# ---- rf_wb_arbiter_flat ----
rf_wb_arbiter_flat, sequential cells grouped by signal name:
Drawn at 4 px/um. Other sequential cells in the stronger grey, the rest of the logic in the fainter grey.
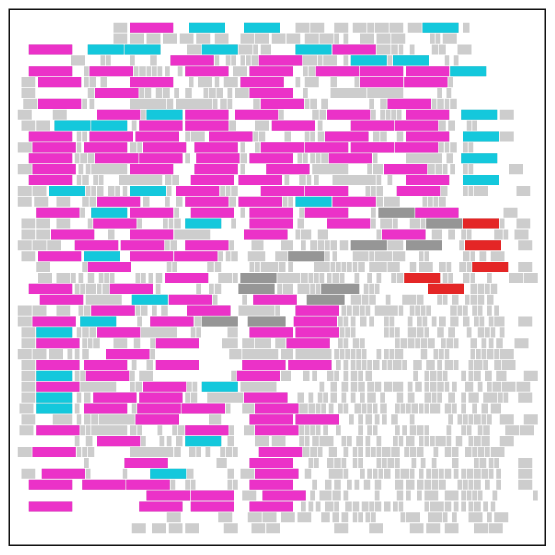

`src/rtl/rf_wb_arbiter_if.sv`:
```
// Bus bundle for the register-file writeback arbiter: two requester channels,
// the RF write port and status. Defining RF_WB_BYPASS_EN adds the forwarding lookups.
interface rf_wb_arbiter_if;
   logic        WB0_VALID;
   logic        WB0_READY;
   logic [4:0]  WB0_ADR;
   logic [31:0] WB0_DATA;
   logic        WB1_VALID;
   logic        WB1_READY;
   logic [4:0]  WB1_ADR;
   logic [31:0] WB1_DATA;
   logic [4:0]  RF_WA;
   logic [31:0] RF_WD;
   logic        RF_EN;
   logic [31:0] PEND;
   logic        IDLE;
`ifdef RF_WB_BYPASS_EN
   logic [4:0]  BYP_ADR1;
   logic [4:0]  BYP_ADR2;
   logic        BYP_HIT1;
   logic        BYP_HIT2;
   logic [31:0] BYP_DATA1;
   logic [31:0] BYP_DATA2;
`endif

   modport master (
      output WB0_VALID, WB0_ADR, WB0_DATA, WB1_VALID, WB1_ADR, WB1_DATA,
      input  WB0_READY, WB1_READY, RF_WA, RF_WD, RF_EN, PEND, IDLE
`ifdef RF_WB_BYPASS_EN
      , output BYP_ADR1, BYP_ADR2
      , input  BYP_HIT1, BYP_HIT2, BYP_DATA1, BYP_DATA2
`endif
   );

   modport slave (
      input  WB0_VALID, WB0_ADR, WB0_DATA, WB1_VALID, WB1_ADR, WB1_DATA,
      output WB0_READY, WB1_READY, RF_WA, RF_WD, RF_EN, PEND, IDLE
`ifdef RF_WB_BYPASS_EN
      , input  BYP_ADR1, BYP_ADR2
      , output BYP_HIT1, BYP_HIT2, BYP_DATA1, BYP_DATA2
`endif
   );
endinterface

```
`src/rtl/rf_wb_arbiter.sv`:
```
// Two-requester register-file writeback arbiter: per-requester FIFOs, round-robin
// grant, registered RF write port and pending-register scoreboard. Option: RF_WB_BYPASS_EN.
module rf_wb_arbiter #(
   parameter int DEPTH = 2
) (
   input  logic           clk,
   input  logic           rst_n,
   rf_wb_arbiter_if.slave bus
);
   localparam int PTR_W = $clog2(DEPTH);
   localparam int CNT_W = PTR_W + 1;

   typedef struct packed {
      logic [4:0]  adr;
      logic [31:0] data;
   } entry_t;

   logic [1:0]       push_valid;
   entry_t [1:0]     push_entry;
   logic [1:0]       ready;
   logic [1:0]       not_empty;
   entry_t [1:0]     head;
   logic [1:0][31:0] fifo_pend;
   logic [1:0]       pop;

   logic        ready_en_q, ready_en_d;
   logic        last_q, last_d;
   logic        rf_en_q, rf_en_d;
   logic [4:0]  rf_wa_q, rf_wa_d;
   logic [31:0] rf_wd_q, rf_wd_d;
   logic        grant_any;
   logic        grant_sel;
   logic [31:0] out_pend;

   assign push_valid    = {bus.WB1_VALID, bus.WB0_VALID};
   assign push_entry[0] = {bus.WB0_ADR, bus.WB0_DATA};
   assign push_entry[1] = {bus.WB1_ADR, bus.WB1_DATA};

   for (genvar gi = 0; gi < 2; gi++) begin : g_fifo
      logic [PTR_W-1:0] wr_ptr_q, wr_ptr_d;
      logic [PTR_W-1:0] rd_ptr_q, rd_ptr_d;
      logic [CNT_W-1:0] cnt_q, cnt_d;
      entry_t           mem_q [DEPTH];
      entry_t           mem_d [DEPTH];
      logic             push;
      logic [PTR_W-1:0] off;
      logic [31:0]      pend;

      // READY looks only at occupancy, so a full FIFO refuses even while popping.
      assign ready[gi]     = ready_en_q && (cnt_q != CNT_W'(DEPTH));
      assign push          = push_valid[gi] && ready[gi];
      assign not_empty[gi] = (cnt_q != '0);
      assign head[gi]      = mem_q[rd_ptr_q];
      assign fifo_pend[gi] = pend;

      always_comb begin
         wr_ptr_d = wr_ptr_q;
         rd_ptr_d = rd_ptr_q;
         mem_d    = mem_q;
         if (push) begin
            mem_d[wr_ptr_q] = push_entry[gi];
            wr_ptr_d        = wr_ptr_q + PTR_W'(1);
         end
         if (pop[gi]) begin
            rd_ptr_d = rd_ptr_q + PTR_W'(1);
         end
         cnt_d = cnt_q + CNT_W'(push) - CNT_W'(pop[gi]);
      end

      always_comb begin
         pend = '0;
         off  = '0;
         for (int i = 0; i < DEPTH; i++) begin
            off = PTR_W'(i) - rd_ptr_q;
            if (({1'b0, off} < cnt_q) && (mem_q[i].adr != 5'd0)) begin
               pend[mem_q[i].adr] = 1'b1;
            end
         end
      end

      always_ff @(posedge clk or negedge rst_n) begin
         if (!rst_n) begin
            wr_ptr_q <= '0;
            rd_ptr_q <= '0;
            cnt_q    <= '0;
         end else begin
            wr_ptr_q <= wr_ptr_d;
            rd_ptr_q <= rd_ptr_d;
            cnt_q    <= cnt_d;
         end
      end

      always_ff @(posedge clk) begin
         mem_q <= mem_d;
      end
   end

   // Eligibility comes from registered occupancy, so a fresh push never falls through.
   always_comb begin
      grant_any = |not_empty;
      if (&not_empty) begin
         grant_sel = ~last_q;
      end else begin
         grant_sel = not_empty[1];
      end
      pop = '0;
      if (grant_any) begin
         pop[grant_sel] = 1'b1;
      end
      last_d     = grant_any ? grant_sel : last_q;
      ready_en_d = 1'b1;
      rf_en_d    = 1'b0;
      rf_wa_d    = rf_wa_q;
      rf_wd_d    = rf_wd_q;
      if (grant_any) begin
         rf_en_d = (head[grant_sel].adr != 5'd0);
         rf_wa_d = head[grant_sel].adr;
         rf_wd_d = head[grant_sel].data;
      end
   end

   // last_q resets to 1 so requester 0 wins the first contention.
   always_ff @(posedge clk or negedge rst_n) begin
      if (!rst_n) begin
         ready_en_q <= 1'b0;
         last_q     <= 1'b1;
         rf_en_q    <= 1'b0;
         rf_wa_q    <= 5'd0;
         rf_wd_q    <= 32'd0;
      end else begin
         ready_en_q <= ready_en_d;
         last_q     <= last_d;
         rf_en_q    <= rf_en_d;
         rf_wa_q    <= rf_wa_d;
         rf_wd_q    <= rf_wd_d;
      end
   end

   assign out_pend      = rf_en_q ? (32'd1 << rf_wa_q) : 32'd0;
   assign bus.WB0_READY = ready[0];
   assign bus.WB1_READY = ready[1];
   assign bus.RF_EN     = rf_en_q;
   assign bus.RF_WA     = rf_wa_q;
   assign bus.RF_WD     = rf_wd_q;
   assign bus.PEND      = (fifo_pend[0] | fifo_pend[1] | out_pend) & ~32'd1;
   assign bus.IDLE      = ~(|not_empty) & ~rf_en_q;

`ifdef RF_WB_BYPASS_EN
   logic byp_hit1;
   logic byp_hit2;
   assign byp_hit1      = rf_en_q && (bus.BYP_ADR1 != 5'd0) && (bus.BYP_ADR1 == rf_wa_q);
   assign byp_hit2      = rf_en_q && (bus.BYP_ADR2 != 5'd0) && (bus.BYP_ADR2 == rf_wa_q);
   assign bus.BYP_HIT1  = byp_hit1;
   assign bus.BYP_HIT2  = byp_hit2;
   assign bus.BYP_DATA1 = byp_hit1 ? rf_wd_q : 32'd0;
   assign bus.BYP_DATA2 = byp_hit2 ? rf_wd_q : 32'd0;
`endif
endmodule

```
`src/flat_wrapper.sv`:
```
// flat-port wrapper written by rule: the top's interface ports become plain ports
module rf_wb_arbiter_flat 
#(
   parameter int DEPTH = 2
)
  (clk, rst_n, bus_WB0_VALID, bus_WB0_ADR, bus_WB0_DATA, bus_WB1_VALID, bus_WB1_ADR, bus_WB1_DATA, bus_WB0_READY, bus_WB1_READY, bus_RF_WA, bus_RF_WD, bus_RF_EN, bus_PEND, bus_IDLE);
  rf_wb_arbiter_if bus_i ();
  input  logic clk;
  input  logic rst_n;
  input wire logic [$bits(bus_i.WB0_VALID)-1:0] bus_WB0_VALID;
  input wire logic [$bits(bus_i.WB0_ADR)-1:0] bus_WB0_ADR;
  input wire logic [$bits(bus_i.WB0_DATA)-1:0] bus_WB0_DATA;
  input wire logic [$bits(bus_i.WB1_VALID)-1:0] bus_WB1_VALID;
  input wire logic [$bits(bus_i.WB1_ADR)-1:0] bus_WB1_ADR;
  input wire logic [$bits(bus_i.WB1_DATA)-1:0] bus_WB1_DATA;
  output wire logic [$bits(bus_i.WB0_READY)-1:0] bus_WB0_READY;
  output wire logic [$bits(bus_i.WB1_READY)-1:0] bus_WB1_READY;
  output wire logic [$bits(bus_i.RF_WA)-1:0] bus_RF_WA;
  output wire logic [$bits(bus_i.RF_WD)-1:0] bus_RF_WD;
  output wire logic [$bits(bus_i.RF_EN)-1:0] bus_RF_EN;
  output wire logic [$bits(bus_i.PEND)-1:0] bus_PEND;
  output wire logic [$bits(bus_i.IDLE)-1:0] bus_IDLE;
  assign bus_i.WB0_VALID = bus_WB0_VALID;
  assign bus_i.WB0_ADR = bus_WB0_ADR;
  assign bus_i.WB0_DATA = bus_WB0_DATA;
  assign bus_i.WB1_VALID = bus_WB1_VALID;
  assign bus_i.WB1_ADR = bus_WB1_ADR;
  assign bus_i.WB1_DATA = bus_WB1_DATA;
  assign bus_WB0_READY = bus_i.WB0_READY;
  assign bus_WB1_READY = bus_i.WB1_READY;
  assign bus_RF_WA = bus_i.RF_WA;
  assign bus_RF_WD = bus_i.RF_WD;
  assign bus_RF_EN = bus_i.RF_EN;
  assign bus_PEND = bus_i.PEND;
  assign bus_IDLE = bus_i.IDLE;
  rf_wb_arbiter #(.DEPTH(DEPTH)) u_core (.clk(clk), .rst_n(rst_n), .bus(bus_i));
endmodule
```
`config.mk`:
```
export PLATFORM = sky130hd
export DESIGN_NAME = rf_wb_arbiter_flat
export DESIGN_NICKNAME = d
export VERILOG_FILES = /design/src/rtl/rf_wb_arbiter_if.sv /design/src/rtl/rf_wb_arbiter.sv /design/src/flat_wrapper.sv
export SDC_FILE = /design/constraint.sdc
export NUM_CORES = 1
export LEC_CHECK = 0
export ABC_AREA = 1
export CAP_MARGIN = 20
export CORE_MARGIN = 1.5
export CORE_UTILIZATION = 54
export DETAILED_ROUTE_END_ITERATION = 7
export GPL_ROUTABILITY_DRIVEN = 0
export GPL_TIMING_DRIVEN = 1
export PLACE_DENSITY = 0.79
export SLEW_MARGIN = 15
export SYNTH_ARGS = -nofsm -noshare
export SYNTH_HDL_FRONTEND = slang
export SYNTH_SLANG_ARGS = --single-unit
export TNS_END_PERCENT = 5
```
`constraint.sdc`:
```
create_clock -name clk -period 3.73 [get_ports clk]
set_input_delay 0.746 -clock clk [delete_from_list [all_inputs] [get_ports clk]]
set_output_delay 0.746 -clock clk [all_outputs]
set_load 0.005 [all_outputs]
```
# ---- mem_req_arbiter ----
File: config.mk
export PLATFORM = sky130hd
export DESIGN_NAME = mem_req_arbiter
export DESIGN_NICKNAME = d
export VERILOG_FILES = /design/src/rtl/mem_arb_pkg.sv /design/src/rtl/rr_pick.sv /design/src/rtl/mem_req_arbiter.sv
export SDC_FILE = /design/constraint.sdc
export NUM_CORES = 1
export LEC_CHECK = 0
export ABC_CLOCK_PERIOD_IN_PS = 3800
export CAP_MARGIN = 20
export CORE_AREA = 2 2 222 224
export DETAILED_ROUTE_END_ITERATION = 16
export DIE_AREA = 0 0 224 226
export SLEW_MARGIN = 20
export SYNTH_ARGS = -nofsm -noshare
export SYNTH_HDL_FRONTEND = slang
export SYNTH_SLANG_ARGS = --single-unit
File: constraint.sdc
create_clock -name clk -period 3.8 [get_ports clk]
set_clock_uncertainty 0.1 [all_clocks]
set_input_delay 0.57 -clock clk [delete_from_list [all_inputs] [get_ports clk]]
set_output_delay 0.57 -clock clk [all_outputs]
set_load 0.005 [all_outputs]
File: src/rtl/mem_arb_pkg.sv
// mem_arb_pkg
// Shared types and constants for the memory request arbiter.
//   arb_state_e : sequencer states (IDLE -> ISSUE -> WAIT_DONE -> RELEASE)
//   READ_REQ / WRITE_REQ : encodings of the per-requester rw bit
//   REQ_ICACHE / REQ_DCACHE / REQ_MMIO : requester slot indices
package mem_arb_pkg;

  typedef enum logic [1:0] {
    IDLE      = 2'd0,
    ISSUE     = 2'd1,
    WAIT_DONE = 2'd2,
    RELEASE   = 2'd3
  } arb_state_e;

  localparam logic READ_REQ  = 1'b0;
  localparam logic WRITE_REQ = 1'b1;

  localparam int REQ_ICACHE = 0;
  localparam int REQ_DCACHE = 1;
  localparam int REQ_MMIO   = 2;

endpackage

File: src/rtl/rr_pick.sv
// rr_pick
// Combinational round-robin picker. Searches the request vector starting
// at index ptr_i and wrapping modulo NUM_REQ; the first set bit wins.
// Ports:
//   req_i     : request vector
//   ptr_i     : index with highest priority this round
//   onehot_o  : one-hot winner (all zero when nothing is requested)
//   idx_o     : binary index of the winner (0 when nothing is requested)
//   valid_o   : at least one request is set
module rr_pick #(
  parameter int NUM_REQ = 3,
  parameter int IDX_W   = (NUM_REQ > 1) ? $clog2(NUM_REQ) : 1
) (
  input  logic [NUM_REQ-1:0] req_i,
  input  logic [IDX_W-1:0]   ptr_i,
  output logic [NUM_REQ-1:0] onehot_o,
  output logic [IDX_W-1:0]   idx_o,
  output logic               valid_o
);

  int k;

  always_comb begin
    onehot_o = '0;
    idx_o    = '0;
    valid_o  = 1'b0;
    k        = 0;
    for (int i = 0; i < NUM_REQ; i++) begin
      k = (int'(ptr_i) + i) % NUM_REQ;
      if (!valid_o && req_i[k]) begin
        valid_o     = 1'b1;
        idx_o       = IDX_W'(k);
        onehot_o[k] = 1'b1;
      end
    end
  end

endmodule

File: src/rtl/mem_req_arbiter.sv
// mem_req_arbiter
// Shares one AXI controller request port between NUM_REQ requesters
// (0 = icache, 1 = dcache, 2 = mmio). A round-robin winner is granted for
// a whole transaction, its command is latched onto the controller port,
// and a one-cycle done pulse is returned when the controller completes or
// the watchdog expires. All outputs are registered.
// Ports:
//   clk, rst              : clock, synchronous active-high reset
//   req_i/rw_i            : per-requester request level and direction
//   addr_i/wdata_i/len_i  : packed per-requester command fields
//   gnt_o                 : one-hot grant, held ISSUE through WAIT_DONE
//   done_o                : one-cycle completion pulse to the winner
//   bus_ready_i           : controller can accept a new request
//   bus_req_o, bus_rw_o, bus_addr_o, bus_wdata_o, bus_len_o : latched command
//   bus_done_i            : controller completion (level or pulse)
//   timeout_err           : sticky watchdog flag, cleared only by rst
module mem_req_arbiter
  import mem_arb_pkg::*;
#(
  parameter int NUM_REQ = 3,
  parameter int ADDR_W  = 64,
  parameter int DATA_W  = 64,
  parameter int TIMEOUT = 4096
) (
  input  logic                  clk,
  input  logic                  rst,
  input  logic [NUM_REQ-1:0]    req_i,
  input  logic [NUM_REQ-1:0]    rw_i,
  input  logic [NUM_REQ*ADDR_W-1:0] addr_i,
  input  logic [NUM_REQ*DATA_W-1:0] wdata_i,
  input  logic [NUM_REQ*8-1:0]  len_i,
  output logic [NUM_REQ-1:0]    gnt_o,
  output logic [NUM_REQ-1:0]    done_o,
  input  logic                  bus_ready_i,
  output logic                  bus_req_o,
  output logic                  bus_rw_o,
  output logic [ADDR_W-1:0]     bus_addr_o,
  output logic [DATA_W-1:0]     bus_wdata_o,
  output logic [7:0]            bus_len_o,
  input  logic                  bus_done_i,
  output logic                  timeout_err
);

  localparam int IDX_W = (NUM_REQ > 1) ? $clog2(NUM_REQ) : 1;
  localparam logic [31:0] WDOG_LIMIT = 32'(TIMEOUT - 1);

  arb_state_e state_q, state_d;
  logic [IDX_W-1:0]   ptr_q, ptr_d;
  logic [IDX_W-1:0]   win_q, win_d;
  logic [NUM_REQ-1:0] gnt_q, gnt_d;
  logic [NUM_REQ-1:0] done_q, done_d;
  logic               bus_req_q, bus_req_d;
  logic               rw_q, rw_d;
  logic [ADDR_W-1:0]  addr_q, addr_d;
  logic [DATA_W-1:0]  wdata_q, wdata_d;
  logic [7:0]         len_q, len_d;
  logic [31:0]        wdog_q, wdog_d;
  logic               tout_q, tout_d;

  logic [NUM_REQ-1:0] pick_onehot;
  logic [IDX_W-1:0]   pick_idx;
  logic               pick_valid;

  rr_pick #(
    .NUM_REQ (NUM_REQ),
    .IDX_W   (IDX_W)
  ) u_rr_pick (
    .req_i    (req_i),
    .ptr_i    (ptr_q),
    .onehot_o (pick_onehot),
    .idx_o    (pick_idx),
    .valid_o  (pick_valid)
  );

  always_comb begin
    state_d   = state_q;
    ptr_d     = ptr_q;
    win_d     = win_q;
    gnt_d     = gnt_q;
    done_d    = '0;
    bus_req_d = bus_req_q;
    rw_d      = rw_q;
    addr_d    = addr_q;
    wdata_d   = wdata_q;
    len_d     = len_q;
    wdog_d    = wdog_q;
    tout_d    = tout_q;

    unique case (state_q)
      IDLE: begin
        bus_req_d = 1'b0;
        if (pick_valid && bus_ready_i) begin
          win_d   = pick_idx;
          gnt_d   = pick_onehot;
          rw_d    = rw_i[pick_idx];
          addr_d  = addr_i[pick_idx*ADDR_W +: ADDR_W];
          wdata_d = wdata_i[pick_idx*DATA_W +: DATA_W];
          len_d   = len_i[pick_idx*8 +: 8];
          ptr_d   = (pick_idx == IDX_W'(NUM_REQ - 1)) ? '0 : pick_idx + 1'b1;
          wdog_d  = '0;
          state_d = ISSUE;
        end
      end

      // bus_req_o is registered, so it becomes visible while in WAIT_DONE.
      ISSUE: begin
        bus_req_d = 1'b1;
        state_d   = WAIT_DONE;
      end

      // Completion is checked before the watchdog so a simultaneous
      // done and expiry counts as a normal completion.
      WAIT_DONE: begin
        if (bus_done_i) begin
          done_d    = gnt_q;
          gnt_d     = '0;
          bus_req_d = 1'b0;
          state_d   = RELEASE;
        end else if (wdog_q == WDOG_LIMIT) begin
          tout_d    = 1'b1;
          done_d    = gnt_q;
          gnt_d     = '0;
          bus_req_d = 1'b0;
          state_d   = RELEASE;
        end else begin
          wdog_d = wdog_q + 32'd1;
        end
      end

      // Hold here until the finished requester drops its request, so a
      // stuck-high request cannot be granted twice for one transaction.
      RELEASE: begin
        if (!req_i[win_q]) begin
          state_d = IDLE;
        end
      end

      default: state_d = IDLE;
    endcase
  end

  always_ff @(posedge clk) begin
    if (rst) begin
      state_q   <= IDLE;
      ptr_q     <= '0;
      win_q     <= '0;
      gnt_q     <= '0;
      done_q    <= '0;
      bus_req_q <= 1'b0;
      rw_q      <= READ_REQ;
      addr_q    <= '0;
      wdata_q   <= '0;
      len_q     <= '0;
      wdog_q    <= '0;
      tout_q    <= 1'b0;
    end else begin
      state_q   <= state_d;
      ptr_q     <= ptr_d;
      win_q     <= win_d;
      gnt_q     <= gnt_d;
      done_q    <= done_d;
      bus_req_q <= bus_req_d;
      rw_q      <= rw_d;
      addr_q    <= addr_d;
      wdata_q   <= wdata_d;
      len_q     <= len_d;
      wdog_q    <= wdog_d;
      tout_q    <= tout_d;
    end
  end

  assign gnt_o       = gnt_q;
  assign done_o      = done_q;
  assign bus_req_o   = bus_req_q;
  assign bus_rw_o    = rw_q;
  assign bus_addr_o  = addr_q;
  assign bus_wdata_o = wdata_q;
  assign bus_len_o   = len_q;
  assign timeout_err = tout_q;

endmodule

# ---- dda_cmd_framer_flat ----
===== config.mk =====
export PLATFORM = sky130hd
export DESIGN_NAME = dda_cmd_framer_flat
export DESIGN_NICKNAME = d
export VERILOG_FILES = /design/src/rtl/dda_cmd_if.sv /design/src/rtl/dda_cmd_framer.sv /design/src/flat_wrapper.sv
export SDC_FILE = /design/constraint.sdc
export NUM_CORES = 1
export LEC_CHECK = 0
export CAP_MARGIN = 15
export CORE_ASPECT_RATIO = 1.4
export CORE_UTILIZATION = 40
export CTS_BUF_LIST = sky130_fd_sc_hd__clkbuf_16
export CTS_CLUSTER_DIAMETER = 60
export DETAILED_ROUTE_END_ITERATION = 16
export PLACE_DENSITY_LB_ADDON = 0.1
export SLEW_MARGIN = 10
export SYNTH_ARGS = -nofsm -noshare
export SYNTH_HDL_FRONTEND = slang
export SYNTH_SLANG_ARGS = --single-unit

===== constraint.sdc =====
create_clock -name clk -period 2.3 [get_ports clk]
set_clock_uncertainty 0.05 [all_clocks]
set_input_delay 0.575 -clock clk [delete_from_list [all_inputs] [get_ports clk]]
set_output_delay 0.575 -clock clk [all_outputs]
set_load 0.01 [all_outputs]

===== src/rtl/dda_cmd_if.sv =====
// dda_cmd_if: UART byte stream in, published parameter set and frame status out.
interface dda_cmd_if #(parameter int REG_SIZE = 10);
  logic                  rx_valid;
  logic [7:0]            rx_byte;
  logic                  rx_error;
  logic [REG_SIZE*8-1:0] cfg_data;
  logic                  cfg_valid;
  logic                  frame_err;
  logic [1:0]            err_code;
  logic                  busy;
  modport master (output rx_valid, rx_byte, rx_error, input cfg_data, cfg_valid, frame_err, err_code, busy);
  modport slave (input rx_valid, rx_byte, rx_error, output cfg_data, cfg_valid, frame_err, err_code, busy);
endinterface


===== src/rtl/dda_cmd_framer.sv =====
// dda_cmd_framer: checks SYNC/LEN/payload/XOR frames and publishes the payload atomically.
module dda_cmd_framer #(
  parameter int         REG_SIZE    = 10,
  parameter logic [7:0] SYNC_BYTE   = 8'hA5,
  parameter int         TIMEOUT_CYC = 5000
) (
  input logic     clk,
  input logic     rst_n,
  dda_cmd_if.slave bus
);
  localparam int IW = $clog2(REG_SIZE + 1);
  localparam int TW = $clog2(TIMEOUT_CYC + 1);
  localparam int DW = REG_SIZE * 8;
  typedef enum logic [1:0] {IDLE, LEN, PAYLOAD, CSUM} state_t;
  state_t        state;
  logic [IW-1:0] idx;
  logic [7:0]    csum;
  logic [TW-1:0] tmr;
  logic [DW-1:0] shadow;
  logic [DW-1:0] cfg_data;
  logic          cfg_valid;
  logic          frame_err;
  logic [1:0]    err_code;
  logic          active;
  logic          take;
  assign active = state != IDLE;
  assign take   = bus.rx_valid && !bus.rx_error;
  always_ff @(posedge clk or negedge rst_n) begin
    if (!rst_n) begin
      state     <= IDLE;
      idx       <= '0;
      csum      <= '0;
      tmr       <= '0;
      shadow    <= '0;
      cfg_data  <= '0;
      cfg_valid <= 1'b0;
      frame_err <= 1'b0;
      err_code  <= 2'd0;
    end else begin
      cfg_valid <= 1'b0;
      frame_err <= 1'b0;
      // A UART error beats a simultaneous byte; the byte is thrown away
      if (active && bus.rx_error) begin
        state     <= IDLE;
        frame_err <= 1'b1;
        err_code  <= 2'd3;
      end else if (take) begin
        tmr <= TW'(TIMEOUT_CYC);
        if (state == IDLE) begin
          if (bus.rx_byte == SYNC_BYTE) state <= LEN;
        end else if (state == LEN) begin
          if (bus.rx_byte == 8'(REG_SIZE)) begin
            state <= PAYLOAD;
            idx   <= '0;
            csum  <= bus.rx_byte;
          end else begin
            state     <= IDLE;
            frame_err <= 1'b1;
            err_code  <= 2'd1;
          end
        end else if (state == PAYLOAD) begin
          shadow[DW-1-8*int'(idx) -: 8] <= bus.rx_byte;
          csum <= csum ^ bus.rx_byte;
          idx  <= idx + 1'b1;
          if (idx == IW'(REG_SIZE - 1)) state <= CSUM;
        end else begin
          state <= IDLE;
          if (bus.rx_byte == csum) begin
            cfg_data  <= shadow;
            cfg_valid <= 1'b1;
          end else begin
            frame_err <= 1'b1;
            err_code  <= 2'd2;
          end
        end
      end else if (active) begin
        // Expires on the cycle the count would hit zero; a byte on that edge wins above
        if (tmr <= TW'(1)) begin
          state     <= IDLE;
          tmr       <= '0;
          frame_err <= 1'b1;
          err_code  <= 2'd3;
        end else begin
          tmr <= tmr - 1'b1;
        end
      end
    end
  end
  assign bus.cfg_data  = cfg_data;
  assign bus.cfg_valid = cfg_valid;
  assign bus.frame_err = frame_err;
  assign bus.err_code  = err_code;
  assign bus.busy      = active;
endmodule


===== src/flat_wrapper.sv =====
// flat-port wrapper written by rule: the top's interface ports become plain ports
module dda_cmd_framer_flat 
#(
  parameter int         REG_SIZE    = 10,
  parameter logic [7:0] SYNC_BYTE   = 8'hA5,
  parameter int         TIMEOUT_CYC = 5000
)
  (clk, rst_n, bus_rx_valid, bus_rx_byte, bus_rx_error, bus_cfg_data, bus_cfg_valid, bus_frame_err, bus_err_code, bus_busy);
  dda_cmd_if #(.REG_SIZE(REG_SIZE)) bus_i ();
  input logic clk;
  input logic rst_n;
  input wire logic [$bits(bus_i.rx_valid)-1:0] bus_rx_valid;
  input wire logic [$bits(bus_i.rx_byte)-1:0] bus_rx_byte;
  input wire logic [$bits(bus_i.rx_error)-1:0] bus_rx_error;
  output wire logic [$bits(bus_i.cfg_data)-1:0] bus_cfg_data;
  output wire logic [$bits(bus_i.cfg_valid)-1:0] bus_cfg_valid;
  output wire logic [$bits(bus_i.frame_err)-1:0] bus_frame_err;
  output wire logic [$bits(bus_i.err_code)-1:0] bus_err_code;
  output wire logic [$bits(bus_i.busy)-1:0] bus_busy;
  assign bus_i.rx_valid = bus_rx_valid;
  assign bus_i.rx_byte = bus_rx_byte;
  assign bus_i.rx_error = bus_rx_error;
  assign bus_cfg_data = bus_i.cfg_data;
  assign bus_cfg_valid = bus_i.cfg_valid;
  assign bus_frame_err = bus_i.frame_err;
  assign bus_err_code = bus_i.err_code;
  assign bus_busy = bus_i.busy;
  dda_cmd_framer #(.REG_SIZE(REG_SIZE), .SYNC_BYTE(SYNC_BYTE), .TIMEOUT_CYC(TIMEOUT_CYC)) u_core (.clk(clk), .rst_n(rst_n), .bus(bus_i));
endmodule

# ---- popcount_engine_flat ----
File: src/rtl/popcount_engine_if.sv
// Handshake and result bundle for popcount_engine: word-in channel plus result-out channel.
interface popcount_engine_if #(
  parameter int DATA_W = 32,
  parameter int CNT_W  = $clog2(DATA_W + 1)
);
  logic [DATA_W-1:0] data_in;
  logic              in_valid;
  logic              in_ready;
  logic [CNT_W-1:0]  one_count;
  logic [CNT_W-1:0]  zero_count;
  logic              balanced;
  logic              majority;
  logic              out_valid;
  logic              out_ready;

  modport master (
    output data_in, in_valid, out_ready,
    input  in_ready, one_count, zero_count, balanced, majority, out_valid
  );

  modport slave (
    input  data_in, in_valid, out_ready,
    output in_ready, one_count, zero_count, balanced, majority, out_valid
  );
endinterface

File: src/rtl/popcount_engine.sv
// Multi-cycle popcount: counts CHUNK_W bits per cycle over a latched word, then holds the result.
// Optional running total of one_count across completed words is enabled by POPCOUNT_ACCUM_EN.
module popcount_engine #(
  parameter int DATA_W  = 32,
  parameter int CHUNK_W = 8
) (
  input  logic             clk,
  input  logic             rst_n,
`ifdef POPCOUNT_ACCUM_EN
  input  logic             accum_clr,
  output logic [31:0]      accum_count,
`endif
  popcount_engine_if.slave bus
);

  localparam int NCHUNK = DATA_W / CHUNK_W;
  localparam int CNT_W  = $clog2(DATA_W + 1);
  localparam int IDX_W  = (NCHUNK > 1) ? $clog2(NCHUNK) : 1;

  typedef enum logic [1:0] {IDLE, COUNT, DONE} state_t;

  state_t            state_q, state_d;
  logic [DATA_W-1:0] shift_q, shift_d;
  logic [IDX_W-1:0]  idx_q, idx_d;
  logic [CNT_W-1:0]  part_q, part_d;
  logic [CNT_W-1:0]  one_q, one_d;
  logic [CNT_W-1:0]  zero_q, zero_d;
  logic              bal_q, bal_d;
  logic              maj_q, maj_d;

  // Ripple prefix sum over the low slice of the shift register.
  logic [CNT_W-1:0]  prefix [0:CHUNK_W];
  logic [CNT_W-1:0]  part_sum;
  logic [CNT_W-1:0]  zero_sum;

  assign prefix[0] = '0;
  generate
    for (genvar gi = 0; gi < CHUNK_W; gi++) begin : g_bit
      assign prefix[gi+1] = prefix[gi] + CNT_W'(shift_q[gi]);
    end
  endgenerate

  assign part_sum = part_q + prefix[CHUNK_W];
  assign zero_sum = CNT_W'(DATA_W) - part_sum;

  always_comb begin
    state_d = state_q;
    shift_d = shift_q;
    idx_d   = idx_q;
    part_d  = part_q;
    one_d   = one_q;
    zero_d  = zero_q;
    bal_d   = bal_q;
    maj_d   = maj_q;
    case (state_q)
      IDLE: begin
        if (bus.in_valid) begin
          shift_d = bus.data_in;
          idx_d   = '0;
          part_d  = '0;
          state_d = COUNT;
        end
      end
      COUNT: begin
        part_d  = part_sum;
        shift_d = shift_q >> CHUNK_W;
        idx_d   = idx_q + IDX_W'(1);
        if (idx_q == IDX_W'(NCHUNK - 1)) begin
          idx_d   = '0;
          one_d   = part_sum;
          zero_d  = zero_sum;
          bal_d   = (part_sum == zero_sum);
          maj_d   = (part_sum > zero_sum);
          state_d = DONE;
        end
      end
      DONE: begin
        if (bus.out_ready) begin
          state_d = IDLE;
        end
      end
      default: state_d = IDLE;
    endcase
  end

  always_ff @(posedge clk or negedge rst_n) begin
    if (!rst_n) begin
      state_q <= IDLE;
      shift_q <= '0;
      idx_q   <= '0;
      part_q  <= '0;
      one_q   <= '0;
      zero_q  <= '0;
      bal_q   <= 1'b0;
      maj_q   <= 1'b0;
    end else begin
      state_q <= state_d;
      shift_q <= shift_d;
      idx_q   <= idx_d;
      part_q  <= part_d;
      one_q   <= one_d;
      zero_q  <= zero_d;
      bal_q   <= bal_d;
      maj_q   <= maj_d;
    end
  end

  assign bus.in_ready   = (state_q == IDLE);
  assign bus.out_valid  = (state_q == DONE);
  assign bus.one_count  = one_q;
  assign bus.zero_count = zero_q;
  assign bus.balanced   = bal_q;
  assign bus.majority   = maj_q;

`ifdef POPCOUNT_ACCUM_EN
  logic [31:0] accum_q, accum_d;
  logic [32:0] accum_sum;

  assign accum_sum = {1'b0, accum_q} + 33'(one_q);

  // Clear wins over a same-cycle add; the total sticks at all-ones instead of wrapping.
  always_comb begin
    accum_d = accum_q;
    if (accum_clr) begin
      accum_d = '0;
    end else if (state_q == DONE && bus.out_ready) begin
      accum_d = accum_sum[32] ? 32'hFFFF_FFFF : accum_sum[31:0];
    end
  end

  always_ff @(posedge clk or negedge rst_n) begin
    if (!rst_n) begin
      accum_q <= '0;
    end else begin
      accum_q <= accum_d;
    end
  end

  assign accum_count = accum_q;
`endif

endmodule

File: src/flat_wrapper.sv
// flat-port wrapper written by rule: the top's interface ports become plain ports
module popcount_engine_flat 
#(
  parameter int DATA_W  = 32,
  parameter int CHUNK_W = 8
)
  (clk, rst_n, bus_data_in, bus_in_valid, bus_out_ready, bus_in_ready, bus_one_count, bus_zero_count, bus_balanced, bus_majority, bus_out_valid);
  popcount_engine_if #(.DATA_W(DATA_W)) bus_i ();
  input  logic clk;
  input  logic rst_n;
  input wire logic [$bits(bus_i.data_in)-1:0] bus_data_in;
  input wire logic [$bits(bus_i.in_valid)-1:0] bus_in_valid;
  input wire logic [$bits(bus_i.out_ready)-1:0] bus_out_ready;
  output wire logic [$bits(bus_i.in_ready)-1:0] bus_in_ready;
  output wire logic [$bits(bus_i.one_count)-1:0] bus_one_count;
  output wire logic [$bits(bus_i.zero_count)-1:0] bus_zero_count;
  output wire logic [$bits(bus_i.balanced)-1:0] bus_balanced;
  output wire logic [$bits(bus_i.majority)-1:0] bus_majority;
  output wire logic [$bits(bus_i.out_valid)-1:0] bus_out_valid;
  assign bus_i.data_in = bus_data_in;
  assign bus_i.in_valid = bus_in_valid;
  assign bus_i.out_ready = bus_out_ready;
  assign bus_in_ready = bus_i.in_ready;
  assign bus_one_count = bus_i.one_count;
  assign bus_zero_count = bus_i.zero_count;
  assign bus_balanced = bus_i.balanced;
  assign bus_majority = bus_i.majority;
  assign bus_out_valid = bus_i.out_valid;
  popcount_engine #(.DATA_W(DATA_W), .CHUNK_W(CHUNK_W)) u_core (.clk(clk), .rst_n(rst_n), .bus(bus_i));
endmodule
File: config.mk
export PLATFORM = sky130hd
export DESIGN_NAME = popcount_engine_flat
export DESIGN_NICKNAME = d
export VERILOG_FILES = /design/src/rtl/popcount_engine_if.sv /design/src/rtl/popcount_engine.sv /design/src/flat_wrapper.sv
export SDC_FILE = /design/constraint.sdc
export NUM_CORES = 1
export LEC_CHECK = 0
export CAP_MARGIN = 20
export CELL_PAD_IN_SITES_DETAIL_PLACEMENT = 0
export CELL_PAD_IN_SITES_GLOBAL_PLACEMENT = 2
export CORE_MARGIN = 8
export CORE_UTILIZATION = 36
export DETAILED_ROUTE_END_ITERATION = 8
export GPL_ROUTABILITY_DRIVEN = 0
export GPL_TIMING_DRIVEN = 0
export HOLD_SLACK_MARGIN = 0.06
export PLACE_DENSITY = 0.93
export SLEW_MARGIN = 20
export SYNTH_ARGS = -nofsm -noshare
export SYNTH_HDL_FRONTEND = slang
export SYNTH_SLANG_ARGS = --single-unit
File: constraint.sdc
create_clock -name clk -period 11.74 [get_ports clk]
set_input_delay 1.174 -clock clk [delete_from_list [all_inputs] [get_ports clk]]
set_output_delay 1.174 -clock clk [all_outputs]
set_load 0.05 [all_outputs]
dda_cmd_framer_flat, nets reached from selected ports:
Drawn at 3 px/um.
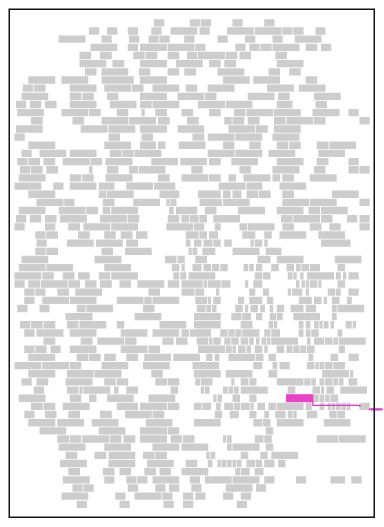
[magenta] bus_frame_err | bits: 1 | direction: output | end cells: 1 | buffers: 1 | wire: 19.0 um

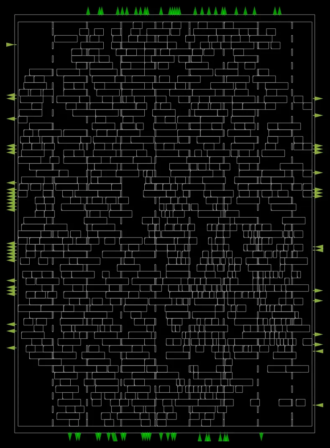
dda_cmd_framer_flat: placement view
row cnt: 60
Well Taps: 248
flip-flops: 191
Final Util: 53.3%
number of fill cells: 1,650

==> flow_summary_export.csv, dda_cmd_framer_flat <==
group,metric,value,unit
timing,min_period,2.21,ns
timing,rsz0062_at_grt,"no",
logic_synthesis,mux_area_share,22.9,%
clock_network,clk_pin_slew_worst_paths,0.07,ns
clock_network,clk_path_buf_depth,2,
layout,nets,751,
route,routed-wl-met3,510,um
worst_setup_path,crit_fanout,8,
layout,seq_area,0.00478,mm^2
logic_synthesis,yosys-stat-cells,576,
status,outcome,"completed",
logic_synthesis,synth-area-yosys,0.00795,mm^2
placement,placed_cells,957,
worst_setup_path,end_kind,"register",
route,wire_per_inst,18.7,um
layout,drive_gt1_share,36.7,%
worst_setup_path,critPathKind,"register to register",
floorplanning,core,0.0194,mm^2
route,wl_met2,9940,um
clock_network,postCtsSetupBuffers,0,
route,top_layer,"met4",
worst_setup_path,max_stage_delay,0.55,ns
route,finalWirelength,18500,um
grt,top_usage_layer,"met2",
timing,tightest_slew,0.768,ns
grt,grt_max_degree,74,
==> dda_cmd_framer_flat: path summary, 6_finish.rpt <==
path / endpoint / slack [ns] / from / cells past startpoint
max: u_core.shadow[69] / 0.09 / u_core.state[0] / 6
min: u_core.shadow[19] / 0.45 / u_core.shadow[19] / 1
max reg2reg: u_core.shadow[69] / 0.09 / u_core.state[0] / 6
min reg2reg: u_core.shadow[19] / 0.45 / u_core.shadow[19] / 1
min in group asynchronous: u_core.csum[6] / 0.55 / rst_n / 2
max in group asynchronous: u_core.bus.cfg_data[29] / 0.98 / rst_n / 3
==> dda_cmd_framer_flat: metrics by stage <==
| step | worst slack [ns] | instance area [um^2] | setup TNS (ns) |
|---|---|---|---|
| after global placement | -0.496 | 9710 | -59.97 |
| after floorplan | -0.0804 | 8000 | -1.61 |
| after global routing | 0.00206 | 10300 | 0 |
| after detailed placement | -0.506 | 9710 | -59.05 |
| final | 0.0900 | 10300 | 0 |
| after CTS | 0.0204 | 10300 | 0 |
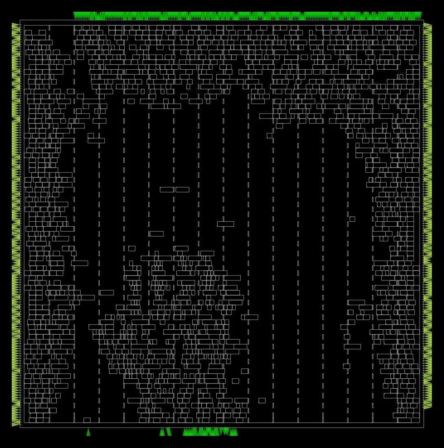
mem_req_arbiter: placement view
fraction of area in registers: 22.9%
Well Taps: 622

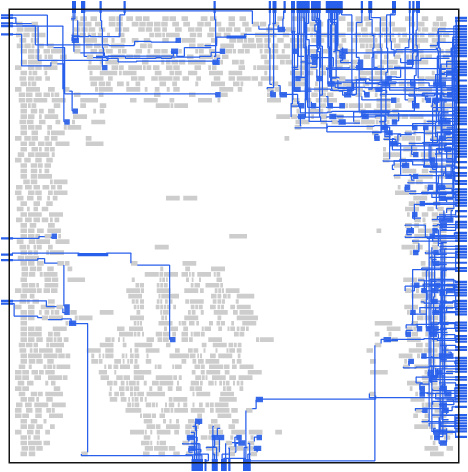
mem_req_arbiter: nets reached from selected ports
Drawn at 2 px/um.
[blue] wdata_i | bits: 192 | direction: input | end cells: 128 | buffers: 192 | wire: 8,250 um

==> flow_summary_export.csv, mem_req_arbiter <==
group,metric,value,unit
worst_setup_path,cp-startpoint,"ptr_q[0]",
layout,nets,1916,
layout,largestClassByArea,"non-clock buffers",
logic_synthesis,yosys-stat-cells,939,
grt,use_met2,25.8,%
route,num_vias,9741,
floorplanning,die_w,224,um
grt,met1_usage,17.5,%
layout,flops,183,
clock_network,ctsRootBufferMaster,"clkbuf_16",
route,wl_met1,16400,um
hold_path,hold_path_end,"timeout_err",
worst_setup_path,path_cells,"inv_1, ha_1, mux2i_1, o21ai_2, nor4b_4, or3_1, or4_1, a21oi_1",
worst_setup_path,path_buffers,1,
route,routed-wl-met3,3460,um
status,outcome,"completed",
logic_synthesis,avgSynthCellArea,9.47,um^2
mem_req_arbiter: stage by stage:
stage / worst slack, ns / util (%)
4_1_cts: 0.675 / 33.0
3_3_place_gp: 0.346 / 31.9
6_report: 0.661 / 33.0
3_5_place_dp: 0.311 / 31.9
2_1_floorplan: 1.10 / -
5_1_grt: 0.456 / 33.0
mem_req_arbiter: logic make-up (layout without fill, tap and decap cells):
logic type,count (synthesis),count (layout),share of synthesized area [%]
AND-OR/OR-AND,359,359,26.0
adder cells (fa/ha/maj),10,10,1.41
AND/OR/NAND/NOR,143,143,9.12
other,0,4,0
buffers and inverters,87,647,4.43
flip-flops,183,183,41.2
multiplexers,150,150,17.2
XOR/XNOR,7,7,0.690
mem_req_arbiter: cell usage in the layout, fill, tap and decap left out, types with 9 or more instances in the layout:
cell,n
clkdlybuf4s50_1,562
dfxtp_1,183
mux2i_1,146
a22oi_1,138
o21ai_1,125
buf_4,35
o21ai_0,30
a21oi_1,29
nor2_1,26
nand2_1,24
or3_1,17
clkbuf_16,17
inv_1,11
nand3_1,11
ha_1,10
buf_12,9
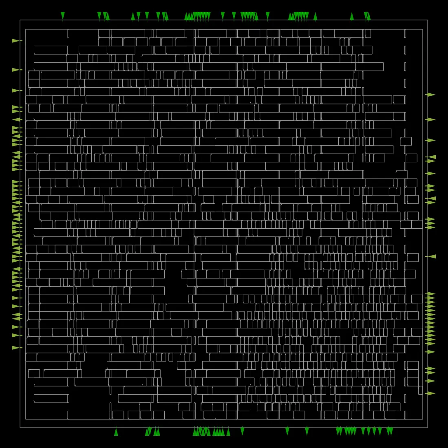
rf_wb_arbiter_flat: placement view
row cnt: 47
Well Taps: 220
number of fill cells: 1,241

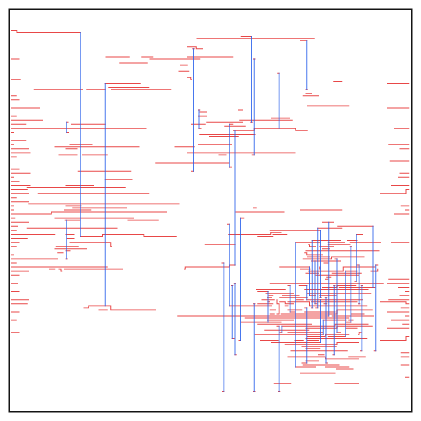
rf_wb_arbiter_flat: metal layers overlaid
Drawn at 3 px/um. Two of the layers only.
[red] metal 3 | wire length: 2,460 um
[blue] metal 4 | wire length: 1,010 um

## Picture notes: 'sequential cells grouped by signal name' of rf_wb_arbiter_flat
[cyan] u_core.bus.RF_WD | flops: 32 | where: spread over the die
[magenta] u_core.g_fifo.mem_q | flops: 148
[red] u_core.bus.RF_WA | flops: 5 | where: east

==> flow_summary_export.csv, rf_wb_arbiter_flat <==
group,metric,value,unit
layout,n_all_inverters,70,
status,outcome,"completed",
layout,drive_gt1_share,5.96,%
logic_synthesis,adder_share,0.543,%
clock_network,cts_resized,0,
route,finalWirelength,24900,um
layout,comb_cells,696,
route,wire_per_inst,18.1,um
logic_synthesis,avgSynthCellArea,9.25,um^2
logic_synthesis,synth_area,0.00922,mm^2
worst_setup_path,r2r_cells,5,
timing,fin_setup_tns,0,ns
worst_setup_path,critPathKind,"register to output port",
hold_path,hold_path.class,"input port to asynchronous set/reset pin",
layout,final_cells,1378,
layout,seq_area,0.00565,mm^2
floorplanning,core,0.0166,mm^2
worst_setup_path,path_cells,"nor2_1, nand2_1, nand2_1, inv_1, nand3b_1, nand4_1, clkdlybuf4s50_1",
[rf_wb_arbiter_flat: routing by layer]
metal / vias up / global-route usage [%] / routed length, um
met5: - / 0 / 0
met4: 0 / 15.0 / 1010
met3: 92 / 6.58 / 2460
met2: 484 / 44.3 / 11600
met1: 3578 / 36.4 / 9810
li1: 3638 / - / -
[rf_wb_arbiter_flat: sequential cells by signal, summed over array words and instances, names as in the netlist]
register / cells
u_core.g_fifo.mem_q: 148
u_core.bus.RF_WD: 32
u_core.bus.RF_WA: 5
u_core.g_fifo.cnt_q: 4
u_core.g_fifo.rd_ptr_q: 2
u_core.g_fifo.wr_ptr_q: 2
u_core.bus.RF_EN: 1
u_core.last_q: 1
u_core.ready_en_q: 1
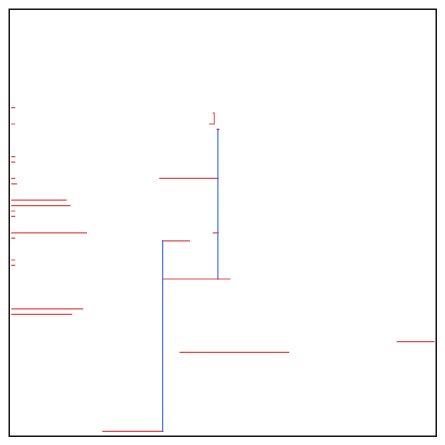
popcount_engine_flat: metal layers overlaid
Drawn at 4 px/um. Two of the layers only.
[red] metal 3 | wire length: 182 um
[blue] metal 4 | wire length: 85.0 um

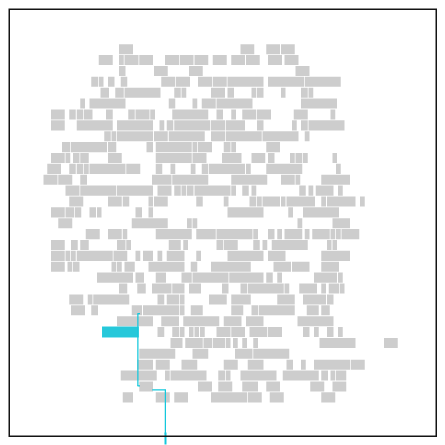
popcount_engine_flat: nets reached from selected ports
Drawn at 4 px/um.
[cyan] bus_balanced | bits: 1 | direction: output | end cells: 1 | buffers: 1 | wire: 33.2 um

==> flow_summary_export.csv, popcount_engine_flat <==
group,metric,value,unit
logic_synthesis,yosysTopAreaCellShare,46.8,%
route,dr.first_iter.drc_count,62,
timing,fin_crit_sh,41.1,%
grt,use_met2,19.3,%
route,ant_nets,0,
clock_network,postCtsSetupBuffers,0,
clock_network,cts_tree,"yes",
route,num_vias,2126,
logic_synthesis,ys_async_sr_fraction,100,%
worst_setup_path,crit_fanout,7,
logic_synthesis,synth.distinct_cells,34,
status,outcome,"completed",
layout,final_util,45.7,%
logic_synthesis,netlist.top_cell.by_area,"dfrtp_1",
logic_synthesis,top_cell,"dfrtp_1",
timing,setup_viol,0,
clock_network,cts_resized,0,
worst_setup_path,critPathKind,"register to register",
timing,max_freq,207,MHz
worst_setup_path,path_cells,"ha_1, inv_1, fa_1, fa_1, fa_1, inv_1, ha_1, inv_1, fa_1, nand2b_1, a21oi_4, xor2_4, ha_1, xor3_1, nor2_1, a2bb2o_1, a211oi_2",
timing,tightest_slew,0.701,ns
floorplanning,core.rowCount,33,
-- popcount_engine_flat: cell families (layout without fill, tap and decap cells) --
logic type | count (synthesis) | after routing | synth area share (%)
AND/OR/NAND/NOR | 72 | 72 | 10.9
multiplexers | 31 | 31 | 10.8
flip-flops | 55 | 55 | 46.8
XOR/XNOR | 7 | 7 | 3.49
buffers and inverters | 34 | 93 | 4.68
adder cells (fa/ha/maj) | 21 | 21 | 9.96
AND-OR/OR-AND | 67 | 67 | 13.3
-- popcount_engine_flat: area by class of cell --
type                            count  area, um^2
Fill cell                         783        4370
Inverter                           18        67.6
Tap cell                          105         131
Timing Repair Buffer               51         508
Buffer                             16        70.1
Clock inverter                      2        16.3
Multi-Input combinational cell    198        1430
Sequential cell                    55        1380
Clock buffer                        6        82.6
-- popcount_engine_flat: layout by cell type, fill, tap and decap left out, types with 4 or more instances in the layout --
cell type	synthesis	routed
a21oi_1	11	11
clkbuf_1	12	12
clkbuf_8	0	6
clkdlybuf4s50_1	0	50
dfrtp_1	55	55
fa_1	4	4
ha_1	17	17
inv_1	18	18
mux2_2	4	4
mux2i_1	26	26
nand2_1	46	46
nor2_1	9	9
nor2b_1	10	10
o21ai_0	43	43

==> screenshots <==
Signal metal coverage by tile.
Plate I
Drawn at 4 px/um. 21 x 21 tiles, from dark blue (low) to red (high), scaled to the fullest tile. Values are wire area over tile area, all layers added.
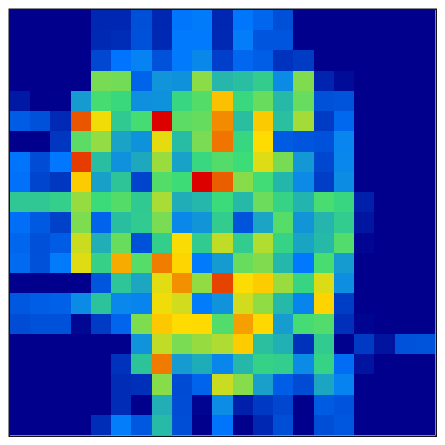
Plate II
Drawn at 2 px/um. 24 x 34 tiles, from dark blue (low) to red (high), scaled to the fullest tile. Values are wire area over tile area, all layers added.
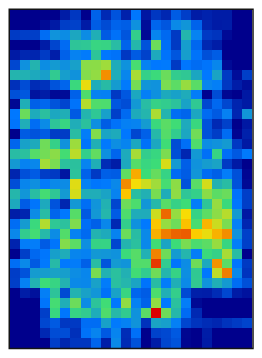
Plate III
Drawn at 3 px/um. 27 x 27 tiles, from dark blue (low) to red (high), scaled to the fullest tile. Values are wire area over tile area, all layers added.
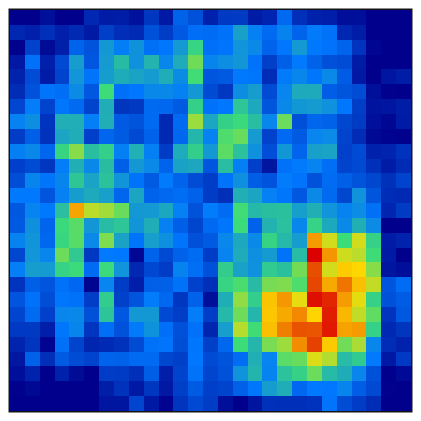
Plate IV
Drawn at 1.5 px/um. 22 x 23 tiles, from dark blue (low) to red (high), scaled to the fullest tile. Values are wire area over tile area, all layers added.
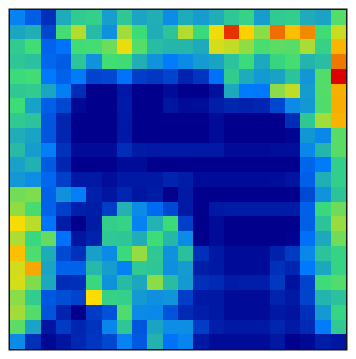
Of these, smallest die: Plate I
Of these, largest die: Plate IV
- dda_cmd_framer_flat = Plate II
- mem_req_arbiter = Plate IV
- popcount_engine_flat = Plate I
- rf_wb_arbiter_flat = Plate III


# ---- spi_frame_fifo_packer_flat ----
spi_frame_fifo_packer_flat, nets reached from selected ports:
Drawn at 3 px/um.
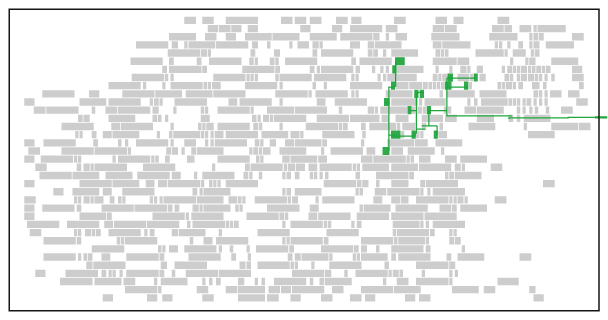

$ cat src/rtl/spi_frame_fifo_packer_if.sv
// Bundle of sample-input, frame-request and status signals between the
// coordinate source / SPI slave (master side) and the frame packer (slave side).
interface spi_frame_fifo_packer_if #(
  parameter int X_W   = 10,
  parameter int Y_W   = 9,
  parameter int ETC_W = 5,
  parameter int SEQ_W = 4,
  parameter int CHK_W = 4,
  parameter int DEPTH = 4
);
  localparam int FRAME_W = X_W + Y_W + ETC_W + SEQ_W + CHK_W;
  localparam int CNT_W   = $clog2(DEPTH) + 1;

  logic               sample_valid;
  logic [X_W-1:0]     xdata;
  logic [Y_W-1:0]     ydata;
  logic [ETC_W-1:0]   etc;
  logic               frame_req;
  logic               clear_ovf;
  logic [FRAME_W-1:0] data_frame;
  logic               frame_fresh;
  logic [CNT_W-1:0]   fifo_count;
  logic               overflow;
  logic [7:0]         drop_cnt;

  modport master (
    output sample_valid, xdata, ydata, etc, frame_req, clear_ovf,
    input  data_frame, frame_fresh, fifo_count, overflow, drop_cnt
  );

  modport slave (
    input  sample_valid, xdata, ydata, etc, frame_req, clear_ovf,
    output data_frame, frame_fresh, fifo_count, overflow, drop_cnt
  );
endinterface

$ cat src/rtl/spi_frame_fifo_packer.sv
// Packs coordinate samples with sequence number and XOR checksum into a small
// circular FIFO; the SPI slave pops one frame per frame_req, oldest dropped on overflow.
module spi_frame_fifo_packer #(
  parameter int X_W   = 10,
  parameter int Y_W   = 9,
  parameter int ETC_W = 5,
  parameter int SEQ_W = 4,
  parameter int CHK_W = 4,
  parameter int DEPTH = 4
) (
  input logic clk,
  input logic reset,
  spi_frame_fifo_packer_if.slave bus
);
  localparam int P_W     = X_W + Y_W + ETC_W + SEQ_W;
  localparam int FRAME_W = P_W + CHK_W;
  localparam int NSL     = (P_W + CHK_W - 1) / CHK_W;
  localparam int PAD_W   = NSL * CHK_W;
  localparam int AW      = $clog2(DEPTH);
  localparam int CNT_W   = AW + 1;

  logic [FRAME_W-1:0] mem_q [DEPTH];
  logic [AW-1:0]      wr_ptr_q, wr_ptr_d, rd_ptr_q, rd_ptr_d;
  logic [CNT_W-1:0]   count_q, count_d;
  logic [SEQ_W-1:0]   seq_q, seq_d;
  logic [FRAME_W-1:0] frame_q, frame_d;
  logic               fresh_q, fresh_d;
  logic               ovf_q, ovf_d;
  logic [7:0]         drop_q, drop_d;

  logic [P_W-1:0]     payload;
  logic [PAD_W-1:0]   pad;
  logic [CHK_W-1:0]   chk;
  logic               full, empty, pop, drop;

  always_comb begin
    payload = {bus.xdata, bus.ydata, bus.etc, seq_q};
    pad     = PAD_W'(payload);
    chk     = '0;
    for (int i = 0; i < NSL; i++) chk = chk ^ pad[i*CHK_W +: CHK_W];
  end

  assign full  = (count_q == CNT_W'(DEPTH));
  assign empty = (count_q == '0);
  assign pop   = bus.frame_req && !empty;
  // A pop in the same cycle makes room, so only an unserviced push at full drops.
  assign drop  = bus.sample_valid && !bus.frame_req && full;

  always_comb begin
    wr_ptr_d = bus.sample_valid ? wr_ptr_q + AW'(1) : wr_ptr_q;
    rd_ptr_d = (pop || drop) ? rd_ptr_q + AW'(1) : rd_ptr_q;
    seq_d    = bus.sample_valid ? seq_q + SEQ_W'(1) : seq_q;
    count_d  = count_q;
    if (bus.sample_valid && !pop && !drop) count_d = count_q + CNT_W'(1);
    else if (pop && !bus.sample_valid)     count_d = count_q - CNT_W'(1);
    frame_d = pop ? mem_q[rd_ptr_q] : frame_q;
    fresh_d = bus.frame_req ? pop : fresh_q;
    ovf_d   = ovf_q;
    drop_d  = drop_q;
    if (drop) begin
      ovf_d  = 1'b1;
      drop_d = bus.clear_ovf ? 8'd1 : ((drop_q == 8'hFF) ? drop_q : drop_q + 8'd1);
    end else if (bus.clear_ovf) begin
      ovf_d  = 1'b0;
      drop_d = 8'd0;
    end
  end

  always_ff @(posedge clk or posedge reset) begin
    if (reset) begin
      wr_ptr_q <= '0;
      rd_ptr_q <= '0;
      count_q  <= '0;
      seq_q    <= '0;
      frame_q  <= '0;
      fresh_q  <= 1'b0;
      ovf_q    <= 1'b0;
      drop_q   <= 8'd0;
    end else begin
      wr_ptr_q <= wr_ptr_d;
      rd_ptr_q <= rd_ptr_d;
      count_q  <= count_d;
      seq_q    <= seq_d;
      frame_q  <= frame_d;
      fresh_q  <= fresh_d;
      ovf_q    <= ovf_d;
      drop_q   <= drop_d;
    end
  end

  // Storage needs no reset: the pointers and count alone define valid contents.
  always_ff @(posedge clk) begin
    if (bus.sample_valid) mem_q[wr_ptr_q] <= {payload, chk};
  end

  assign bus.data_frame  = frame_q;
  assign bus.frame_fresh = fresh_q;
  assign bus.fifo_count  = count_q;
  assign bus.overflow    = ovf_q;
  assign bus.drop_cnt    = drop_q;
endmodule

$ cat src/flat_wrapper.sv
// flat-port wrapper written by rule: the top's interface ports become plain ports
module spi_frame_fifo_packer_flat 
#(
  parameter int X_W   = 10,
  parameter int Y_W   = 9,
  parameter int ETC_W = 5,
  parameter int SEQ_W = 4,
  parameter int CHK_W = 4,
  parameter int DEPTH = 4
)
  (clk, reset, bus_sample_valid, bus_xdata, bus_ydata, bus_etc, bus_frame_req, bus_clear_ovf, bus_data_frame, bus_frame_fresh, bus_fifo_count, bus_overflow, bus_drop_cnt);
  spi_frame_fifo_packer_if #(.X_W(X_W), .Y_W(Y_W), .ETC_W(ETC_W), .SEQ_W(SEQ_W), .CHK_W(CHK_W), .DEPTH(DEPTH)) bus_i ();
  input logic clk;
  input logic reset;
  input wire logic [$bits(bus_i.sample_valid)-1:0] bus_sample_valid;
  input wire logic [$bits(bus_i.xdata)-1:0] bus_xdata;
  input wire logic [$bits(bus_i.ydata)-1:0] bus_ydata;
  input wire logic [$bits(bus_i.etc)-1:0] bus_etc;
  input wire logic [$bits(bus_i.frame_req)-1:0] bus_frame_req;
  input wire logic [$bits(bus_i.clear_ovf)-1:0] bus_clear_ovf;
  output wire logic [$bits(bus_i.data_frame)-1:0] bus_data_frame;
  output wire logic [$bits(bus_i.frame_fresh)-1:0] bus_frame_fresh;
  output wire logic [$bits(bus_i.fifo_count)-1:0] bus_fifo_count;
  output wire logic [$bits(bus_i.overflow)-1:0] bus_overflow;
  output wire logic [$bits(bus_i.drop_cnt)-1:0] bus_drop_cnt;
  assign bus_i.sample_valid = bus_sample_valid;
  assign bus_i.xdata = bus_xdata;
  assign bus_i.ydata = bus_ydata;
  assign bus_i.etc = bus_etc;
  assign bus_i.frame_req = bus_frame_req;
  assign bus_i.clear_ovf = bus_clear_ovf;
  assign bus_data_frame = bus_i.data_frame;
  assign bus_frame_fresh = bus_i.frame_fresh;
  assign bus_fifo_count = bus_i.fifo_count;
  assign bus_overflow = bus_i.overflow;
  assign bus_drop_cnt = bus_i.drop_cnt;
  spi_frame_fifo_packer #(.X_W(X_W), .Y_W(Y_W), .ETC_W(ETC_W), .SEQ_W(SEQ_W), .CHK_W(CHK_W), .DEPTH(DEPTH)) u_core (.clk(clk), .reset(reset), .bus(bus_i));
endmodule
$ cat config.mk
export PLATFORM = sky130hd
export DESIGN_NAME = spi_frame_fifo_packer_flat
export DESIGN_NICKNAME = d
export VERILOG_FILES = /design/src/rtl/spi_frame_fifo_packer_if.sv /design/src/rtl/spi_frame_fifo_packer.sv /design/src/flat_wrapper.sv
export SDC_FILE = /design/constraint.sdc
export NUM_CORES = 1
export LEC_CHECK = 0
export ABC_AREA = 1
export CORE_ASPECT_RATIO = 0.5
export CORE_MARGIN = 2
export CORE_UTILIZATION = 40
export DETAILED_ROUTE_END_ITERATION = 8
export GPL_TIMING_DRIVEN = 0
export SLEW_MARGIN = 20
export SYNTH_ARGS = -nofsm -noshare
export SYNTH_HDL_FRONTEND = slang
export SYNTH_SLANG_ARGS = --single-unit
$ cat constraint.sdc
create_clock -name clk -period 2 [get_ports clk]
set_clock_uncertainty 0.1 [all_clocks]
set_input_delay 0.4 -clock clk [delete_from_list [all_inputs] [get_ports clk]]
set_output_delay 0.4 -clock clk [all_outputs]
set_load 0.1 [all_outputs]
# ---- one_to_four_demux ----
[src/rtl/one_to_four_demux.sv]
// Purpose: buffered 1-to-4 stream demux; each word goes to the channel named by in_sel.
// Latency: one cycle from input acceptance to out_valid/out_dataK, with no bypass path.
// Backpressure: in_ready = !full[in_sel], so a stalled consumer blocks only words addressed to it.
//
// Ports: clk/rst_n (async active-low); in_valid/in_ready/in_data/in_sel input stream;
//        out_valid[3:0]/out_ready[3:0]/out_data0..3 per-channel output streams;
//        out_count0..3 wrapping per-channel delivery counters; busy = any FIFO non-empty.

package soc_pkg;
    typedef logic [31:0] data_t;
endpackage

// Purpose: generic single-clock FIFO; the head is driven straight from storage and reads '0 when empty.
// Latency: a pushed word is visible at the head one cycle after the push edge.
// Backpressure: push_rdy drops when occupancy reaches DEPTH; a pop in the same cycle does not reopen it.
module sync_fifo #(
    parameter int W     = 32,
    parameter int DEPTH = 2
) (
    input  logic         clk,
    input  logic         rst_n,
    input  logic         push_vld,
    input  logic [W-1:0] push_dat,
    output logic         push_rdy,
    output logic         pop_vld,
    input  logic         pop_rdy,
    output logic [W-1:0] pop_dat
);
    localparam int PW = $clog2(DEPTH);
    localparam logic [PW-1:0] PTR_ONE  = PW'(1);
    localparam logic [PW:0]   OCC_ONE  = (PW+1)'(1);
    localparam logic [PW:0]   OCC_FULL = (PW+1)'(DEPTH);

    logic [W-1:0]  mem [DEPTH];
    logic [PW-1:0] wr_ptr;
    logic [PW-1:0] rd_ptr;
    logic [PW:0]   occ;
    logic          do_push;
    logic          do_pop;

    // Fullness comes from occupancy alone, so a simultaneous pop never lets a push through.
    assign push_rdy = (occ != OCC_FULL);
    assign pop_vld  = (occ != '0);
    assign do_push  = push_vld && push_rdy;
    assign do_pop   = pop_vld && pop_rdy;
    assign pop_dat  = pop_vld ? mem[rd_ptr] : '0;

    // Pointers wrap naturally because DEPTH is a power of two.
    always_ff @(posedge clk or negedge rst_n) begin
        if (!rst_n) begin
            wr_ptr <= '0;
            rd_ptr <= '0;
            occ    <= '0;
        end else begin
            if (do_push) begin
                wr_ptr <= wr_ptr + PTR_ONE;
            end
            if (do_pop) begin
                rd_ptr <= rd_ptr + PTR_ONE;
            end
            if (do_push && !do_pop) begin
                occ <= occ + OCC_ONE;
            end else if (do_pop && !do_push) begin
                occ <= occ - OCC_ONE;
            end
        end
    end

    // Storage needs no reset: the head is masked to '0 whenever occupancy is zero.
    always_ff @(posedge clk) begin
        if (do_push) begin
            mem[wr_ptr] <= push_dat;
        end
    end
endmodule

module one_to_four_demux
    import soc_pkg::*;
#(
    parameter int DEPTH = 2,
    parameter int CNT_W = 8
) (
    input  logic             clk,
    input  logic             rst_n,
    input  logic             in_valid,
    output logic             in_ready,
    input  data_t            in_data,
    input  logic [1:0]       in_sel,
    output logic [3:0]       out_valid,
    input  logic [3:0]       out_ready,
    output data_t            out_data0,
    output data_t            out_data1,
    output data_t            out_data2,
    output data_t            out_data3,
    output logic [CNT_W-1:0] out_count0,
    output logic [CNT_W-1:0] out_count1,
    output logic [CNT_W-1:0] out_count2,
    output logic [CNT_W-1:0] out_count3,
    output logic             busy
);
    localparam logic [CNT_W-1:0] CNT_ONE = CNT_W'(1);

    logic [3:0] push_vld;
    logic [3:0] push_rdy;
    data_t      head [4];

    // Depends only on in_sel and FIFO state, never on out_ready.
    assign in_ready = push_rdy[in_sel];

    for (genvar k = 0; k < 4; k++) begin : g_ch
        logic [CNT_W-1:0] cnt_q;

        assign push_vld[k] = in_valid && (in_sel == 2'(k));

        sync_fifo #(
            .W     ($bits(data_t)),
            .DEPTH (DEPTH)
        ) u_fifo (
            .clk      (clk),
            .rst_n    (rst_n),
            .push_vld (push_vld[k]),
            .push_dat (in_data),
            .push_rdy (push_rdy[k]),
            .pop_vld  (out_valid[k]),
            .pop_rdy  (out_ready[k]),
            .pop_dat  (head[k])
        );

        // Delivery counter wraps silently at 2^CNT_W.
        always_ff @(posedge clk or negedge rst_n) begin
            if (!rst_n) begin
                cnt_q <= '0;
            end else if (out_valid[k] && out_ready[k]) begin
                cnt_q <= cnt_q + CNT_ONE;
            end
        end
    end

    assign out_data0  = head[0];
    assign out_data1  = head[1];
    assign out_data2  = head[2];
    assign out_data3  = head[3];
    assign out_count0 = g_ch[0].cnt_q;
    assign out_count1 = g_ch[1].cnt_q;
    assign out_count2 = g_ch[2].cnt_q;
    assign out_count3 = g_ch[3].cnt_q;

    // out_valid comes from the occupancy registers, so busy is glitch-free state.
    assign busy = |out_valid;
endmodule
[config.mk]
export PLATFORM = sky130hd
export DESIGN_NAME = one_to_four_demux
export DESIGN_NICKNAME = d
export VERILOG_FILES = /design/src/rtl/one_to_four_demux.sv
export SDC_FILE = /design/constraint.sdc
export NUM_CORES = 1
export LEC_CHECK = 0
export CAP_MARGIN = 20
export CORE_MARGIN = 1.5
export CORE_UTILIZATION = 33
export DETAILED_ROUTE_END_ITERATION = 10
export HOLD_SLACK_MARGIN = 0.12
export PLACE_DENSITY_LB_ADDON = 0.15
export SKIP_LAST_GASP = 1
export SLEW_MARGIN = 20
export SYNTH_ARGS = -nofsm -noshare
export SYNTH_HDL_FRONTEND = slang
export SYNTH_SLANG_ARGS = --single-unit
[constraint.sdc]
create_clock -name clk -period 10.2 [get_ports clk]
set_input_delay 1.53 -clock clk [delete_from_list [all_inputs] [get_ports clk]]
set_output_delay 1.53 -clock clk [all_outputs]
set_load 0.05 [all_outputs]
# ---- mem_arbiter ----
File: src/rtl/mem_arbiter.sv
// mem_arbiter: shares one single-port synchronous memory between the
// program loader, the core data port and the core instruction fetch.
module mem_arbiter #(
  parameter int ADDR_WIDTH   = 32,
  parameter int DATA_WIDTH   = 32,
  parameter int STARVE_LIMIT = 4
) (
  input  logic                      clk_i,
  input  logic                      arst_i,
  input  logic                      ldr_active_i,
  input  logic [2:0]                req_i,
  input  logic [2:0]                we_i,
  input  logic [3*ADDR_WIDTH-1:0]   addr_i,
  input  logic [3*DATA_WIDTH-1:0]   wdata_i,
  input  logic [3*DATA_WIDTH/8-1:0] be_i,
  output logic [2:0]                gnt_o,
  output logic [2:0]                rvalid_o,
  output logic [DATA_WIDTH-1:0]     rdata_o,
  output logic                      core_hold_o,
  output logic                      mem_en_o,
  output logic                      mem_we_o,
  output logic [ADDR_WIDTH-1:0]     mem_addr_o,
  output logic [DATA_WIDTH-1:0]     mem_wdata_o,
  output logic [DATA_WIDTH/8-1:0]   mem_be_o,
  input  logic [DATA_WIDTH-1:0]     mem_rdata_i
);

  localparam int BW = DATA_WIDTH / 8;
  localparam logic [3:0] LIM = 4'(STARVE_LIMIT);

  typedef enum logic {
    LOAD = 1'b0,
    RUN  = 1'b1
  } state_t;

  state_t     state_q;
  state_t     state_d;
  logic [3:0] starve_q;
  logic [3:0] starve_d;
  logic [2:0] pend_q;
  logic [2:0] pend_d;
  logic [2:0] gnt;
  logic       fetch_win;

  // Boot sequencing: loader owns memory until it lets go and
  // its last read response has been delivered.
  always_comb begin
    state_d = state_q;
    unique case (state_q)
      LOAD: begin
        if (!ldr_active_i && !pend_q[0]) begin
          state_d = RUN;
        end
      end
      RUN: begin
        if (ldr_active_i) begin
          state_d = LOAD;
        end
      end
      default: state_d = LOAD;
    endcase
  end

  // Grant decode: loader only in LOAD; data over fetch in RUN
  // unless fetch has been starved for STARVE_LIMIT cycles.
  always_comb begin
    gnt       = 3'b000;
    fetch_win = (starve_q == LIM);
    if (state_q == LOAD) begin
      gnt[0] = req_i[0];
    end else if (!ldr_active_i) begin
      unique case (1'b1)
        (req_i[2] && (fetch_win || !req_i[1])):
          gnt = 3'b100;
        (req_i[1] && !(req_i[2] && fetch_win)):
          gnt = 3'b010;
        default:
          gnt = 3'b000;
      endcase
    end
  end

  // Starvation counter: counts denied fetch cycles, frozen in LOAD.
  always_comb begin
    starve_d = starve_q;
    if (state_q == RUN) begin
      if (req_i[2] && !gnt[2]) begin
        if (starve_q != LIM) begin
          starve_d = starve_q + 4'd1;
        end
      end else begin
        starve_d = 4'd0;
      end
    end
  end

  // Memory port mux from the single granted requester.
  always_comb begin
    mem_we_o    = 1'b0;
    mem_addr_o  = '0;
    mem_wdata_o = '0;
    mem_be_o    = '0;
    for (int k = 0; k < 3; k++) begin
      if (gnt[k]) begin
        mem_we_o    = we_i[k];
        mem_addr_o  = addr_i[k*ADDR_WIDTH +: ADDR_WIDTH];
        mem_wdata_o = wdata_i[k*DATA_WIDTH +: DATA_WIDTH];
        mem_be_o    = be_i[k*BW +: BW];
      end
    end
  end

  // Read grants mark which port owns next cycle's read data.
  always_comb begin
    pend_d = gnt & ~we_i;
  end

  // State, starvation and pending-response registers.
  always_ff @(posedge clk_i or posedge arst_i) begin
    if (arst_i) begin
      state_q  <= LOAD;
      starve_q <= 4'd0;
      pend_q   <= 3'b000;
    end else begin
      state_q  <= state_d;
      starve_q <= starve_d;
      pend_q   <= pend_d;
    end
  end

  assign gnt_o       = gnt;
  assign mem_en_o    = |gnt;
  assign rvalid_o    = pend_q;
  assign rdata_o     = mem_rdata_i;
  assign core_hold_o = (state_q == LOAD);

  // Grant must never select more than one requester.
  a_gnt_onehot: assert property (
    @(posedge clk_i) disable iff (arst_i) $onehot0(gnt)
  );

endmodule

File: config.mk
export PLATFORM = sky130hd
export DESIGN_NAME = mem_arbiter
export DESIGN_NICKNAME = d
export VERILOG_FILES = /design/src/rtl/mem_arbiter.sv
export SDC_FILE = /design/constraint.sdc
export NUM_CORES = 1
export LEC_CHECK = 0
export CORE_AREA = 3 3 136 138
export CTS_BUF_LIST = sky130_fd_sc_hd__clkbuf_4 sky130_fd_sc_hd__clkbuf_8
export DETAILED_ROUTE_END_ITERATION = 12
export DIE_AREA = 0 0 139 141
export PLACE_DENSITY = 0.56
export SYNTH_ARGS = -nofsm -noshare
export SYNTH_HDL_FRONTEND = slang
export SYNTH_SLANG_ARGS = --single-unit
File: constraint.sdc
create_clock -name clk_i -period 1.9 [get_ports clk_i]
set_clock_uncertainty 0.1 [all_clocks]
set_input_delay 0.38 -clock clk_i [delete_from_list [all_inputs] [get_ports clk_i]]
set_output_delay 0.38 -clock clk_i [all_outputs]
set_load 0.02 [all_outputs]

==> gallery <==
Placement view.
shot_01.png
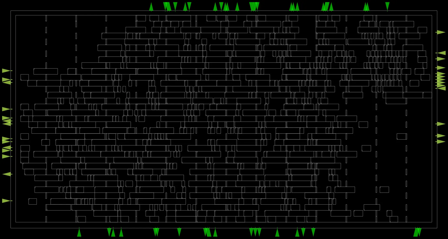
shot_02.png
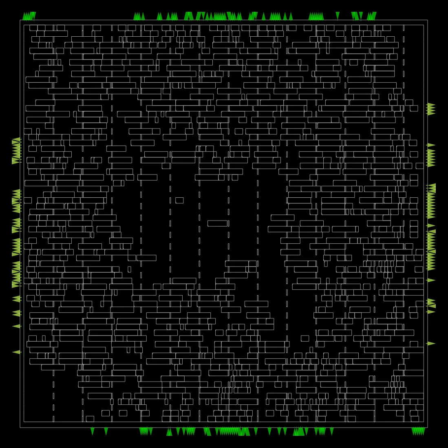
shot_03.png
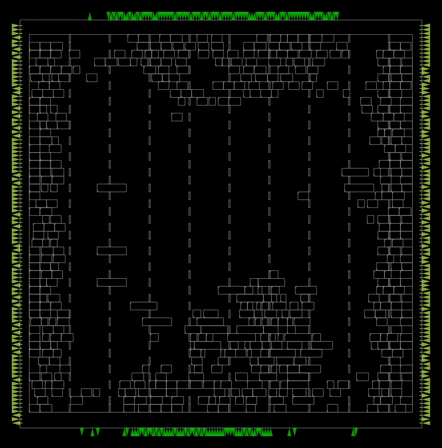
shot_03.png -> mem_arbiter
shot_02.png -> one_to_four_demux
shot_01.png -> spi_frame_fifo_packer_flat
Of these, fewest sequential cells: shot_03.png

spi_frame_fifo_packer_flat, signal metal coverage by tile:
Drawn at 2 px/um. 39 x 20 tiles, from dark blue (low) to red (high), scaled to the fullest tile. Values are wire area over tile area, all layers added.
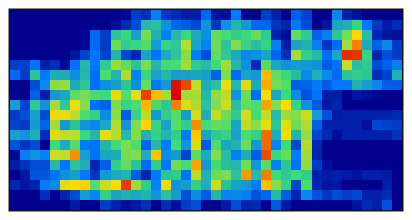
fullest tile: 0.43
mean over tiles: 0.13
tiles over half the peak: 22%

Notes on 'nets reached from selected ports' of spi_frame_fifo_packer_flat above:
[green] bus_sample_valid | bits: 1 | direction: input | end cells: 16 | buffers: 2 | wire: 168 um

==> flow_summary_export.csv, spi_frame_fifo_packer_flat <==
group,metric,value,unit
route,num_vias,4898,
logic_synthesis,ys_sh_simple,13.7,%
grt,grt_pass1_vias,4823,
logic_synthesis,syn_inst,631,
floorplanning,chipArea,0.0196,mm^2
status,outcome,"completed",
power,comb-power,7.02,mW
power,maxPowerGroup,"combinational logic",
logic_synthesis,ys_async_sr_fraction,29.3,%
grt,antenna_found_initial,0,
floorplanning,die_y,100,um
logic_synthesis,ys_sh_xor,3.21,%
logic_synthesis,synth.distinct_cells,28,
route,drt-pass1-iter-count,4,
worst_setup_path,rr_endpoint,"u_core.bus.fifo_count[2]",
power,p_seq,5.69,mW
layout,layout_top_cells,"173 x nor2_1, 128 x edfxtp_1, 55 x o21ai_0",
timing,fin_ws,0.0584,ns
logic_synthesis,top_cell,"nor2_1",
floorplanning,io_pins,74,
## spi_frame_fifo_packer_flat: flip-flops by register name (all words and copies together), names as in the netlist
register	cells
u_core.bus.data_frame	32
u_core.bus.drop_cnt	8
u_core.bus.fifo_count	3
u_core.bus.frame_fresh	1
u_core.bus.overflow	1
u_core.mem_q	128
u_core.rd_ptr_q	2
u_core.seq_q	4
u_core.wr_ptr_q	2
## spi_frame_fifo_packer_flat: final cells by class
| type | count | area, um^2 |
|---|---|---|
| buffer | 29 | 184 |
| clock buffer | 17 | 425 |
| clock inverter | 15 | 148 |
| fill | 1621 | 9070 |
| inverter | 31 | 119 |
| multi-input combinational | 390 | 1910 |
| sequential | 181 | 5180 |
| tap | 240 | 300 |
| timing repair buffer | 77 | 886 |
## spi_frame_fifo_packer_flat: routing by layer
metal	routed length, um	vias to the layer above	GRT usage, %
li1	-	2358	-
met1	8210	2431	26.4
met2	7910	100	29.8
met3	688	9	3.33
met4	65	0	4.20
met5	0	-	0
## spi_frame_fifo_packer_flat: logic make-up after synthesis
logic type / Yosys count
buffers and inverters: 60
AOI/OAI and AO/OA: 104
and+or+nand+nor: 252
DFF: 181
xor gates and xnor gates: 27
adders and majority gates: 7
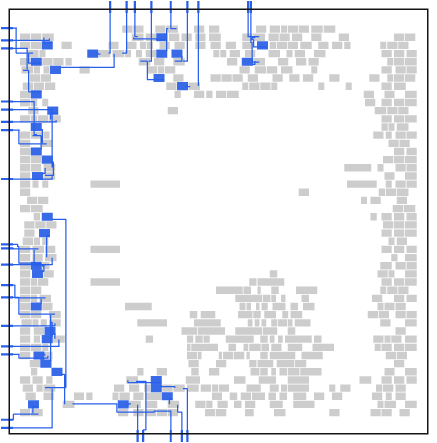
mem_arbiter: nets reached from selected ports
Drawn at 3 px/um.
[blue] mem_addr_o | bits: 32 | direction: output | end cells: 32 | buffers: 32 | wire: 814 um

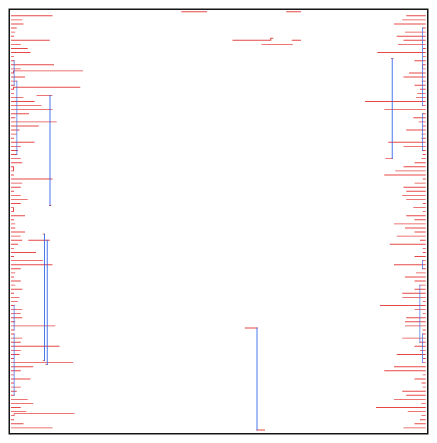
mem_arbiter: metal layers overlaid
Drawn at 3 px/um. Two of the layers only.
[blue] metal 4 | wire length: 318 um
[red] metal 3 | wire length: 1,060 um

==> flow_summary_export.csv, mem_arbiter <==
group,metric,value,unit
status,failed_checks,"setup timing",
logic_synthesis,adder_share,1.30,%
status,outcome,"finished with violations",
logic_synthesis,ff_type,"dfrtp_1",
power,p_leak,2.30,nW
worst_setup_path,cp-startpoint,"starve_q[1]",
grt,grt_use_met3,3.09,%
floorplanning,chipArea,0.0196,mm^2
logic_synthesis,ys_top_cells_by_area,"a221o_1 35%, and2_1 22%, buf_4 13%",
timing,fin_ws,-0.492,ns
clock_network,cts_sinks,8,
route,drt-pass1-iter-count,4,
logic_synthesis,synth-area-yosys,0.00192,mm^2
worst_setup_path,cp_num_cells,7,
hold_path,hold_path.class,"input port to asynchronous set/reset pin",
timing,setup_viol,72,
layout,layout_top_cells,"211 x clkdlybuf4s50_1, 72 x buf_6, 69 x and2_1",
clock_network,cts_buffers,3,
worst_setup_path,path_cells,"inv_2, ha_4, nand4b_4, and3_4, buf_12, a221o_1, buf_6",
clock_network,clk_path_buf_depth,2,
floorplanning,core.rowCount,48,
route,dr.first_iter.drc_count,81,
clock_network,cts_max_level,1,
power,p_int,1.20,mW
layout,layout.cells.most_common,"clkdlybuf4s50_1",
-- mem_arbiter: final cells by class --
type,instances,area share [%]
timing repair buffer,329,64.0
multi-input combinational,172,26.1
tap,225,5.11
sequential,8,3.66
clock buffer,3,0.750
inverter,5,0.341
-- mem_arbiter: through the flow --
step                      utilization (%)  instances  setup WS [ns]  TNS (ns)  power [mW]
after floorplan                         -        240         -0.239    -11.36       0.754
after global placement               29.0        720         -0.982    -63.76        1.43
after detailed placement             29.0        720         -0.971    -65.24        1.44
after CTS                            30.4        736         -0.515    -32.04        1.72
after global routing                 31.8        742         -0.592    -37.85        1.90
final                                31.8        742         -0.492    -30.59        1.79
-- mem_arbiter: flip-flops by register name (all words and copies together), names as in the netlist --
| register | flops |
|---|---|
| rvalid_o | 3 |
| starve_q | 4 |
| state_q | 1 |
-- mem_arbiter: timing repair --
item                       CTS  global route
hold buffers                 0             0
setup endpoints to repair   73            75
pin swaps                    8            12
resized                    406            55
buffers inserted             7             5
hold endpoints to repair     0             0
cloned                       6             2
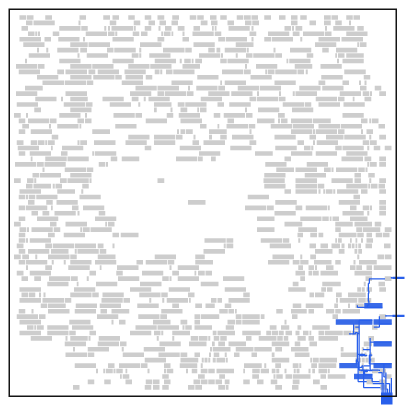
one_to_four_demux: nets reached from selected ports
Drawn at 2 px/um.
[blue] out_count0 | bits: 8 | direction: output | end cells: 8 | buffers: 8 | wire: 304 um

==> flow_summary_export.csv, one_to_four_demux <==
group,metric,value,unit
timing,fin_crit_sh,47.9,%
layout,area_growth_syn_to_layout,31.1,%
worst_setup_path,critPathKind,"input port to output port",
logic_synthesis,edf_count,256,
clock_network,clk-insertion-delay-late,0.50,ns
logic_synthesis,synth.distinct_cells,34,
timing,fin_setup_tns,0,ns
floorplanning,io_pins,207,
logic_synthesis,netlist.top_cell.by_area,"edfxtp_1",
logic_synthesis,aoi_share,0.463,%
worst_setup_path,rrSetupSlack,7.87,ns
power,switchingPower,2.40,mW
layout,flops,304,
status,outcome,"completed",
grt,antenna_found_initial,1,
-- one_to_four_demux: through the flow --
stage	cells	setup WS [ns]
2_1_floorplan	737	4.95
3_3_place_gp	1382	5.32
3_5_place_dp	1383	5.30
4_1_cts	1442	5.30
5_1_grt	1442	5.26
6_report	1442	5.31
-- one_to_four_demux: layout by cell type, fill, tap and decap left out, drive strengths merged --
| cell | count |
|---|---|
| mux2i | 128 |
| edfxtp | 256 |
| nand2 | 23 |
| inv | 4 |
| buf | 13 |
| and4 | 1 |
| mux2 | 4 |
| xor2 | 32 |
| dfrtp | 48 |
| clkbuf | 47 |
| and2 | 4 |
| ha | 8 |
| nor3 | 9 |
| nor2b | 4 |
| nand2b | 4 |
| clkdlybuf4s50 | 205 |
| and4bb | 1 |
| mux4 | 1 |
| nor4 | 5 |
| nor2 | 144 |
| o21ai | 1 |
| and4b | 1 |
| xnor2 | 16 |
| bufinv | 1 |
| nand4 | 1 |
| clkinv | 11 |
| nand3 | 6 |
| o211ai | 3 |
-- one_to_four_demux: worst max-delay path, cell delays in order --
cell,delay (ns)
clkdlybuf4s50_1,0.55
mux4_2,0.56
clkdlybuf4s50_1,0.72

# ---- fpu_divsqrt_iter_flat ----
fpu_divsqrt_iter_flat, nets reached from selected ports:
Drawn at 4 px/um.
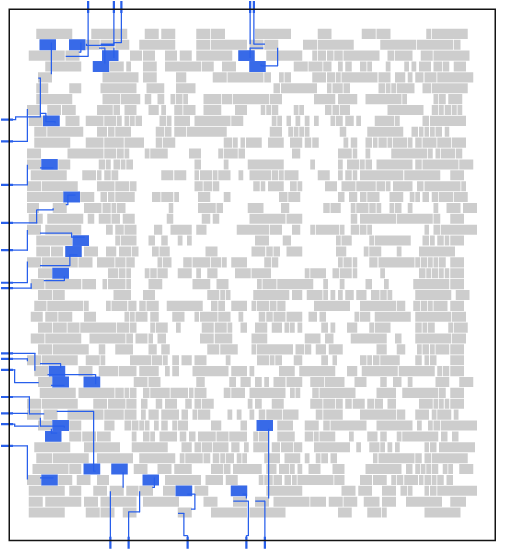

**config.mk**
```make
export PLATFORM = sky130hd
export DESIGN_NAME = fpu_divsqrt_iter_flat
export DESIGN_NICKNAME = d
export VERILOG_FILES = /design/src/rtl/fpu_divsqrt_iter_if.sv /design/src/rtl/fpu_divsqrt_iter.sv /design/src/flat_wrapper.sv
export SDC_FILE = /design/constraint.sdc
export NUM_CORES = 1
export LEC_CHECK = 0
export ABC_CLOCK_PERIOD_IN_PS = 10600
export CORE_ASPECT_RATIO = 1.1
export CORE_MARGIN = 4
export CORE_UTILIZATION = 55
export CTS_BUF_LIST = sky130_fd_sc_hd__clkbuf_4 sky130_fd_sc_hd__clkbuf_8
export DETAILED_ROUTE_END_ITERATION = 12
export GPL_TIMING_DRIVEN = 0
export PLACE_DENSITY_LB_ADDON = 0.08
export SETUP_SLACK_MARGIN = 0.05
export SLEW_MARGIN = 25
export SYNTH_ARGS = -nofsm -noshare
export SYNTH_HDL_FRONTEND = slang
export SYNTH_SLANG_ARGS = --single-unit
```
**constraint.sdc**
```tcl
create_clock -name i_clk -period 10.6 [get_ports i_clk]
set_clock_uncertainty 0.1 [all_clocks]
set_input_delay 3.18 -clock i_clk [delete_from_list [all_inputs] [get_ports i_clk]]
set_output_delay 3.18 -clock i_clk [all_outputs]
set_load 0.01 [all_outputs]
```
**src/rtl/fpu_divsqrt_iter_if.sv**
```systemverilog
// Request/response bundle for the iterative divide/sqrt significand core.
// master drives operands and the result-ready; slave is the core.
interface fpu_divsqrt_iter_if #(
  parameter int MAN_WIDTH = 23,
  parameter int TAG_WIDTH = 1
);
  localparam int QUO_WIDTH = MAN_WIDTH + 3;

  logic [MAN_WIDTH:0]   i_op_a;
  logic [MAN_WIDTH:0]   i_op_b;
  logic                 i_is_sqrt;
  logic                 i_exp_odd;
  logic [TAG_WIDTH-1:0] i_tag;
  logic                 i_flush;
  logic                 i_in_valid;
  logic                 o_in_ready;
  logic [QUO_WIDTH-1:0] o_quo;
  logic                 o_sticky;
  logic [TAG_WIDTH-1:0] o_tag;
  logic                 o_out_valid;
  logic                 i_out_ready;

  modport master (
    output i_op_a, i_op_b, i_is_sqrt, i_exp_odd, i_tag, i_flush, i_in_valid, i_out_ready,
    input  o_in_ready, o_quo, o_sticky, o_tag, o_out_valid
  );

  modport slave (
    input  i_op_a, i_op_b, i_is_sqrt, i_exp_odd, i_tag, i_flush, i_in_valid, i_out_ready,
    output o_in_ready, o_quo, o_sticky, o_tag, o_out_valid
  );
endinterface

```
**src/rtl/fpu_divsqrt_iter.sv**
```systemverilog
// Radix-2 restoring significand divide / square root, one result bit per cycle.
// Quotient/root is truncated; sticky flags a nonzero final remainder.
module fpu_divsqrt_iter #(
  parameter int MAN_WIDTH = 23,
  parameter int TAG_WIDTH = 1
) (
  input logic               i_clk,
  input logic               i_rst_n,
  fpu_divsqrt_iter_if.slave bus
);
  localparam int QUO_WIDTH = MAN_WIDTH + 3;
  localparam int REM_WIDTH = QUO_WIDTH + 2;
  localparam int RAD_WIDTH = 2 * QUO_WIDTH;
  localparam int CNT_WIDTH = $clog2(QUO_WIDTH + 1);

  typedef enum logic [1:0] {IDLE, BUSY, DONE} state_e;

  state_e               state_q, state_d;
  logic [CNT_WIDTH-1:0] cnt_q, cnt_d;
  logic [REM_WIDTH-1:0] rem_q, rem_d;
  logic [RAD_WIDTH-1:0] rad_q, rad_d;
  logic [MAN_WIDTH:0]   div_q, div_d;
  logic [QUO_WIDTH-1:0] quo_q, quo_d;
  logic                 sqrt_q, sqrt_d;
  logic                 sticky_q, sticky_d;
  logic [TAG_WIDTH-1:0] tag_q, tag_d;

  logic [REM_WIDTH-1:0] cmp, trial;
  logic [REM_WIDTH:0]   diff;
  logic                 ge;

  // Sqrt brings down two radicand bits per step and trials 4*root+1;
  // divide trials the divisor and shifts the remainder after the step.
  always_comb begin
    if (sqrt_q) begin
      cmp   = {rem_q[REM_WIDTH-3:0], rad_q[RAD_WIDTH-1 -: 2]};
      trial = {quo_q, 2'b01};
    end else begin
      cmp   = rem_q;
      trial = REM_WIDTH'(div_q);
    end
    diff = {1'b0, cmp} - {1'b0, trial};
    ge   = ~diff[REM_WIDTH];
  end

  always_comb begin
    state_d  = state_q;
    cnt_d    = cnt_q;
    rem_d    = rem_q;
    rad_d    = rad_q;
    div_d    = div_q;
    quo_d    = quo_q;
    sqrt_d   = sqrt_q;
    sticky_d = sticky_q;
    tag_d    = tag_q;
    if (bus.i_flush) begin
      state_d = IDLE;
    end else begin
      case (state_q)
        IDLE: if (bus.i_in_valid) begin
          state_d  = BUSY;
          cnt_d    = CNT_WIDTH'(QUO_WIDTH);
          sqrt_d   = bus.i_is_sqrt;
          tag_d    = bus.i_tag;
          div_d    = bus.i_op_b;
          quo_d    = '0;
          sticky_d = 1'b0;
          // Odd exponent doubles the radicand; low bits pad the root to QUO_WIDTH bits.
          rad_d    = {(bus.i_exp_odd ? {bus.i_op_a, 1'b0} : {1'b0, bus.i_op_a}),
                      {(MAN_WIDTH+4){1'b0}}};
          rem_d    = bus.i_is_sqrt ? '0 : REM_WIDTH'(bus.i_op_a);
        end
        BUSY: if (cnt_q != '0) begin
          cnt_d = cnt_q - CNT_WIDTH'(1);
          quo_d = {quo_q[QUO_WIDTH-2:0], ge};
          rad_d = rad_q << 2;
          if (sqrt_q) rem_d = ge ? diff[REM_WIDTH-1:0] : cmp;
          else        rem_d = (ge ? diff[REM_WIDTH-1:0] : cmp) << 1;
        end else begin
          state_d  = DONE;
          sticky_d = |rem_q;
        end
        DONE: if (bus.i_out_ready) state_d = IDLE;
        default: state_d = IDLE;
      endcase
    end
  end

  always_ff @(posedge i_clk or negedge i_rst_n) begin
    if (!i_rst_n) begin
      state_q  <= IDLE;
      cnt_q    <= '0;
      rem_q    <= '0;
      rad_q    <= '0;
      div_q    <= '0;
      quo_q    <= '0;
      sqrt_q   <= 1'b0;
      sticky_q <= 1'b0;
      tag_q    <= '0;
    end else begin
      state_q  <= state_d;
      cnt_q    <= cnt_d;
      rem_q    <= rem_d;
      rad_q    <= rad_d;
      div_q    <= div_d;
      quo_q    <= quo_d;
      sqrt_q   <= sqrt_d;
      sticky_q <= sticky_d;
      tag_q    <= tag_d;
    end
  end

  assign bus.o_in_ready  = (state_q == IDLE);
  assign bus.o_out_valid = (state_q == DONE);
  assign bus.o_quo       = quo_q;
  assign bus.o_sticky    = sticky_q;
  assign bus.o_tag       = tag_q;
endmodule

```
**src/flat_wrapper.sv**
```systemverilog
// flat-port wrapper written by rule: the top's interface ports become plain ports
module fpu_divsqrt_iter_flat 
#(
  parameter int MAN_WIDTH = 23,
  parameter int TAG_WIDTH = 1
)
  (i_clk, i_rst_n, bus_i_op_a, bus_i_op_b, bus_i_is_sqrt, bus_i_exp_odd, bus_i_tag, bus_i_flush, bus_i_in_valid, bus_i_out_ready, bus_o_in_ready, bus_o_quo, bus_o_sticky, bus_o_tag, bus_o_out_valid);
  fpu_divsqrt_iter_if #(.MAN_WIDTH(MAN_WIDTH), .TAG_WIDTH(TAG_WIDTH)) bus_i ();
  input logic i_clk;
  input logic i_rst_n;
  input wire logic [$bits(bus_i.i_op_a)-1:0] bus_i_op_a;
  input wire logic [$bits(bus_i.i_op_b)-1:0] bus_i_op_b;
  input wire logic [$bits(bus_i.i_is_sqrt)-1:0] bus_i_is_sqrt;
  input wire logic [$bits(bus_i.i_exp_odd)-1:0] bus_i_exp_odd;
  input wire logic [$bits(bus_i.i_tag)-1:0] bus_i_tag;
  input wire logic [$bits(bus_i.i_flush)-1:0] bus_i_flush;
  input wire logic [$bits(bus_i.i_in_valid)-1:0] bus_i_in_valid;
  input wire logic [$bits(bus_i.i_out_ready)-1:0] bus_i_out_ready;
  output wire logic [$bits(bus_i.o_in_ready)-1:0] bus_o_in_ready;
  output wire logic [$bits(bus_i.o_quo)-1:0] bus_o_quo;
  output wire logic [$bits(bus_i.o_sticky)-1:0] bus_o_sticky;
  output wire logic [$bits(bus_i.o_tag)-1:0] bus_o_tag;
  output wire logic [$bits(bus_i.o_out_valid)-1:0] bus_o_out_valid;
  assign bus_i.i_op_a = bus_i_op_a;
  assign bus_i.i_op_b = bus_i_op_b;
  assign bus_i.i_is_sqrt = bus_i_is_sqrt;
  assign bus_i.i_exp_odd = bus_i_exp_odd;
  assign bus_i.i_tag = bus_i_tag;
  assign bus_i.i_flush = bus_i_flush;
  assign bus_i.i_in_valid = bus_i_in_valid;
  assign bus_i.i_out_ready = bus_i_out_ready;
  assign bus_o_in_ready = bus_i.o_in_ready;
  assign bus_o_quo = bus_i.o_quo;
  assign bus_o_sticky = bus_i.o_sticky;
  assign bus_o_tag = bus_i.o_tag;
  assign bus_o_out_valid = bus_i.o_out_valid;
  fpu_divsqrt_iter #(.MAN_WIDTH(MAN_WIDTH), .TAG_WIDTH(TAG_WIDTH)) u_core (.i_clk(i_clk), .i_rst_n(i_rst_n), .bus(bus_i));
endmodule
```
# ---- keypad_scan_flat ----
`config.mk`:
```
export PLATFORM = sky130hd
export DESIGN_NAME = keypad_scan_flat
export DESIGN_NICKNAME = d
export VERILOG_FILES = /design/src/rtl/leg4_pkg.sv /design/src/rtl/keypad_scan_if.sv /design/src/rtl/clkdiv.sv /design/src/rtl/kp_onehot16.sv /design/src/rtl/keypad_scan.sv /design/src/flat_wrapper.sv
export SDC_FILE = /design/constraint.sdc
export NUM_CORES = 1
export LEC_CHECK = 0
export CORE_ASPECT_RATIO = 1.2
export CORE_UTILIZATION = 63
export CTS_BUF_LIST = sky130_fd_sc_hd__clkbuf_4 sky130_fd_sc_hd__clkbuf_8 sky130_fd_sc_hd__clkbuf_16
export CTS_CLUSTER_DIAMETER = 60
export CTS_CLUSTER_SIZE = 40
export DETAILED_ROUTE_END_ITERATION = 7
export MAX_ROUTING_LAYER = met4
export PLACE_DENSITY = 0.81
export SLEW_MARGIN = 15
export SYNTH_ARGS = -nofsm -noshare
export SYNTH_HDL_FRONTEND = slang
export SYNTH_SLANG_ARGS = --single-unit
```
`constraint.sdc`:
```
create_clock -name clk -period 12.51 [get_ports clk]
set_clock_uncertainty 0.15 [all_clocks]
set_input_delay 2.502 -clock clk [delete_from_list [all_inputs] [get_ports clk]]
set_output_delay 2.502 -clock clk [all_outputs]
set_load 0.05 [all_outputs]
```
`src/rtl/leg4_pkg.sv`:
```
// Shared types and constants for the leg4 top level and its matrix-input blocks.
// Holds the keypad FSM state type, the one-hot classifier result and keypad geometry.
package leg4_pkg;

    localparam int KP_COLS    = 4;
    localparam int KP_ROWS    = 4;
    localparam int KP_FRAME_W = KP_COLS * KP_ROWS;

    typedef enum logic [1:0] {
        IDLE = 2'd0,
        DOWN = 2'd1,
        LOCK = 2'd2
    } kp_state_t;

    typedef enum logic [1:0] {
        KP_NONE   = 2'd0,
        KP_SINGLE = 2'd1,
        KP_MULTI  = 2'd2
    } kp_class_t;

endpackage

```
`src/rtl/keypad_scan_if.sv`:
```
// Keypad matrix and key-event bundle between keypad_scan and its surroundings.
// row: active-low returns into the scanner; col: active-low strobes; key/key_valid/key_down: events.
interface keypad_scan_if;

    logic [3:0] row;
    logic [3:0] col;
    logic [3:0] key;
    logic       key_valid;
    logic       key_down;

    modport master (
        input  row,
        output col,
        output key,
        output key_valid,
        output key_down
    );

    modport slave (
        output row,
        input  col,
        input  key,
        input  key_valid,
        input  key_down
    );

endinterface

```
`src/rtl/clkdiv.sv`:
```
// Free-running prescaler: counts 0..max and flags the terminal count for one cycle.
// Ports: clk, rst (sync, active-high), tc (high while the count equals max).
module clkdiv #(
    parameter logic [23:0] max = 24'd11999
) (
    input  logic clk,
    input  logic rst,
    output logic tc
);

    logic [23:0] r_cnt;
    logic        w_tc;

    assign w_tc = (r_cnt == max);
    assign tc   = w_tc;

    always_ff @(posedge clk) begin
        if (rst) begin
            r_cnt <= '0;
        end else if (w_tc) begin
            r_cnt <= '0;
        end else begin
            r_cnt <= r_cnt + 24'd1;
        end
    end

endmodule

```
`src/rtl/kp_onehot16.sv`:
```
// Combinational classifier for a 16-bit matrix image: none / single / multi plus key code.
// Ports: i_vec (one bit per key), o_class (classification), o_code (index of the set bit).
module kp_onehot16
    import leg4_pkg::*;
(
    input  logic [15:0] i_vec,
    output kp_class_t   o_class,
    output logic [3:0]  o_code
);

    logic [4:0] w_cnt;
    logic [3:0] w_code;

    always_comb begin
        w_cnt  = '0;
        w_code = '0;
        for (int i = 0; i < 16; i++) begin
            if (i_vec[i]) begin
                w_cnt  = w_cnt + 5'd1;
                w_code = 4'(i);
            end
        end
    end

    always_comb begin
        o_code = w_code;
        unique case (1'b1)
            (w_cnt == 5'd0): o_class = KP_NONE;
            (w_cnt == 5'd1): o_class = KP_SINGLE;
            default:         o_class = KP_MULTI;
        endcase
    end

endmodule

```
`src/rtl/keypad_scan.sv`:
```
// 4x4 matrix keypad scanner: column strobing, row sync, frame debounce, single-key FSM.
// Ports: clk, rst (sync, active-high), bus (keypad_scan_if.master: row in, col/key/key_valid/key_down out).
module keypad_scan
    import leg4_pkg::*;
#(
    parameter logic [23:0] SCAN_MAX  = 24'd11999,
    parameter logic [2:0]  DEB_SCANS = 3'd4
) (
    input  logic          clk,
    input  logic          rst,
    keypad_scan_if.master bus
);

    logic            w_tick;
    logic [3:0]      r_sync1;
    logic [3:0]      r_rows_s;
    logic [1:0]      r_col_idx;
    logic [1:0]      w_col_idx_nxt;
    logic [3:0]      r_col;
    logic [15:0]     r_frame;
    logic [15:0]     w_new_frame;
    logic [15:0]     r_prev_frame;
    logic [15:0]     r_debounced;
    logic [2:0]      r_stable_cnt;
    logic [2:0]      w_cnt_inc;
    logic            w_frame_done;
    logic            w_match;
    logic            w_commit_now;
    logic            r_commit;
    kp_class_t       w_class;
    logic [3:0]      w_code;
    kp_state_t       r_state;
    kp_state_t       w_next_state;
    logic            w_accept;
    logic [3:0]      r_key;
    logic            r_key_valid;
    logic            r_key_down;

    clkdiv #(
        .max (SCAN_MAX)
    ) u_div (
        .clk (clk),
        .rst (rst),
        .tc  (w_tick)
    );

    // Rows are active-low and asynchronous; invert then double-flop.
    always_ff @(posedge clk) begin
        if (rst) begin
            r_sync1  <= '0;
            r_rows_s <= '0;
        end else begin
            r_sync1  <= ~bus.row;
            r_rows_s <= r_sync1;
        end
    end

    // Frame image with the current column's slice replaced by the synced rows.
    always_comb begin
        w_new_frame = r_frame;
        w_new_frame[{r_col_idx, 2'b00} +: 4] = r_rows_s;
    end

    assign w_col_idx_nxt = r_col_idx + 2'd1;
    assign w_frame_done  = w_tick && (r_col_idx == 2'd3);
    assign w_match       = (w_new_frame == r_prev_frame);
    assign w_cnt_inc     = (r_stable_cnt == DEB_SCANS) ? DEB_SCANS
                                                       : r_stable_cnt + 3'd1;
    // Commit only on the transition into saturation, never while parked there.
    assign w_commit_now  = w_frame_done && w_match
                        && (r_stable_cnt == DEB_SCANS - 3'd1);

    always_ff @(posedge clk) begin
        if (rst) begin
            r_col_idx <= '0;
            r_col     <= 4'b1110;
            r_frame   <= '0;
        end else if (w_tick) begin
            r_frame   <= w_new_frame;
            r_col_idx <= w_col_idx_nxt;
            r_col     <= ~(4'b0001 << w_col_idx_nxt);
        end
    end

    always_ff @(posedge clk) begin
        if (rst) begin
            r_prev_frame <= '0;
            r_stable_cnt <= '0;
            r_debounced  <= '0;
            r_commit     <= 1'b0;
        end else begin
            r_commit <= w_commit_now;
            if (w_frame_done) begin
                r_prev_frame <= w_new_frame;
                r_stable_cnt <= w_match ? w_cnt_inc : 3'd0;
            end
            if (w_commit_now) begin
                r_debounced <= w_new_frame;
            end
        end
    end

    kp_onehot16 u_cls (
        .i_vec   (r_debounced),
        .o_class (w_class),
        .o_code  (w_code)
    );

    always_ff @(posedge clk) begin
        if (rst) begin
            r_state <= IDLE;
        end else begin
            r_state <= w_next_state;
        end
    end

    always_comb begin
        w_next_state = r_state;
        if (r_commit) begin
            unique case (r_state)
                IDLE: begin
                    if (w_class == KP_SINGLE) begin
                        w_next_state = DOWN;
                    end else if (w_class == KP_MULTI) begin
                        w_next_state = LOCK;
                    end
                end
                DOWN: begin
                    if (w_class == KP_NONE) begin
                        w_next_state = IDLE;
                    end else if (w_class != KP_SINGLE || w_code != r_key) begin
                        w_next_state = LOCK;
                    end
                end
                LOCK: begin
                    if (w_class == KP_NONE) begin
                        w_next_state = IDLE;
                    end
                end
                default: w_next_state = IDLE;
            endcase
        end
    end

    always_comb begin
        w_accept = r_commit && (r_state == IDLE) && (w_class == KP_SINGLE);
    end

    // key_down tracks the state being entered so it rises with key_valid.
    always_ff @(posedge clk) begin
        if (rst) begin
            r_key       <= '0;
            r_key_valid <= 1'b0;
            r_key_down  <= 1'b0;
        end else begin
            r_key_valid <= w_accept;
            r_key_down  <= (w_next_state == DOWN);
            if (w_accept) begin
                r_key <= w_code;
            end
        end
    end

    assign bus.col       = r_col;
    assign bus.key       = r_key;
    assign bus.key_valid = r_key_valid;
    assign bus.key_down  = r_key_down;

endmodule

```
`src/flat_wrapper.sv`:
```
// flat-port wrapper written by rule: the top's interface ports become plain ports
module keypad_scan_flat import leg4_pkg::*;
#(
    parameter logic [23:0] SCAN_MAX  = 24'd11999,
    parameter logic [2:0]  DEB_SCANS = 3'd4
)
  (clk, rst, bus_row, bus_col, bus_key, bus_key_valid, bus_key_down);
  keypad_scan_if bus_i ();
  input  logic clk;
  input  logic rst;
  input wire logic [$bits(bus_i.row)-1:0] bus_row;
  output wire logic [$bits(bus_i.col)-1:0] bus_col;
  output wire logic [$bits(bus_i.key)-1:0] bus_key;
  output wire logic [$bits(bus_i.key_valid)-1:0] bus_key_valid;
  output wire logic [$bits(bus_i.key_down)-1:0] bus_key_down;
  assign bus_i.row = bus_row;
  assign bus_col = bus_i.col;
  assign bus_key = bus_i.key;
  assign bus_key_valid = bus_i.key_valid;
  assign bus_key_down = bus_i.key_down;
  keypad_scan #(.SCAN_MAX(SCAN_MAX), .DEB_SCANS(DEB_SCANS)) u_core (.clk(clk), .rst(rst), .bus(bus_i));
endmodule
```
# ---- sha2_stream_core_flat ----
$ cat src/rtl/sha2_stream_core_pkg.sv
// sha2_stream_core_pkg: SHA-2 types, FSM states, K/IV constants and round helper functions
package sha2_stream_core_pkg;
  typedef logic [31:0] word_t;
  typedef logic [7:0][31:0] hv_t;
  typedef logic [15:0][31:0] win_t;
  typedef enum logic [2:0] {S_IDLE, S_LOAD, S_COMP, S_UPD, S_OUT} state_t;
  localparam word_t K [64] = '{
    32'h428a2f98, 32'h71374491, 32'hb5c0fbcf, 32'he9b5dba5, 32'h3956c25b, 32'h59f111f1, 32'h923f82a4, 32'hab1c5ed5,
    32'hd807aa98, 32'h12835b01, 32'h243185be, 32'h550c7dc3, 32'h72be5d74, 32'h80deb1fe, 32'h9bdc06a7, 32'hc19bf174,
    32'he49b69c1, 32'hefbe4786, 32'h0fc19dc6, 32'h240ca1cc, 32'h2de92c6f, 32'h4a7484aa, 32'h5cb0a9dc, 32'h76f988da,
    32'h983e5152, 32'ha831c66d, 32'hb00327c8, 32'hbf597fc7, 32'hc6e00bf3, 32'hd5a79147, 32'h06ca6351, 32'h14292967,
    32'h27b70a85, 32'h2e1b2138, 32'h4d2c6dfc, 32'h53380d13, 32'h650a7354, 32'h766a0abb, 32'h81c2c92e, 32'h92722c85,
    32'ha2bfe8a1, 32'ha81a664b, 32'hc24b8b70, 32'hc76c51a3, 32'hd192e819, 32'hd6990624, 32'hf40e3585, 32'h106aa070,
    32'h19a4c116, 32'h1e376c08, 32'h2748774c, 32'h34b0bcb5, 32'h391c0cb3, 32'h4ed8aa4a, 32'h5b9cca4f, 32'h682e6ff3,
    32'h748f82ee, 32'h78a5636f, 32'h84c87814, 32'h8cc70208, 32'h90befffa, 32'ha4506ceb, 32'hbef9a3f7, 32'hc67178f2};
  localparam word_t IV256 [8] = '{
    32'h6a09e667, 32'hbb67ae85, 32'h3c6ef372, 32'ha54ff53a, 32'h510e527f, 32'h9b05688c, 32'h1f83d9ab, 32'h5be0cd19};
  localparam word_t IV224 [8] = '{
    32'hc1059ed8, 32'h367cd507, 32'h3070dd17, 32'hf70e5939, 32'hffc00b31, 32'h68581511, 32'h64f98fa7, 32'hbefa4fa4};
  function automatic word_t ror(input word_t x, input int n);
    return (x >> n) | (x << (32 - n));
  endfunction
  function automatic word_t ch(input word_t e, input word_t f, input word_t g);
    return (e & f) ^ (~e & g);
  endfunction
  function automatic word_t maj(input word_t a, input word_t b, input word_t c);
    return (a & b) ^ (a & c) ^ (b & c);
  endfunction
  function automatic word_t sum0(input word_t x);
    return ror(x, 2) ^ ror(x, 13) ^ ror(x, 22);
  endfunction
  function automatic word_t sum1(input word_t x);
    return ror(x, 6) ^ ror(x, 11) ^ ror(x, 25);
  endfunction
  function automatic word_t sig0(input word_t x);
    return ror(x, 7) ^ ror(x, 18) ^ (x >> 3);
  endfunction
  function automatic word_t sig1(input word_t x);
    return ror(x, 17) ^ ror(x, 19) ^ (x >> 10);
  endfunction
endpackage

$ cat src/rtl/sha2_stream_core_if.sv
// sha2_stream_core_if: control, message-in and digest-out stream signals; master = host, slave = core
interface sha2_stream_core_if;
  import sha2_stream_core_pkg::*;
  logic start, mode, in_valid, in_ready, in_last, busy, out_valid, out_ready, out_last, err;
  word_t in_data, out_data;
  modport master (output start, mode, in_valid, in_data, in_last, out_ready,
                  input in_ready, busy, out_valid, out_data, out_last, err);
  modport slave (input start, mode, in_valid, in_data, in_last, out_ready,
                 output in_ready, busy, out_valid, out_data, out_last, err);
endinterface

$ cat src/rtl/sha2_stream_core_round.sv
// sha2_stream_core_round: one combinational SHA-2 round plus message-window shift; i_s/i_w/i_k in, o_s/o_w out
module sha2_stream_core_round
  import sha2_stream_core_pkg::*;
(
  input  hv_t   i_s,
  input  win_t  i_w,
  input  word_t i_k,
  output hv_t   o_s,
  output win_t  o_w
);
  word_t w_t1, w_t2;
  assign w_t1 = i_s[7] + sum1(i_s[4]) + ch(i_s[4], i_s[5], i_s[6]) + i_k + i_w[0];
  assign w_t2 = sum0(i_s[0]) + maj(i_s[0], i_s[1], i_s[2]);
  assign o_s = {i_s[6:4], i_s[3] + w_t1, i_s[2:0], w_t1 + w_t2};
  assign o_w = {sig1(i_w[14]) + i_w[9] + sig0(i_w[1]) + i_w[0], i_w[15:1]};
endmodule

$ cat src/rtl/sha2_stream_core.sv
// sha2_stream_core: multi-block SHA-224/256 streaming core; ports clk, rst, bus (slave: start/mode, in stream, out stream, busy, err)
module sha2_stream_core
  import sha2_stream_core_pkg::*;
#(
  parameter int UNROLL    = 1,
  parameter bit EN_SHA224 = 1
)
(
  input logic clk,
  input logic rst,
  sha2_stream_core_if.slave bus
);
  state_t r_state;
  hv_t r_h, r_s;
  win_t r_w;
  word_t r_out_data;
  logic [3:0] r_wcnt;
  logic [5:0] r_rcnt;
  logic [2:0] r_ocnt;
  logic r_mode, r_last_blk, r_in_ready, r_busy, r_out_valid, r_out_last, r_err;
  logic w_mode;
  logic [2:0] w_final, w_onxt;
  assign w_mode = EN_SHA224 && bus.mode;
  assign w_final = r_mode ? 3'd6 : 3'd7;
  assign w_onxt = r_ocnt + 3'd1;
  for (genvar i = 0; i < UNROLL; i++) begin : g_rnd
    hv_t w_si, w_so;
    win_t w_wi, w_wo;
    if (i == 0) begin : g_head
      assign w_si = r_s;
      assign w_wi = r_w;
    end else begin : g_tail
      assign w_si = g_rnd[i-1].w_so;
      assign w_wi = g_rnd[i-1].w_wo;
    end
    sha2_stream_core_round u_rnd (.i_s(w_si), .i_w(w_wi), .i_k(K[r_rcnt + 6'(i)]), .o_s(w_so), .o_w(w_wo));
  end
  always_ff @(posedge clk) begin
    if (rst) begin
      r_state <= S_IDLE;
      r_h <= '0;
      r_s <= '0;
      r_w <= '0;
      r_out_data <= '0;
      r_wcnt <= '0;
      r_rcnt <= '0;
      r_ocnt <= '0;
      r_mode <= 1'b0;
      r_last_blk <= 1'b0;
      r_in_ready <= 1'b0;
      r_busy <= 1'b0;
      r_out_valid <= 1'b0;
      r_out_last <= 1'b0;
      r_err <= 1'b0;
    end else begin
      unique case (r_state)
        S_IDLE: if (bus.start) begin
          r_mode <= w_mode;
          for (int i = 0; i < 8; i++) r_h[i] <= w_mode ? IV224[i] : IV256[i];
          r_err <= 1'b0;
          r_wcnt <= '0;
          r_in_ready <= 1'b1;
          r_busy <= 1'b1;
          r_state <= S_LOAD;
        end
        S_LOAD: if (bus.in_valid) begin
          if (bus.in_last && r_wcnt != 4'd15) begin
            r_err <= 1'b1;
            r_in_ready <= 1'b0;
            r_busy <= 1'b0;
            r_state <= S_IDLE;
          end else begin
            r_w[r_wcnt] <= bus.in_data;
            r_wcnt <= r_wcnt + 4'd1;
            if (r_wcnt == 4'd15) begin
              r_last_blk <= bus.in_last;
              r_s <= r_h;
              r_rcnt <= '0;
              r_in_ready <= 1'b0;
              r_state <= S_COMP;
            end
          end
        end
        S_COMP: begin
          r_s <= g_rnd[UNROLL-1].w_so;
          r_w <= g_rnd[UNROLL-1].w_wo;
          r_rcnt <= r_rcnt + 6'(UNROLL);
          if (r_rcnt == 6'(64 - UNROLL)) r_state <= S_UPD;
        end
        S_UPD: begin
          for (int i = 0; i < 8; i++) r_h[i] <= r_h[i] + r_s[i];
          r_ocnt <= '0;
          r_out_data <= r_h[0] + r_s[0];
          r_out_valid <= r_last_blk;
          r_out_last <= 1'b0;
          r_in_ready <= !r_last_blk;
          r_state <= r_last_blk ? S_OUT : S_LOAD;
        end
        S_OUT: if (bus.out_ready) begin
          if (r_out_last) begin
            r_out_valid <= 1'b0;
            r_out_last <= 1'b0;
            r_busy <= 1'b0;
            r_state <= S_IDLE;
          end else begin
            r_ocnt <= w_onxt;
            r_out_data <= r_h[w_onxt];
            r_out_last <= w_onxt == w_final;
          end
        end
        default: r_state <= S_IDLE;
      endcase
    end
  end
  assign bus.in_ready = r_in_ready;
  assign bus.busy = r_busy;
  assign bus.out_valid = r_out_valid;
  assign bus.out_data = r_out_data;
  assign bus.out_last = r_out_last;
  assign bus.err = r_err;
endmodule

$ cat src/flat_wrapper.sv
// flat-port wrapper written by rule: the top's interface ports become plain ports
module sha2_stream_core_flat import sha2_stream_core_pkg::*;
#(
  parameter int UNROLL    = 1,
  parameter bit EN_SHA224 = 1
)
  (clk, rst, bus_start, bus_mode, bus_in_valid, bus_in_data, bus_in_last, bus_out_ready, bus_in_ready, bus_busy, bus_out_valid, bus_out_data, bus_out_last, bus_err);
  sha2_stream_core_if bus_i ();
  input logic clk;
  input logic rst;
  input wire logic [$bits(bus_i.start)-1:0] bus_start;
  input wire logic [$bits(bus_i.mode)-1:0] bus_mode;
  input wire logic [$bits(bus_i.in_valid)-1:0] bus_in_valid;
  input wire logic [$bits(bus_i.in_data)-1:0] bus_in_data;
  input wire logic [$bits(bus_i.in_last)-1:0] bus_in_last;
  input wire logic [$bits(bus_i.out_ready)-1:0] bus_out_ready;
  output wire logic [$bits(bus_i.in_ready)-1:0] bus_in_ready;
  output wire logic [$bits(bus_i.busy)-1:0] bus_busy;
  output wire logic [$bits(bus_i.out_valid)-1:0] bus_out_valid;
  output wire logic [$bits(bus_i.out_data)-1:0] bus_out_data;
  output wire logic [$bits(bus_i.out_last)-1:0] bus_out_last;
  output wire logic [$bits(bus_i.err)-1:0] bus_err;
  assign bus_i.start = bus_start;
  assign bus_i.mode = bus_mode;
  assign bus_i.in_valid = bus_in_valid;
  assign bus_i.in_data = bus_in_data;
  assign bus_i.in_last = bus_in_last;
  assign bus_i.out_ready = bus_out_ready;
  assign bus_in_ready = bus_i.in_ready;
  assign bus_busy = bus_i.busy;
  assign bus_out_valid = bus_i.out_valid;
  assign bus_out_data = bus_i.out_data;
  assign bus_out_last = bus_i.out_last;
  assign bus_err = bus_i.err;
  sha2_stream_core #(.UNROLL(UNROLL), .EN_SHA224(EN_SHA224)) u_core (.clk(clk), .rst(rst), .bus(bus_i));
endmodule
$ cat config.mk
export PLATFORM = sky130hd
export DESIGN_NAME = sha2_stream_core_flat
export DESIGN_NICKNAME = d
export VERILOG_FILES = /design/src/rtl/sha2_stream_core_pkg.sv /design/src/rtl/sha2_stream_core_if.sv /design/src/rtl/sha2_stream_core_round.sv /design/src/rtl/sha2_stream_core.sv /design/src/flat_wrapper.sv
export SDC_FILE = /design/constraint.sdc
export NUM_CORES = 2
export LEC_CHECK = 0
export CORE_ASPECT_RATIO = 0.6
export CORE_MARGIN = 2
export CORE_UTILIZATION = 40
export CTS_CLUSTER_SIZE = 14
export DETAILED_ROUTE_END_ITERATION = 8
export SYNTH_ARGS = -nofsm -noshare
export SYNTH_HDL_FRONTEND = slang
export SYNTH_SLANG_ARGS = --single-unit
$ cat constraint.sdc
create_clock -name clk -period 11.6 [get_ports clk]
set_input_delay 2.9 -clock clk [delete_from_list [all_inputs] [get_ports clk]]
set_output_delay 2.9 -clock clk [all_outputs]
set_load 0.01 [all_outputs]
fpu_divsqrt_iter_flat, signal metal coverage by tile:
Drawn at 3 px/um. 24 x 26 tiles, from dark blue (low) to red (high), scaled to the fullest tile. Values are wire area over tile area, all layers added.
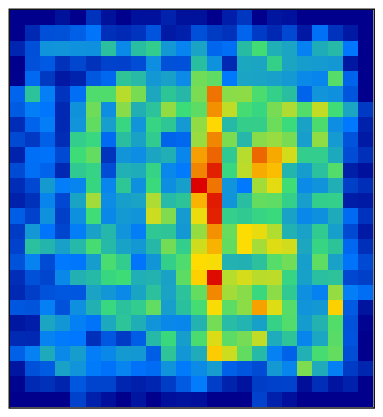
mean over tiles: 0.25
nearly empty tiles: 6.2%
fullest tile: 0.77
densest ninth of the die: centre
tiles over half the peak: 21%

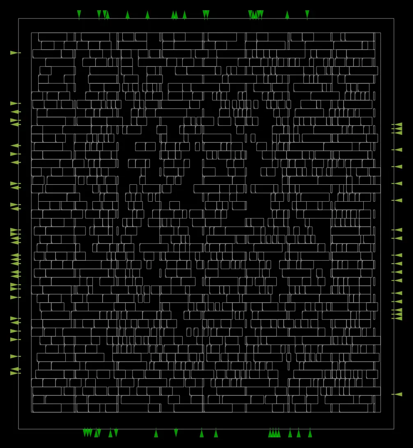
fpu_divsqrt_iter_flat: placement view
flip-flops: 113
fraction of area in registers: 30.7%
final non-filler cell total: 1,150

Notes on 'nets reached from selected ports' of fpu_divsqrt_iter_flat above:
[blue] bus_i_op_b | bits: 24 | direction: input | end cells: 24 | buffers: 24 | wire: 434 um

==> flow_summary_export.csv, fpu_divsqrt_iter_flat <==
group,metric,value,unit
status,outcome,"completed",
job,warnings,27,
route,drcViolationCount,0,
clock_network,cts_max_level,4,
logic_synthesis,ys_top_cells_by_area,"dfrtp_1 37%, mux2_2 7.4%, mux2i_1 6.3%",
power,p_per_area,299,mW/mm^2
worst_setup_path,rrSetupSlack,5.14,ns
layout,buffers,139,
floorplanning,core.rowCount,45,
placement,io_buffers,84,
layout,comb_share,50.3,%
power,pwr-share-clk,13.9,%
hold_path,hold_path.class,"register to register",
layout,n_clock_buffer,21,
layout,clk_share,3.91,%
==> fpu_divsqrt_iter_flat: power by group through the flow <==
stage               combinational (mW)  clock [mW]  sequential (mW)
floorplan                         1.25           0            0.593
global placement                  1.67           0            0.625
detailed placement                1.70           0            0.627
CTS                               1.71       0.387            0.621
global route                      1.89       0.406            0.636
finish                            1.75       0.383            0.627
==> fpu_divsqrt_iter_flat: path summary, 6_finish.rpt <==
check	from	to	cells after the start
worst max-delay path	bus_i_flush	u_core.rem_q[0]	8
worst min-delay path	u_core.rad_q[38]	u_core.rad_q[38]	2
worst max register to register	u_core.sqrt_q	u_core.rem_q[23]	15
worst min register to register	u_core.rad_q[38]	u_core.rad_q[38]	2
max in group asynchronous	i_rst_n	u_core.bus.o_quo[19]	2
min in group asynchronous	i_rst_n	u_core.rad_q[29]	1
==> fpu_divsqrt_iter_flat: metal layers <==
metal | wire length [um] | up-vias | track usage [%] | share of wire [%]
met2 | 11300 | 325 | 49.2 | 46
met1 | 10300 | 3531 | 40.9 | 42
met4 | 1030 | 0 | 14.9 | 4.2
li1 | - | 3331 | - | -
met3 | 1760 | 65 | 5.69 | 7.2
met5 | 0 | - | 0 | 0
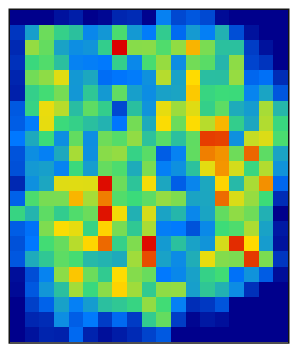
keypad_scan_flat: signal metal coverage by tile
Drawn at 3 px/um. 19 x 22 tiles, from dark blue (low) to red (high), scaled to the fullest tile. Values are wire area over tile area, all layers added.
fullest tile: 0.49
densest ninth of the die: east
nearly empty tiles: 8.9%

==> flow_summary_export.csv, keypad_scan_flat <==
group,metric,value,unit
layout,n_all_inverters,38,
status,outcome,"completed",
layout,comb_cells,593,
power,combPwrFrac,1.8,%
worst_setup_path,path_common_cell,"ha_1",
placement,place_hpwl,9280,um
power,seq_power_share,53.1,%
logic_synthesis,avgSynthCellArea,8.10,um^2
route,dr.first_iter.drc_count,310,
floorplanning,core.rowCount,39,
worst_setup_path,r2r-start,"u_core.r_debounced[1]",
timing,final_hold_viol_count,0,
floorplanning,chipArea,0.0103,mm^2
timing,fin_setup_tns,0,ns
grt,grt_pass1_wl,21700,um
floorplanning,fp_util,64.9,%
layout,fillers,796,
job,maxCapViolations,0,
clock_network,cts_resized,0,
-- keypad_scan_flat: metal layers --
metal	share of wire, %	wire, um	GRT usage (%)
met1	44	5600	31.7
met2	51	6450	44.6
met3	2.7	346	3.29
met4	2.3	289	10.4
met5	0	0	-
-- keypad_scan_flat: power groups by stage --
stage | clock (mW) | sequential [mW] | combinational (mW)
final | 0.268 | 0.316 | 0.0109
after global routing | 0.287 | 0.316 | 0.0124
after CTS | 0.271 | 0.316 | 0.0109
after detailed placement | 0 | 0.323 | 0.0108
after global placement | 0 | 0.323 | 0.0104
after floorplan | 0 | 0.322 | 0.00774
-- keypad_scan_flat: critical path: cells and delay by family (launching register included) --
kind / cells / cell delay (ns)
compound gates: 12 / 2.65
mux: 6 / 1.80
flops: 1 / 0.37
buf+inv: 3 / 0.25
fa+ha+maj: 13 / 3.74
simple gates: 12 / 1.40
xor+xnor: 1 / 0.18
-- keypad_scan_flat: logic make-up after synthesis --
logic type	Yosys count	synth area share, %
xor gates and xnor gates	76	13.5
and+or+nand+nor	325	25.2
DFF	98	31.6
AOI/OAI and AO/OA	142	14.9
buffers and inverters	76	5.26
adders and majority gates	25	5.00
muxes	25	4.55
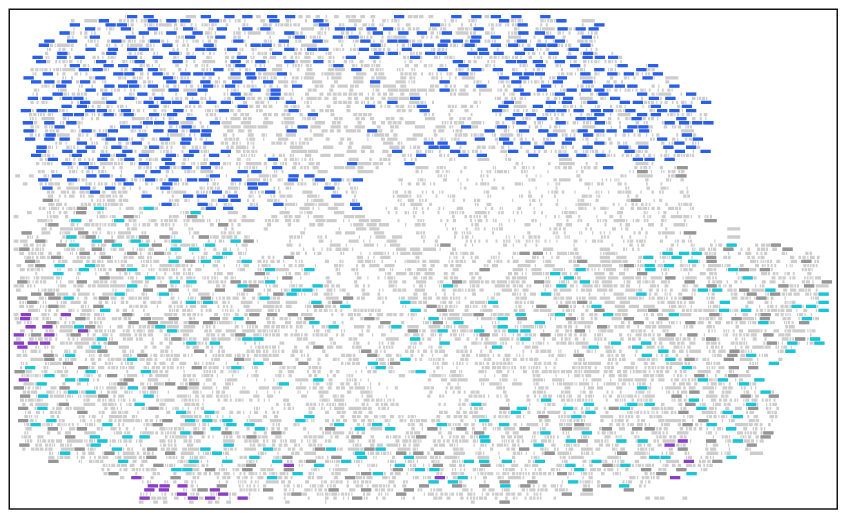
sha2_stream_core_flat: sequential cells grouped by signal name
Drawn at 1.5 px/um. Other sequential cells in the stronger grey, the rest of the logic in the fainter grey.
[purple] u_core.bus.out_data | flops: 32
[blue] u_core.g_rnd.w_wi | flops: 512
[cyan] u_core.g_rnd.w_si | flops: 256

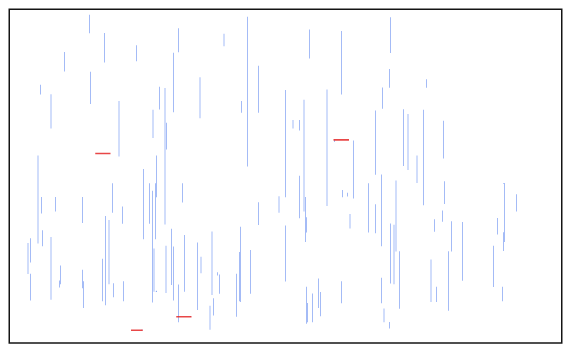
sha2_stream_core_flat: metal layers overlaid
Drawn at 1 px/um. Two of the layers only.
[red] metal 5 | wire length: 51.5 um
[blue] metal 4 | wire length: 4,630 um

==> flow_summary_export.csv, sha2_stream_core_flat <==
group,metric,value,unit
status,outcome,"finished with violations",
logic_synthesis,yosys-stat-cells,8865,
logic_synthesis,mux_area_share,3.45,%
placement,postPlaceCellArea,0.0743,mm^2
logic_synthesis,adder_share,12.4,%
timing,final_hold_viol_count,0,
worst_setup_path,cp_num_cells,37,
layout,final_area,0.0782,mm^2
hold_path,worstHoldStart,"u_core.bus.out_data[26]",
floorplanning,core,0.178,mm^2
timing,whs,0.456,ns
worst_setup_path,crit_fanout,15,
placement,placed_cells,10750,
worst_setup_path,startpoint_type,"register",
timing,fin_ws,1.68,ns
timing,slew_viol_final,4,
worst_setup_path,rr_endpoint,"u_core.g_rnd[0].w_si[31]",
worst_setup_path,rrSetupSlack,1.68,ns
floorplanning,taps,2379,
clock_network,cts_resized,0,
route,drt-pass1-iter-count,5,
job,maxCapViolations,1,
floorplanning,die_w,551,um
placement,gp_congestion,1.01,
timing,rsz0062_at_grt,"no",
logic_synthesis,edf_count,0,
power,powerClk,3.88,mW
timing,fin_crit_sh,85.5,%
logic_synthesis,fp_nets,9497,
status,failed_checks,"capacitance limit, slew limit",
[sha2_stream_core_flat: layout by cell type (no fill, tap or decap), types with 51 or more instances in the layout]
cell,synthesis,final
a211oi_1,681,681
clkdlybuf4s50_1,0,74
clkbuf_16,0,112
xnor2_1,396,396
inv_1,307,306
xor2_1,163,162
a21o_1,189,189
buf_4,0,145
o21a_1,62,62
nor2_1,1094,1086
mux4_2,73,73
o22ai_1,56,54
nand3_1,108,107
nand2b_1,54,54
o21bai_1,51,51
nand2_1,809,806
a22oi_1,91,91
a311oi_1,234,234
fa_1,195,195
ha_1,398,397
nor2b_1,80,79
o21ai_0,303,301
nor3_1,105,105
dfxtp_1,1079,1073
a21oi_1,1049,1046
[sha2_stream_core_flat: flip-flops by register name (all words and copies together) (netlist names)]
signal / count
u_core.bus.out_last: 1
u_core.r_last_blk: 1
u_core.g_rnd.w_wi: 512
u_core.r_ocnt: 3
u_core.bus.in_ready: 1
u_core.bus.err: 1
u_core.r_wcnt: 4
u_core.bus.busy: 1
u_core.r_state: 3
u_core.g_rnd.w_si: 256
u_core.bus.out_data: 32
u_core.r_rcnt: 6
u_core.r_mode: 1
u_core.r_h: 256
u_core.bus.out_valid: 1


==> gallery <==
Nets reached from selected ports.
panel A
Drawn at 4 px/um.
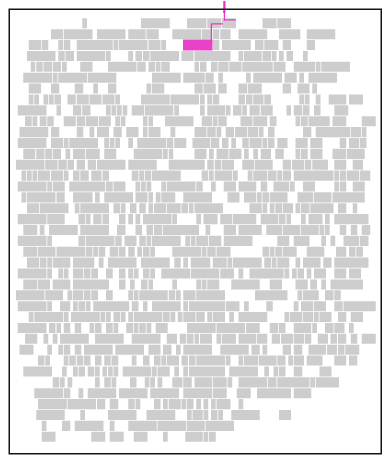
panel B
Drawn at 1 px/um.
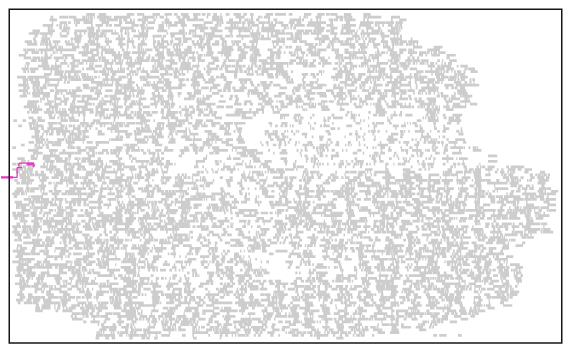
panel C
Drawn at 4 px/um.
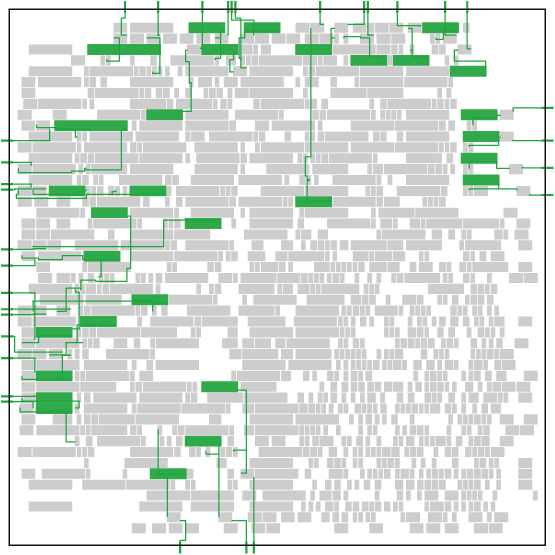
| picture | from |
|---|---|
| panel A | keypad_scan_flat |
| panel C | rf_wb_arbiter_flat |
| panel B | sha2_stream_core_flat |

Key to panel C:
[green] bus_RF_WD | bits: 32 | direction: output | end cells: 32 | buffers: 32 | wire: 1,010 um


==> notes/layouts.md <==
Pictures saved along the way, in no particular order.

Metal layers overlaid.
image #1
Drawn at 2 px/um. Two of the layers only.
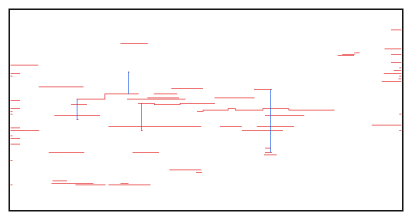
image #2
Drawn at 2 px/um. Two of the layers only.
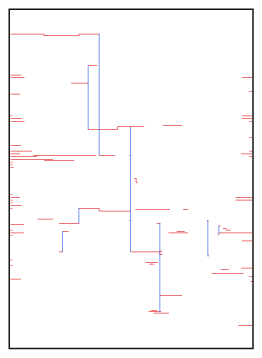
image #3
Drawn at 2 px/um. Two of the layers only.
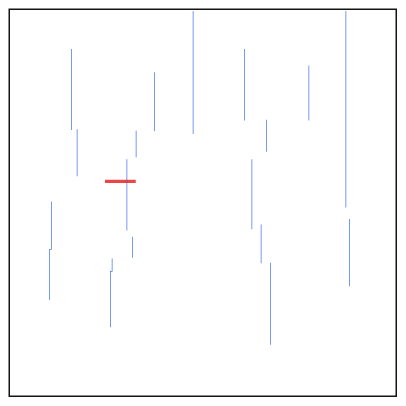
image #4
Drawn at 3 px/um. Two of the layers only.
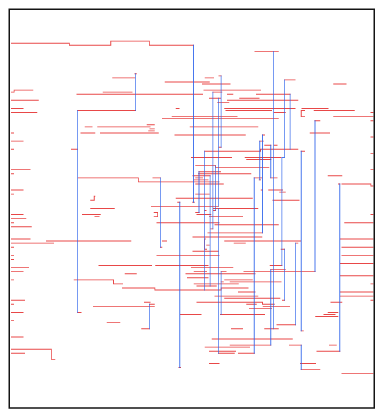
image #5
Drawn at 1.5 px/um. Two of the layers only.
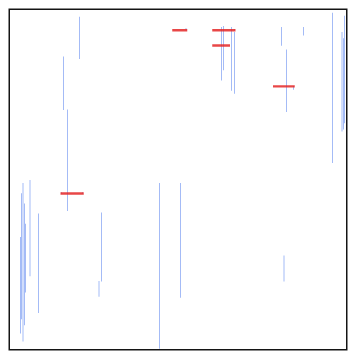
image #6
Drawn at 3 px/um. Two of the layers only.
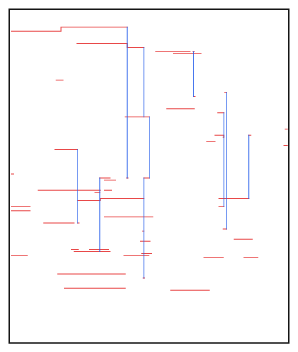
- image #2 = dda_cmd_framer_flat
- image #4 = fpu_divsqrt_iter_flat
- image #6 = keypad_scan_flat
- image #1 = spi_frame_fifo_packer_flat
- image #3 = one_to_four_demux
- image #5 = mem_req_arbiter
- largest die: image #5
- least wire: image #6

Key to image #2:
[red] metal 3 | wire length: 510 um
[blue] metal 4 | wire length: 239 um

Power is estimated from default activity; no workload was simulated.
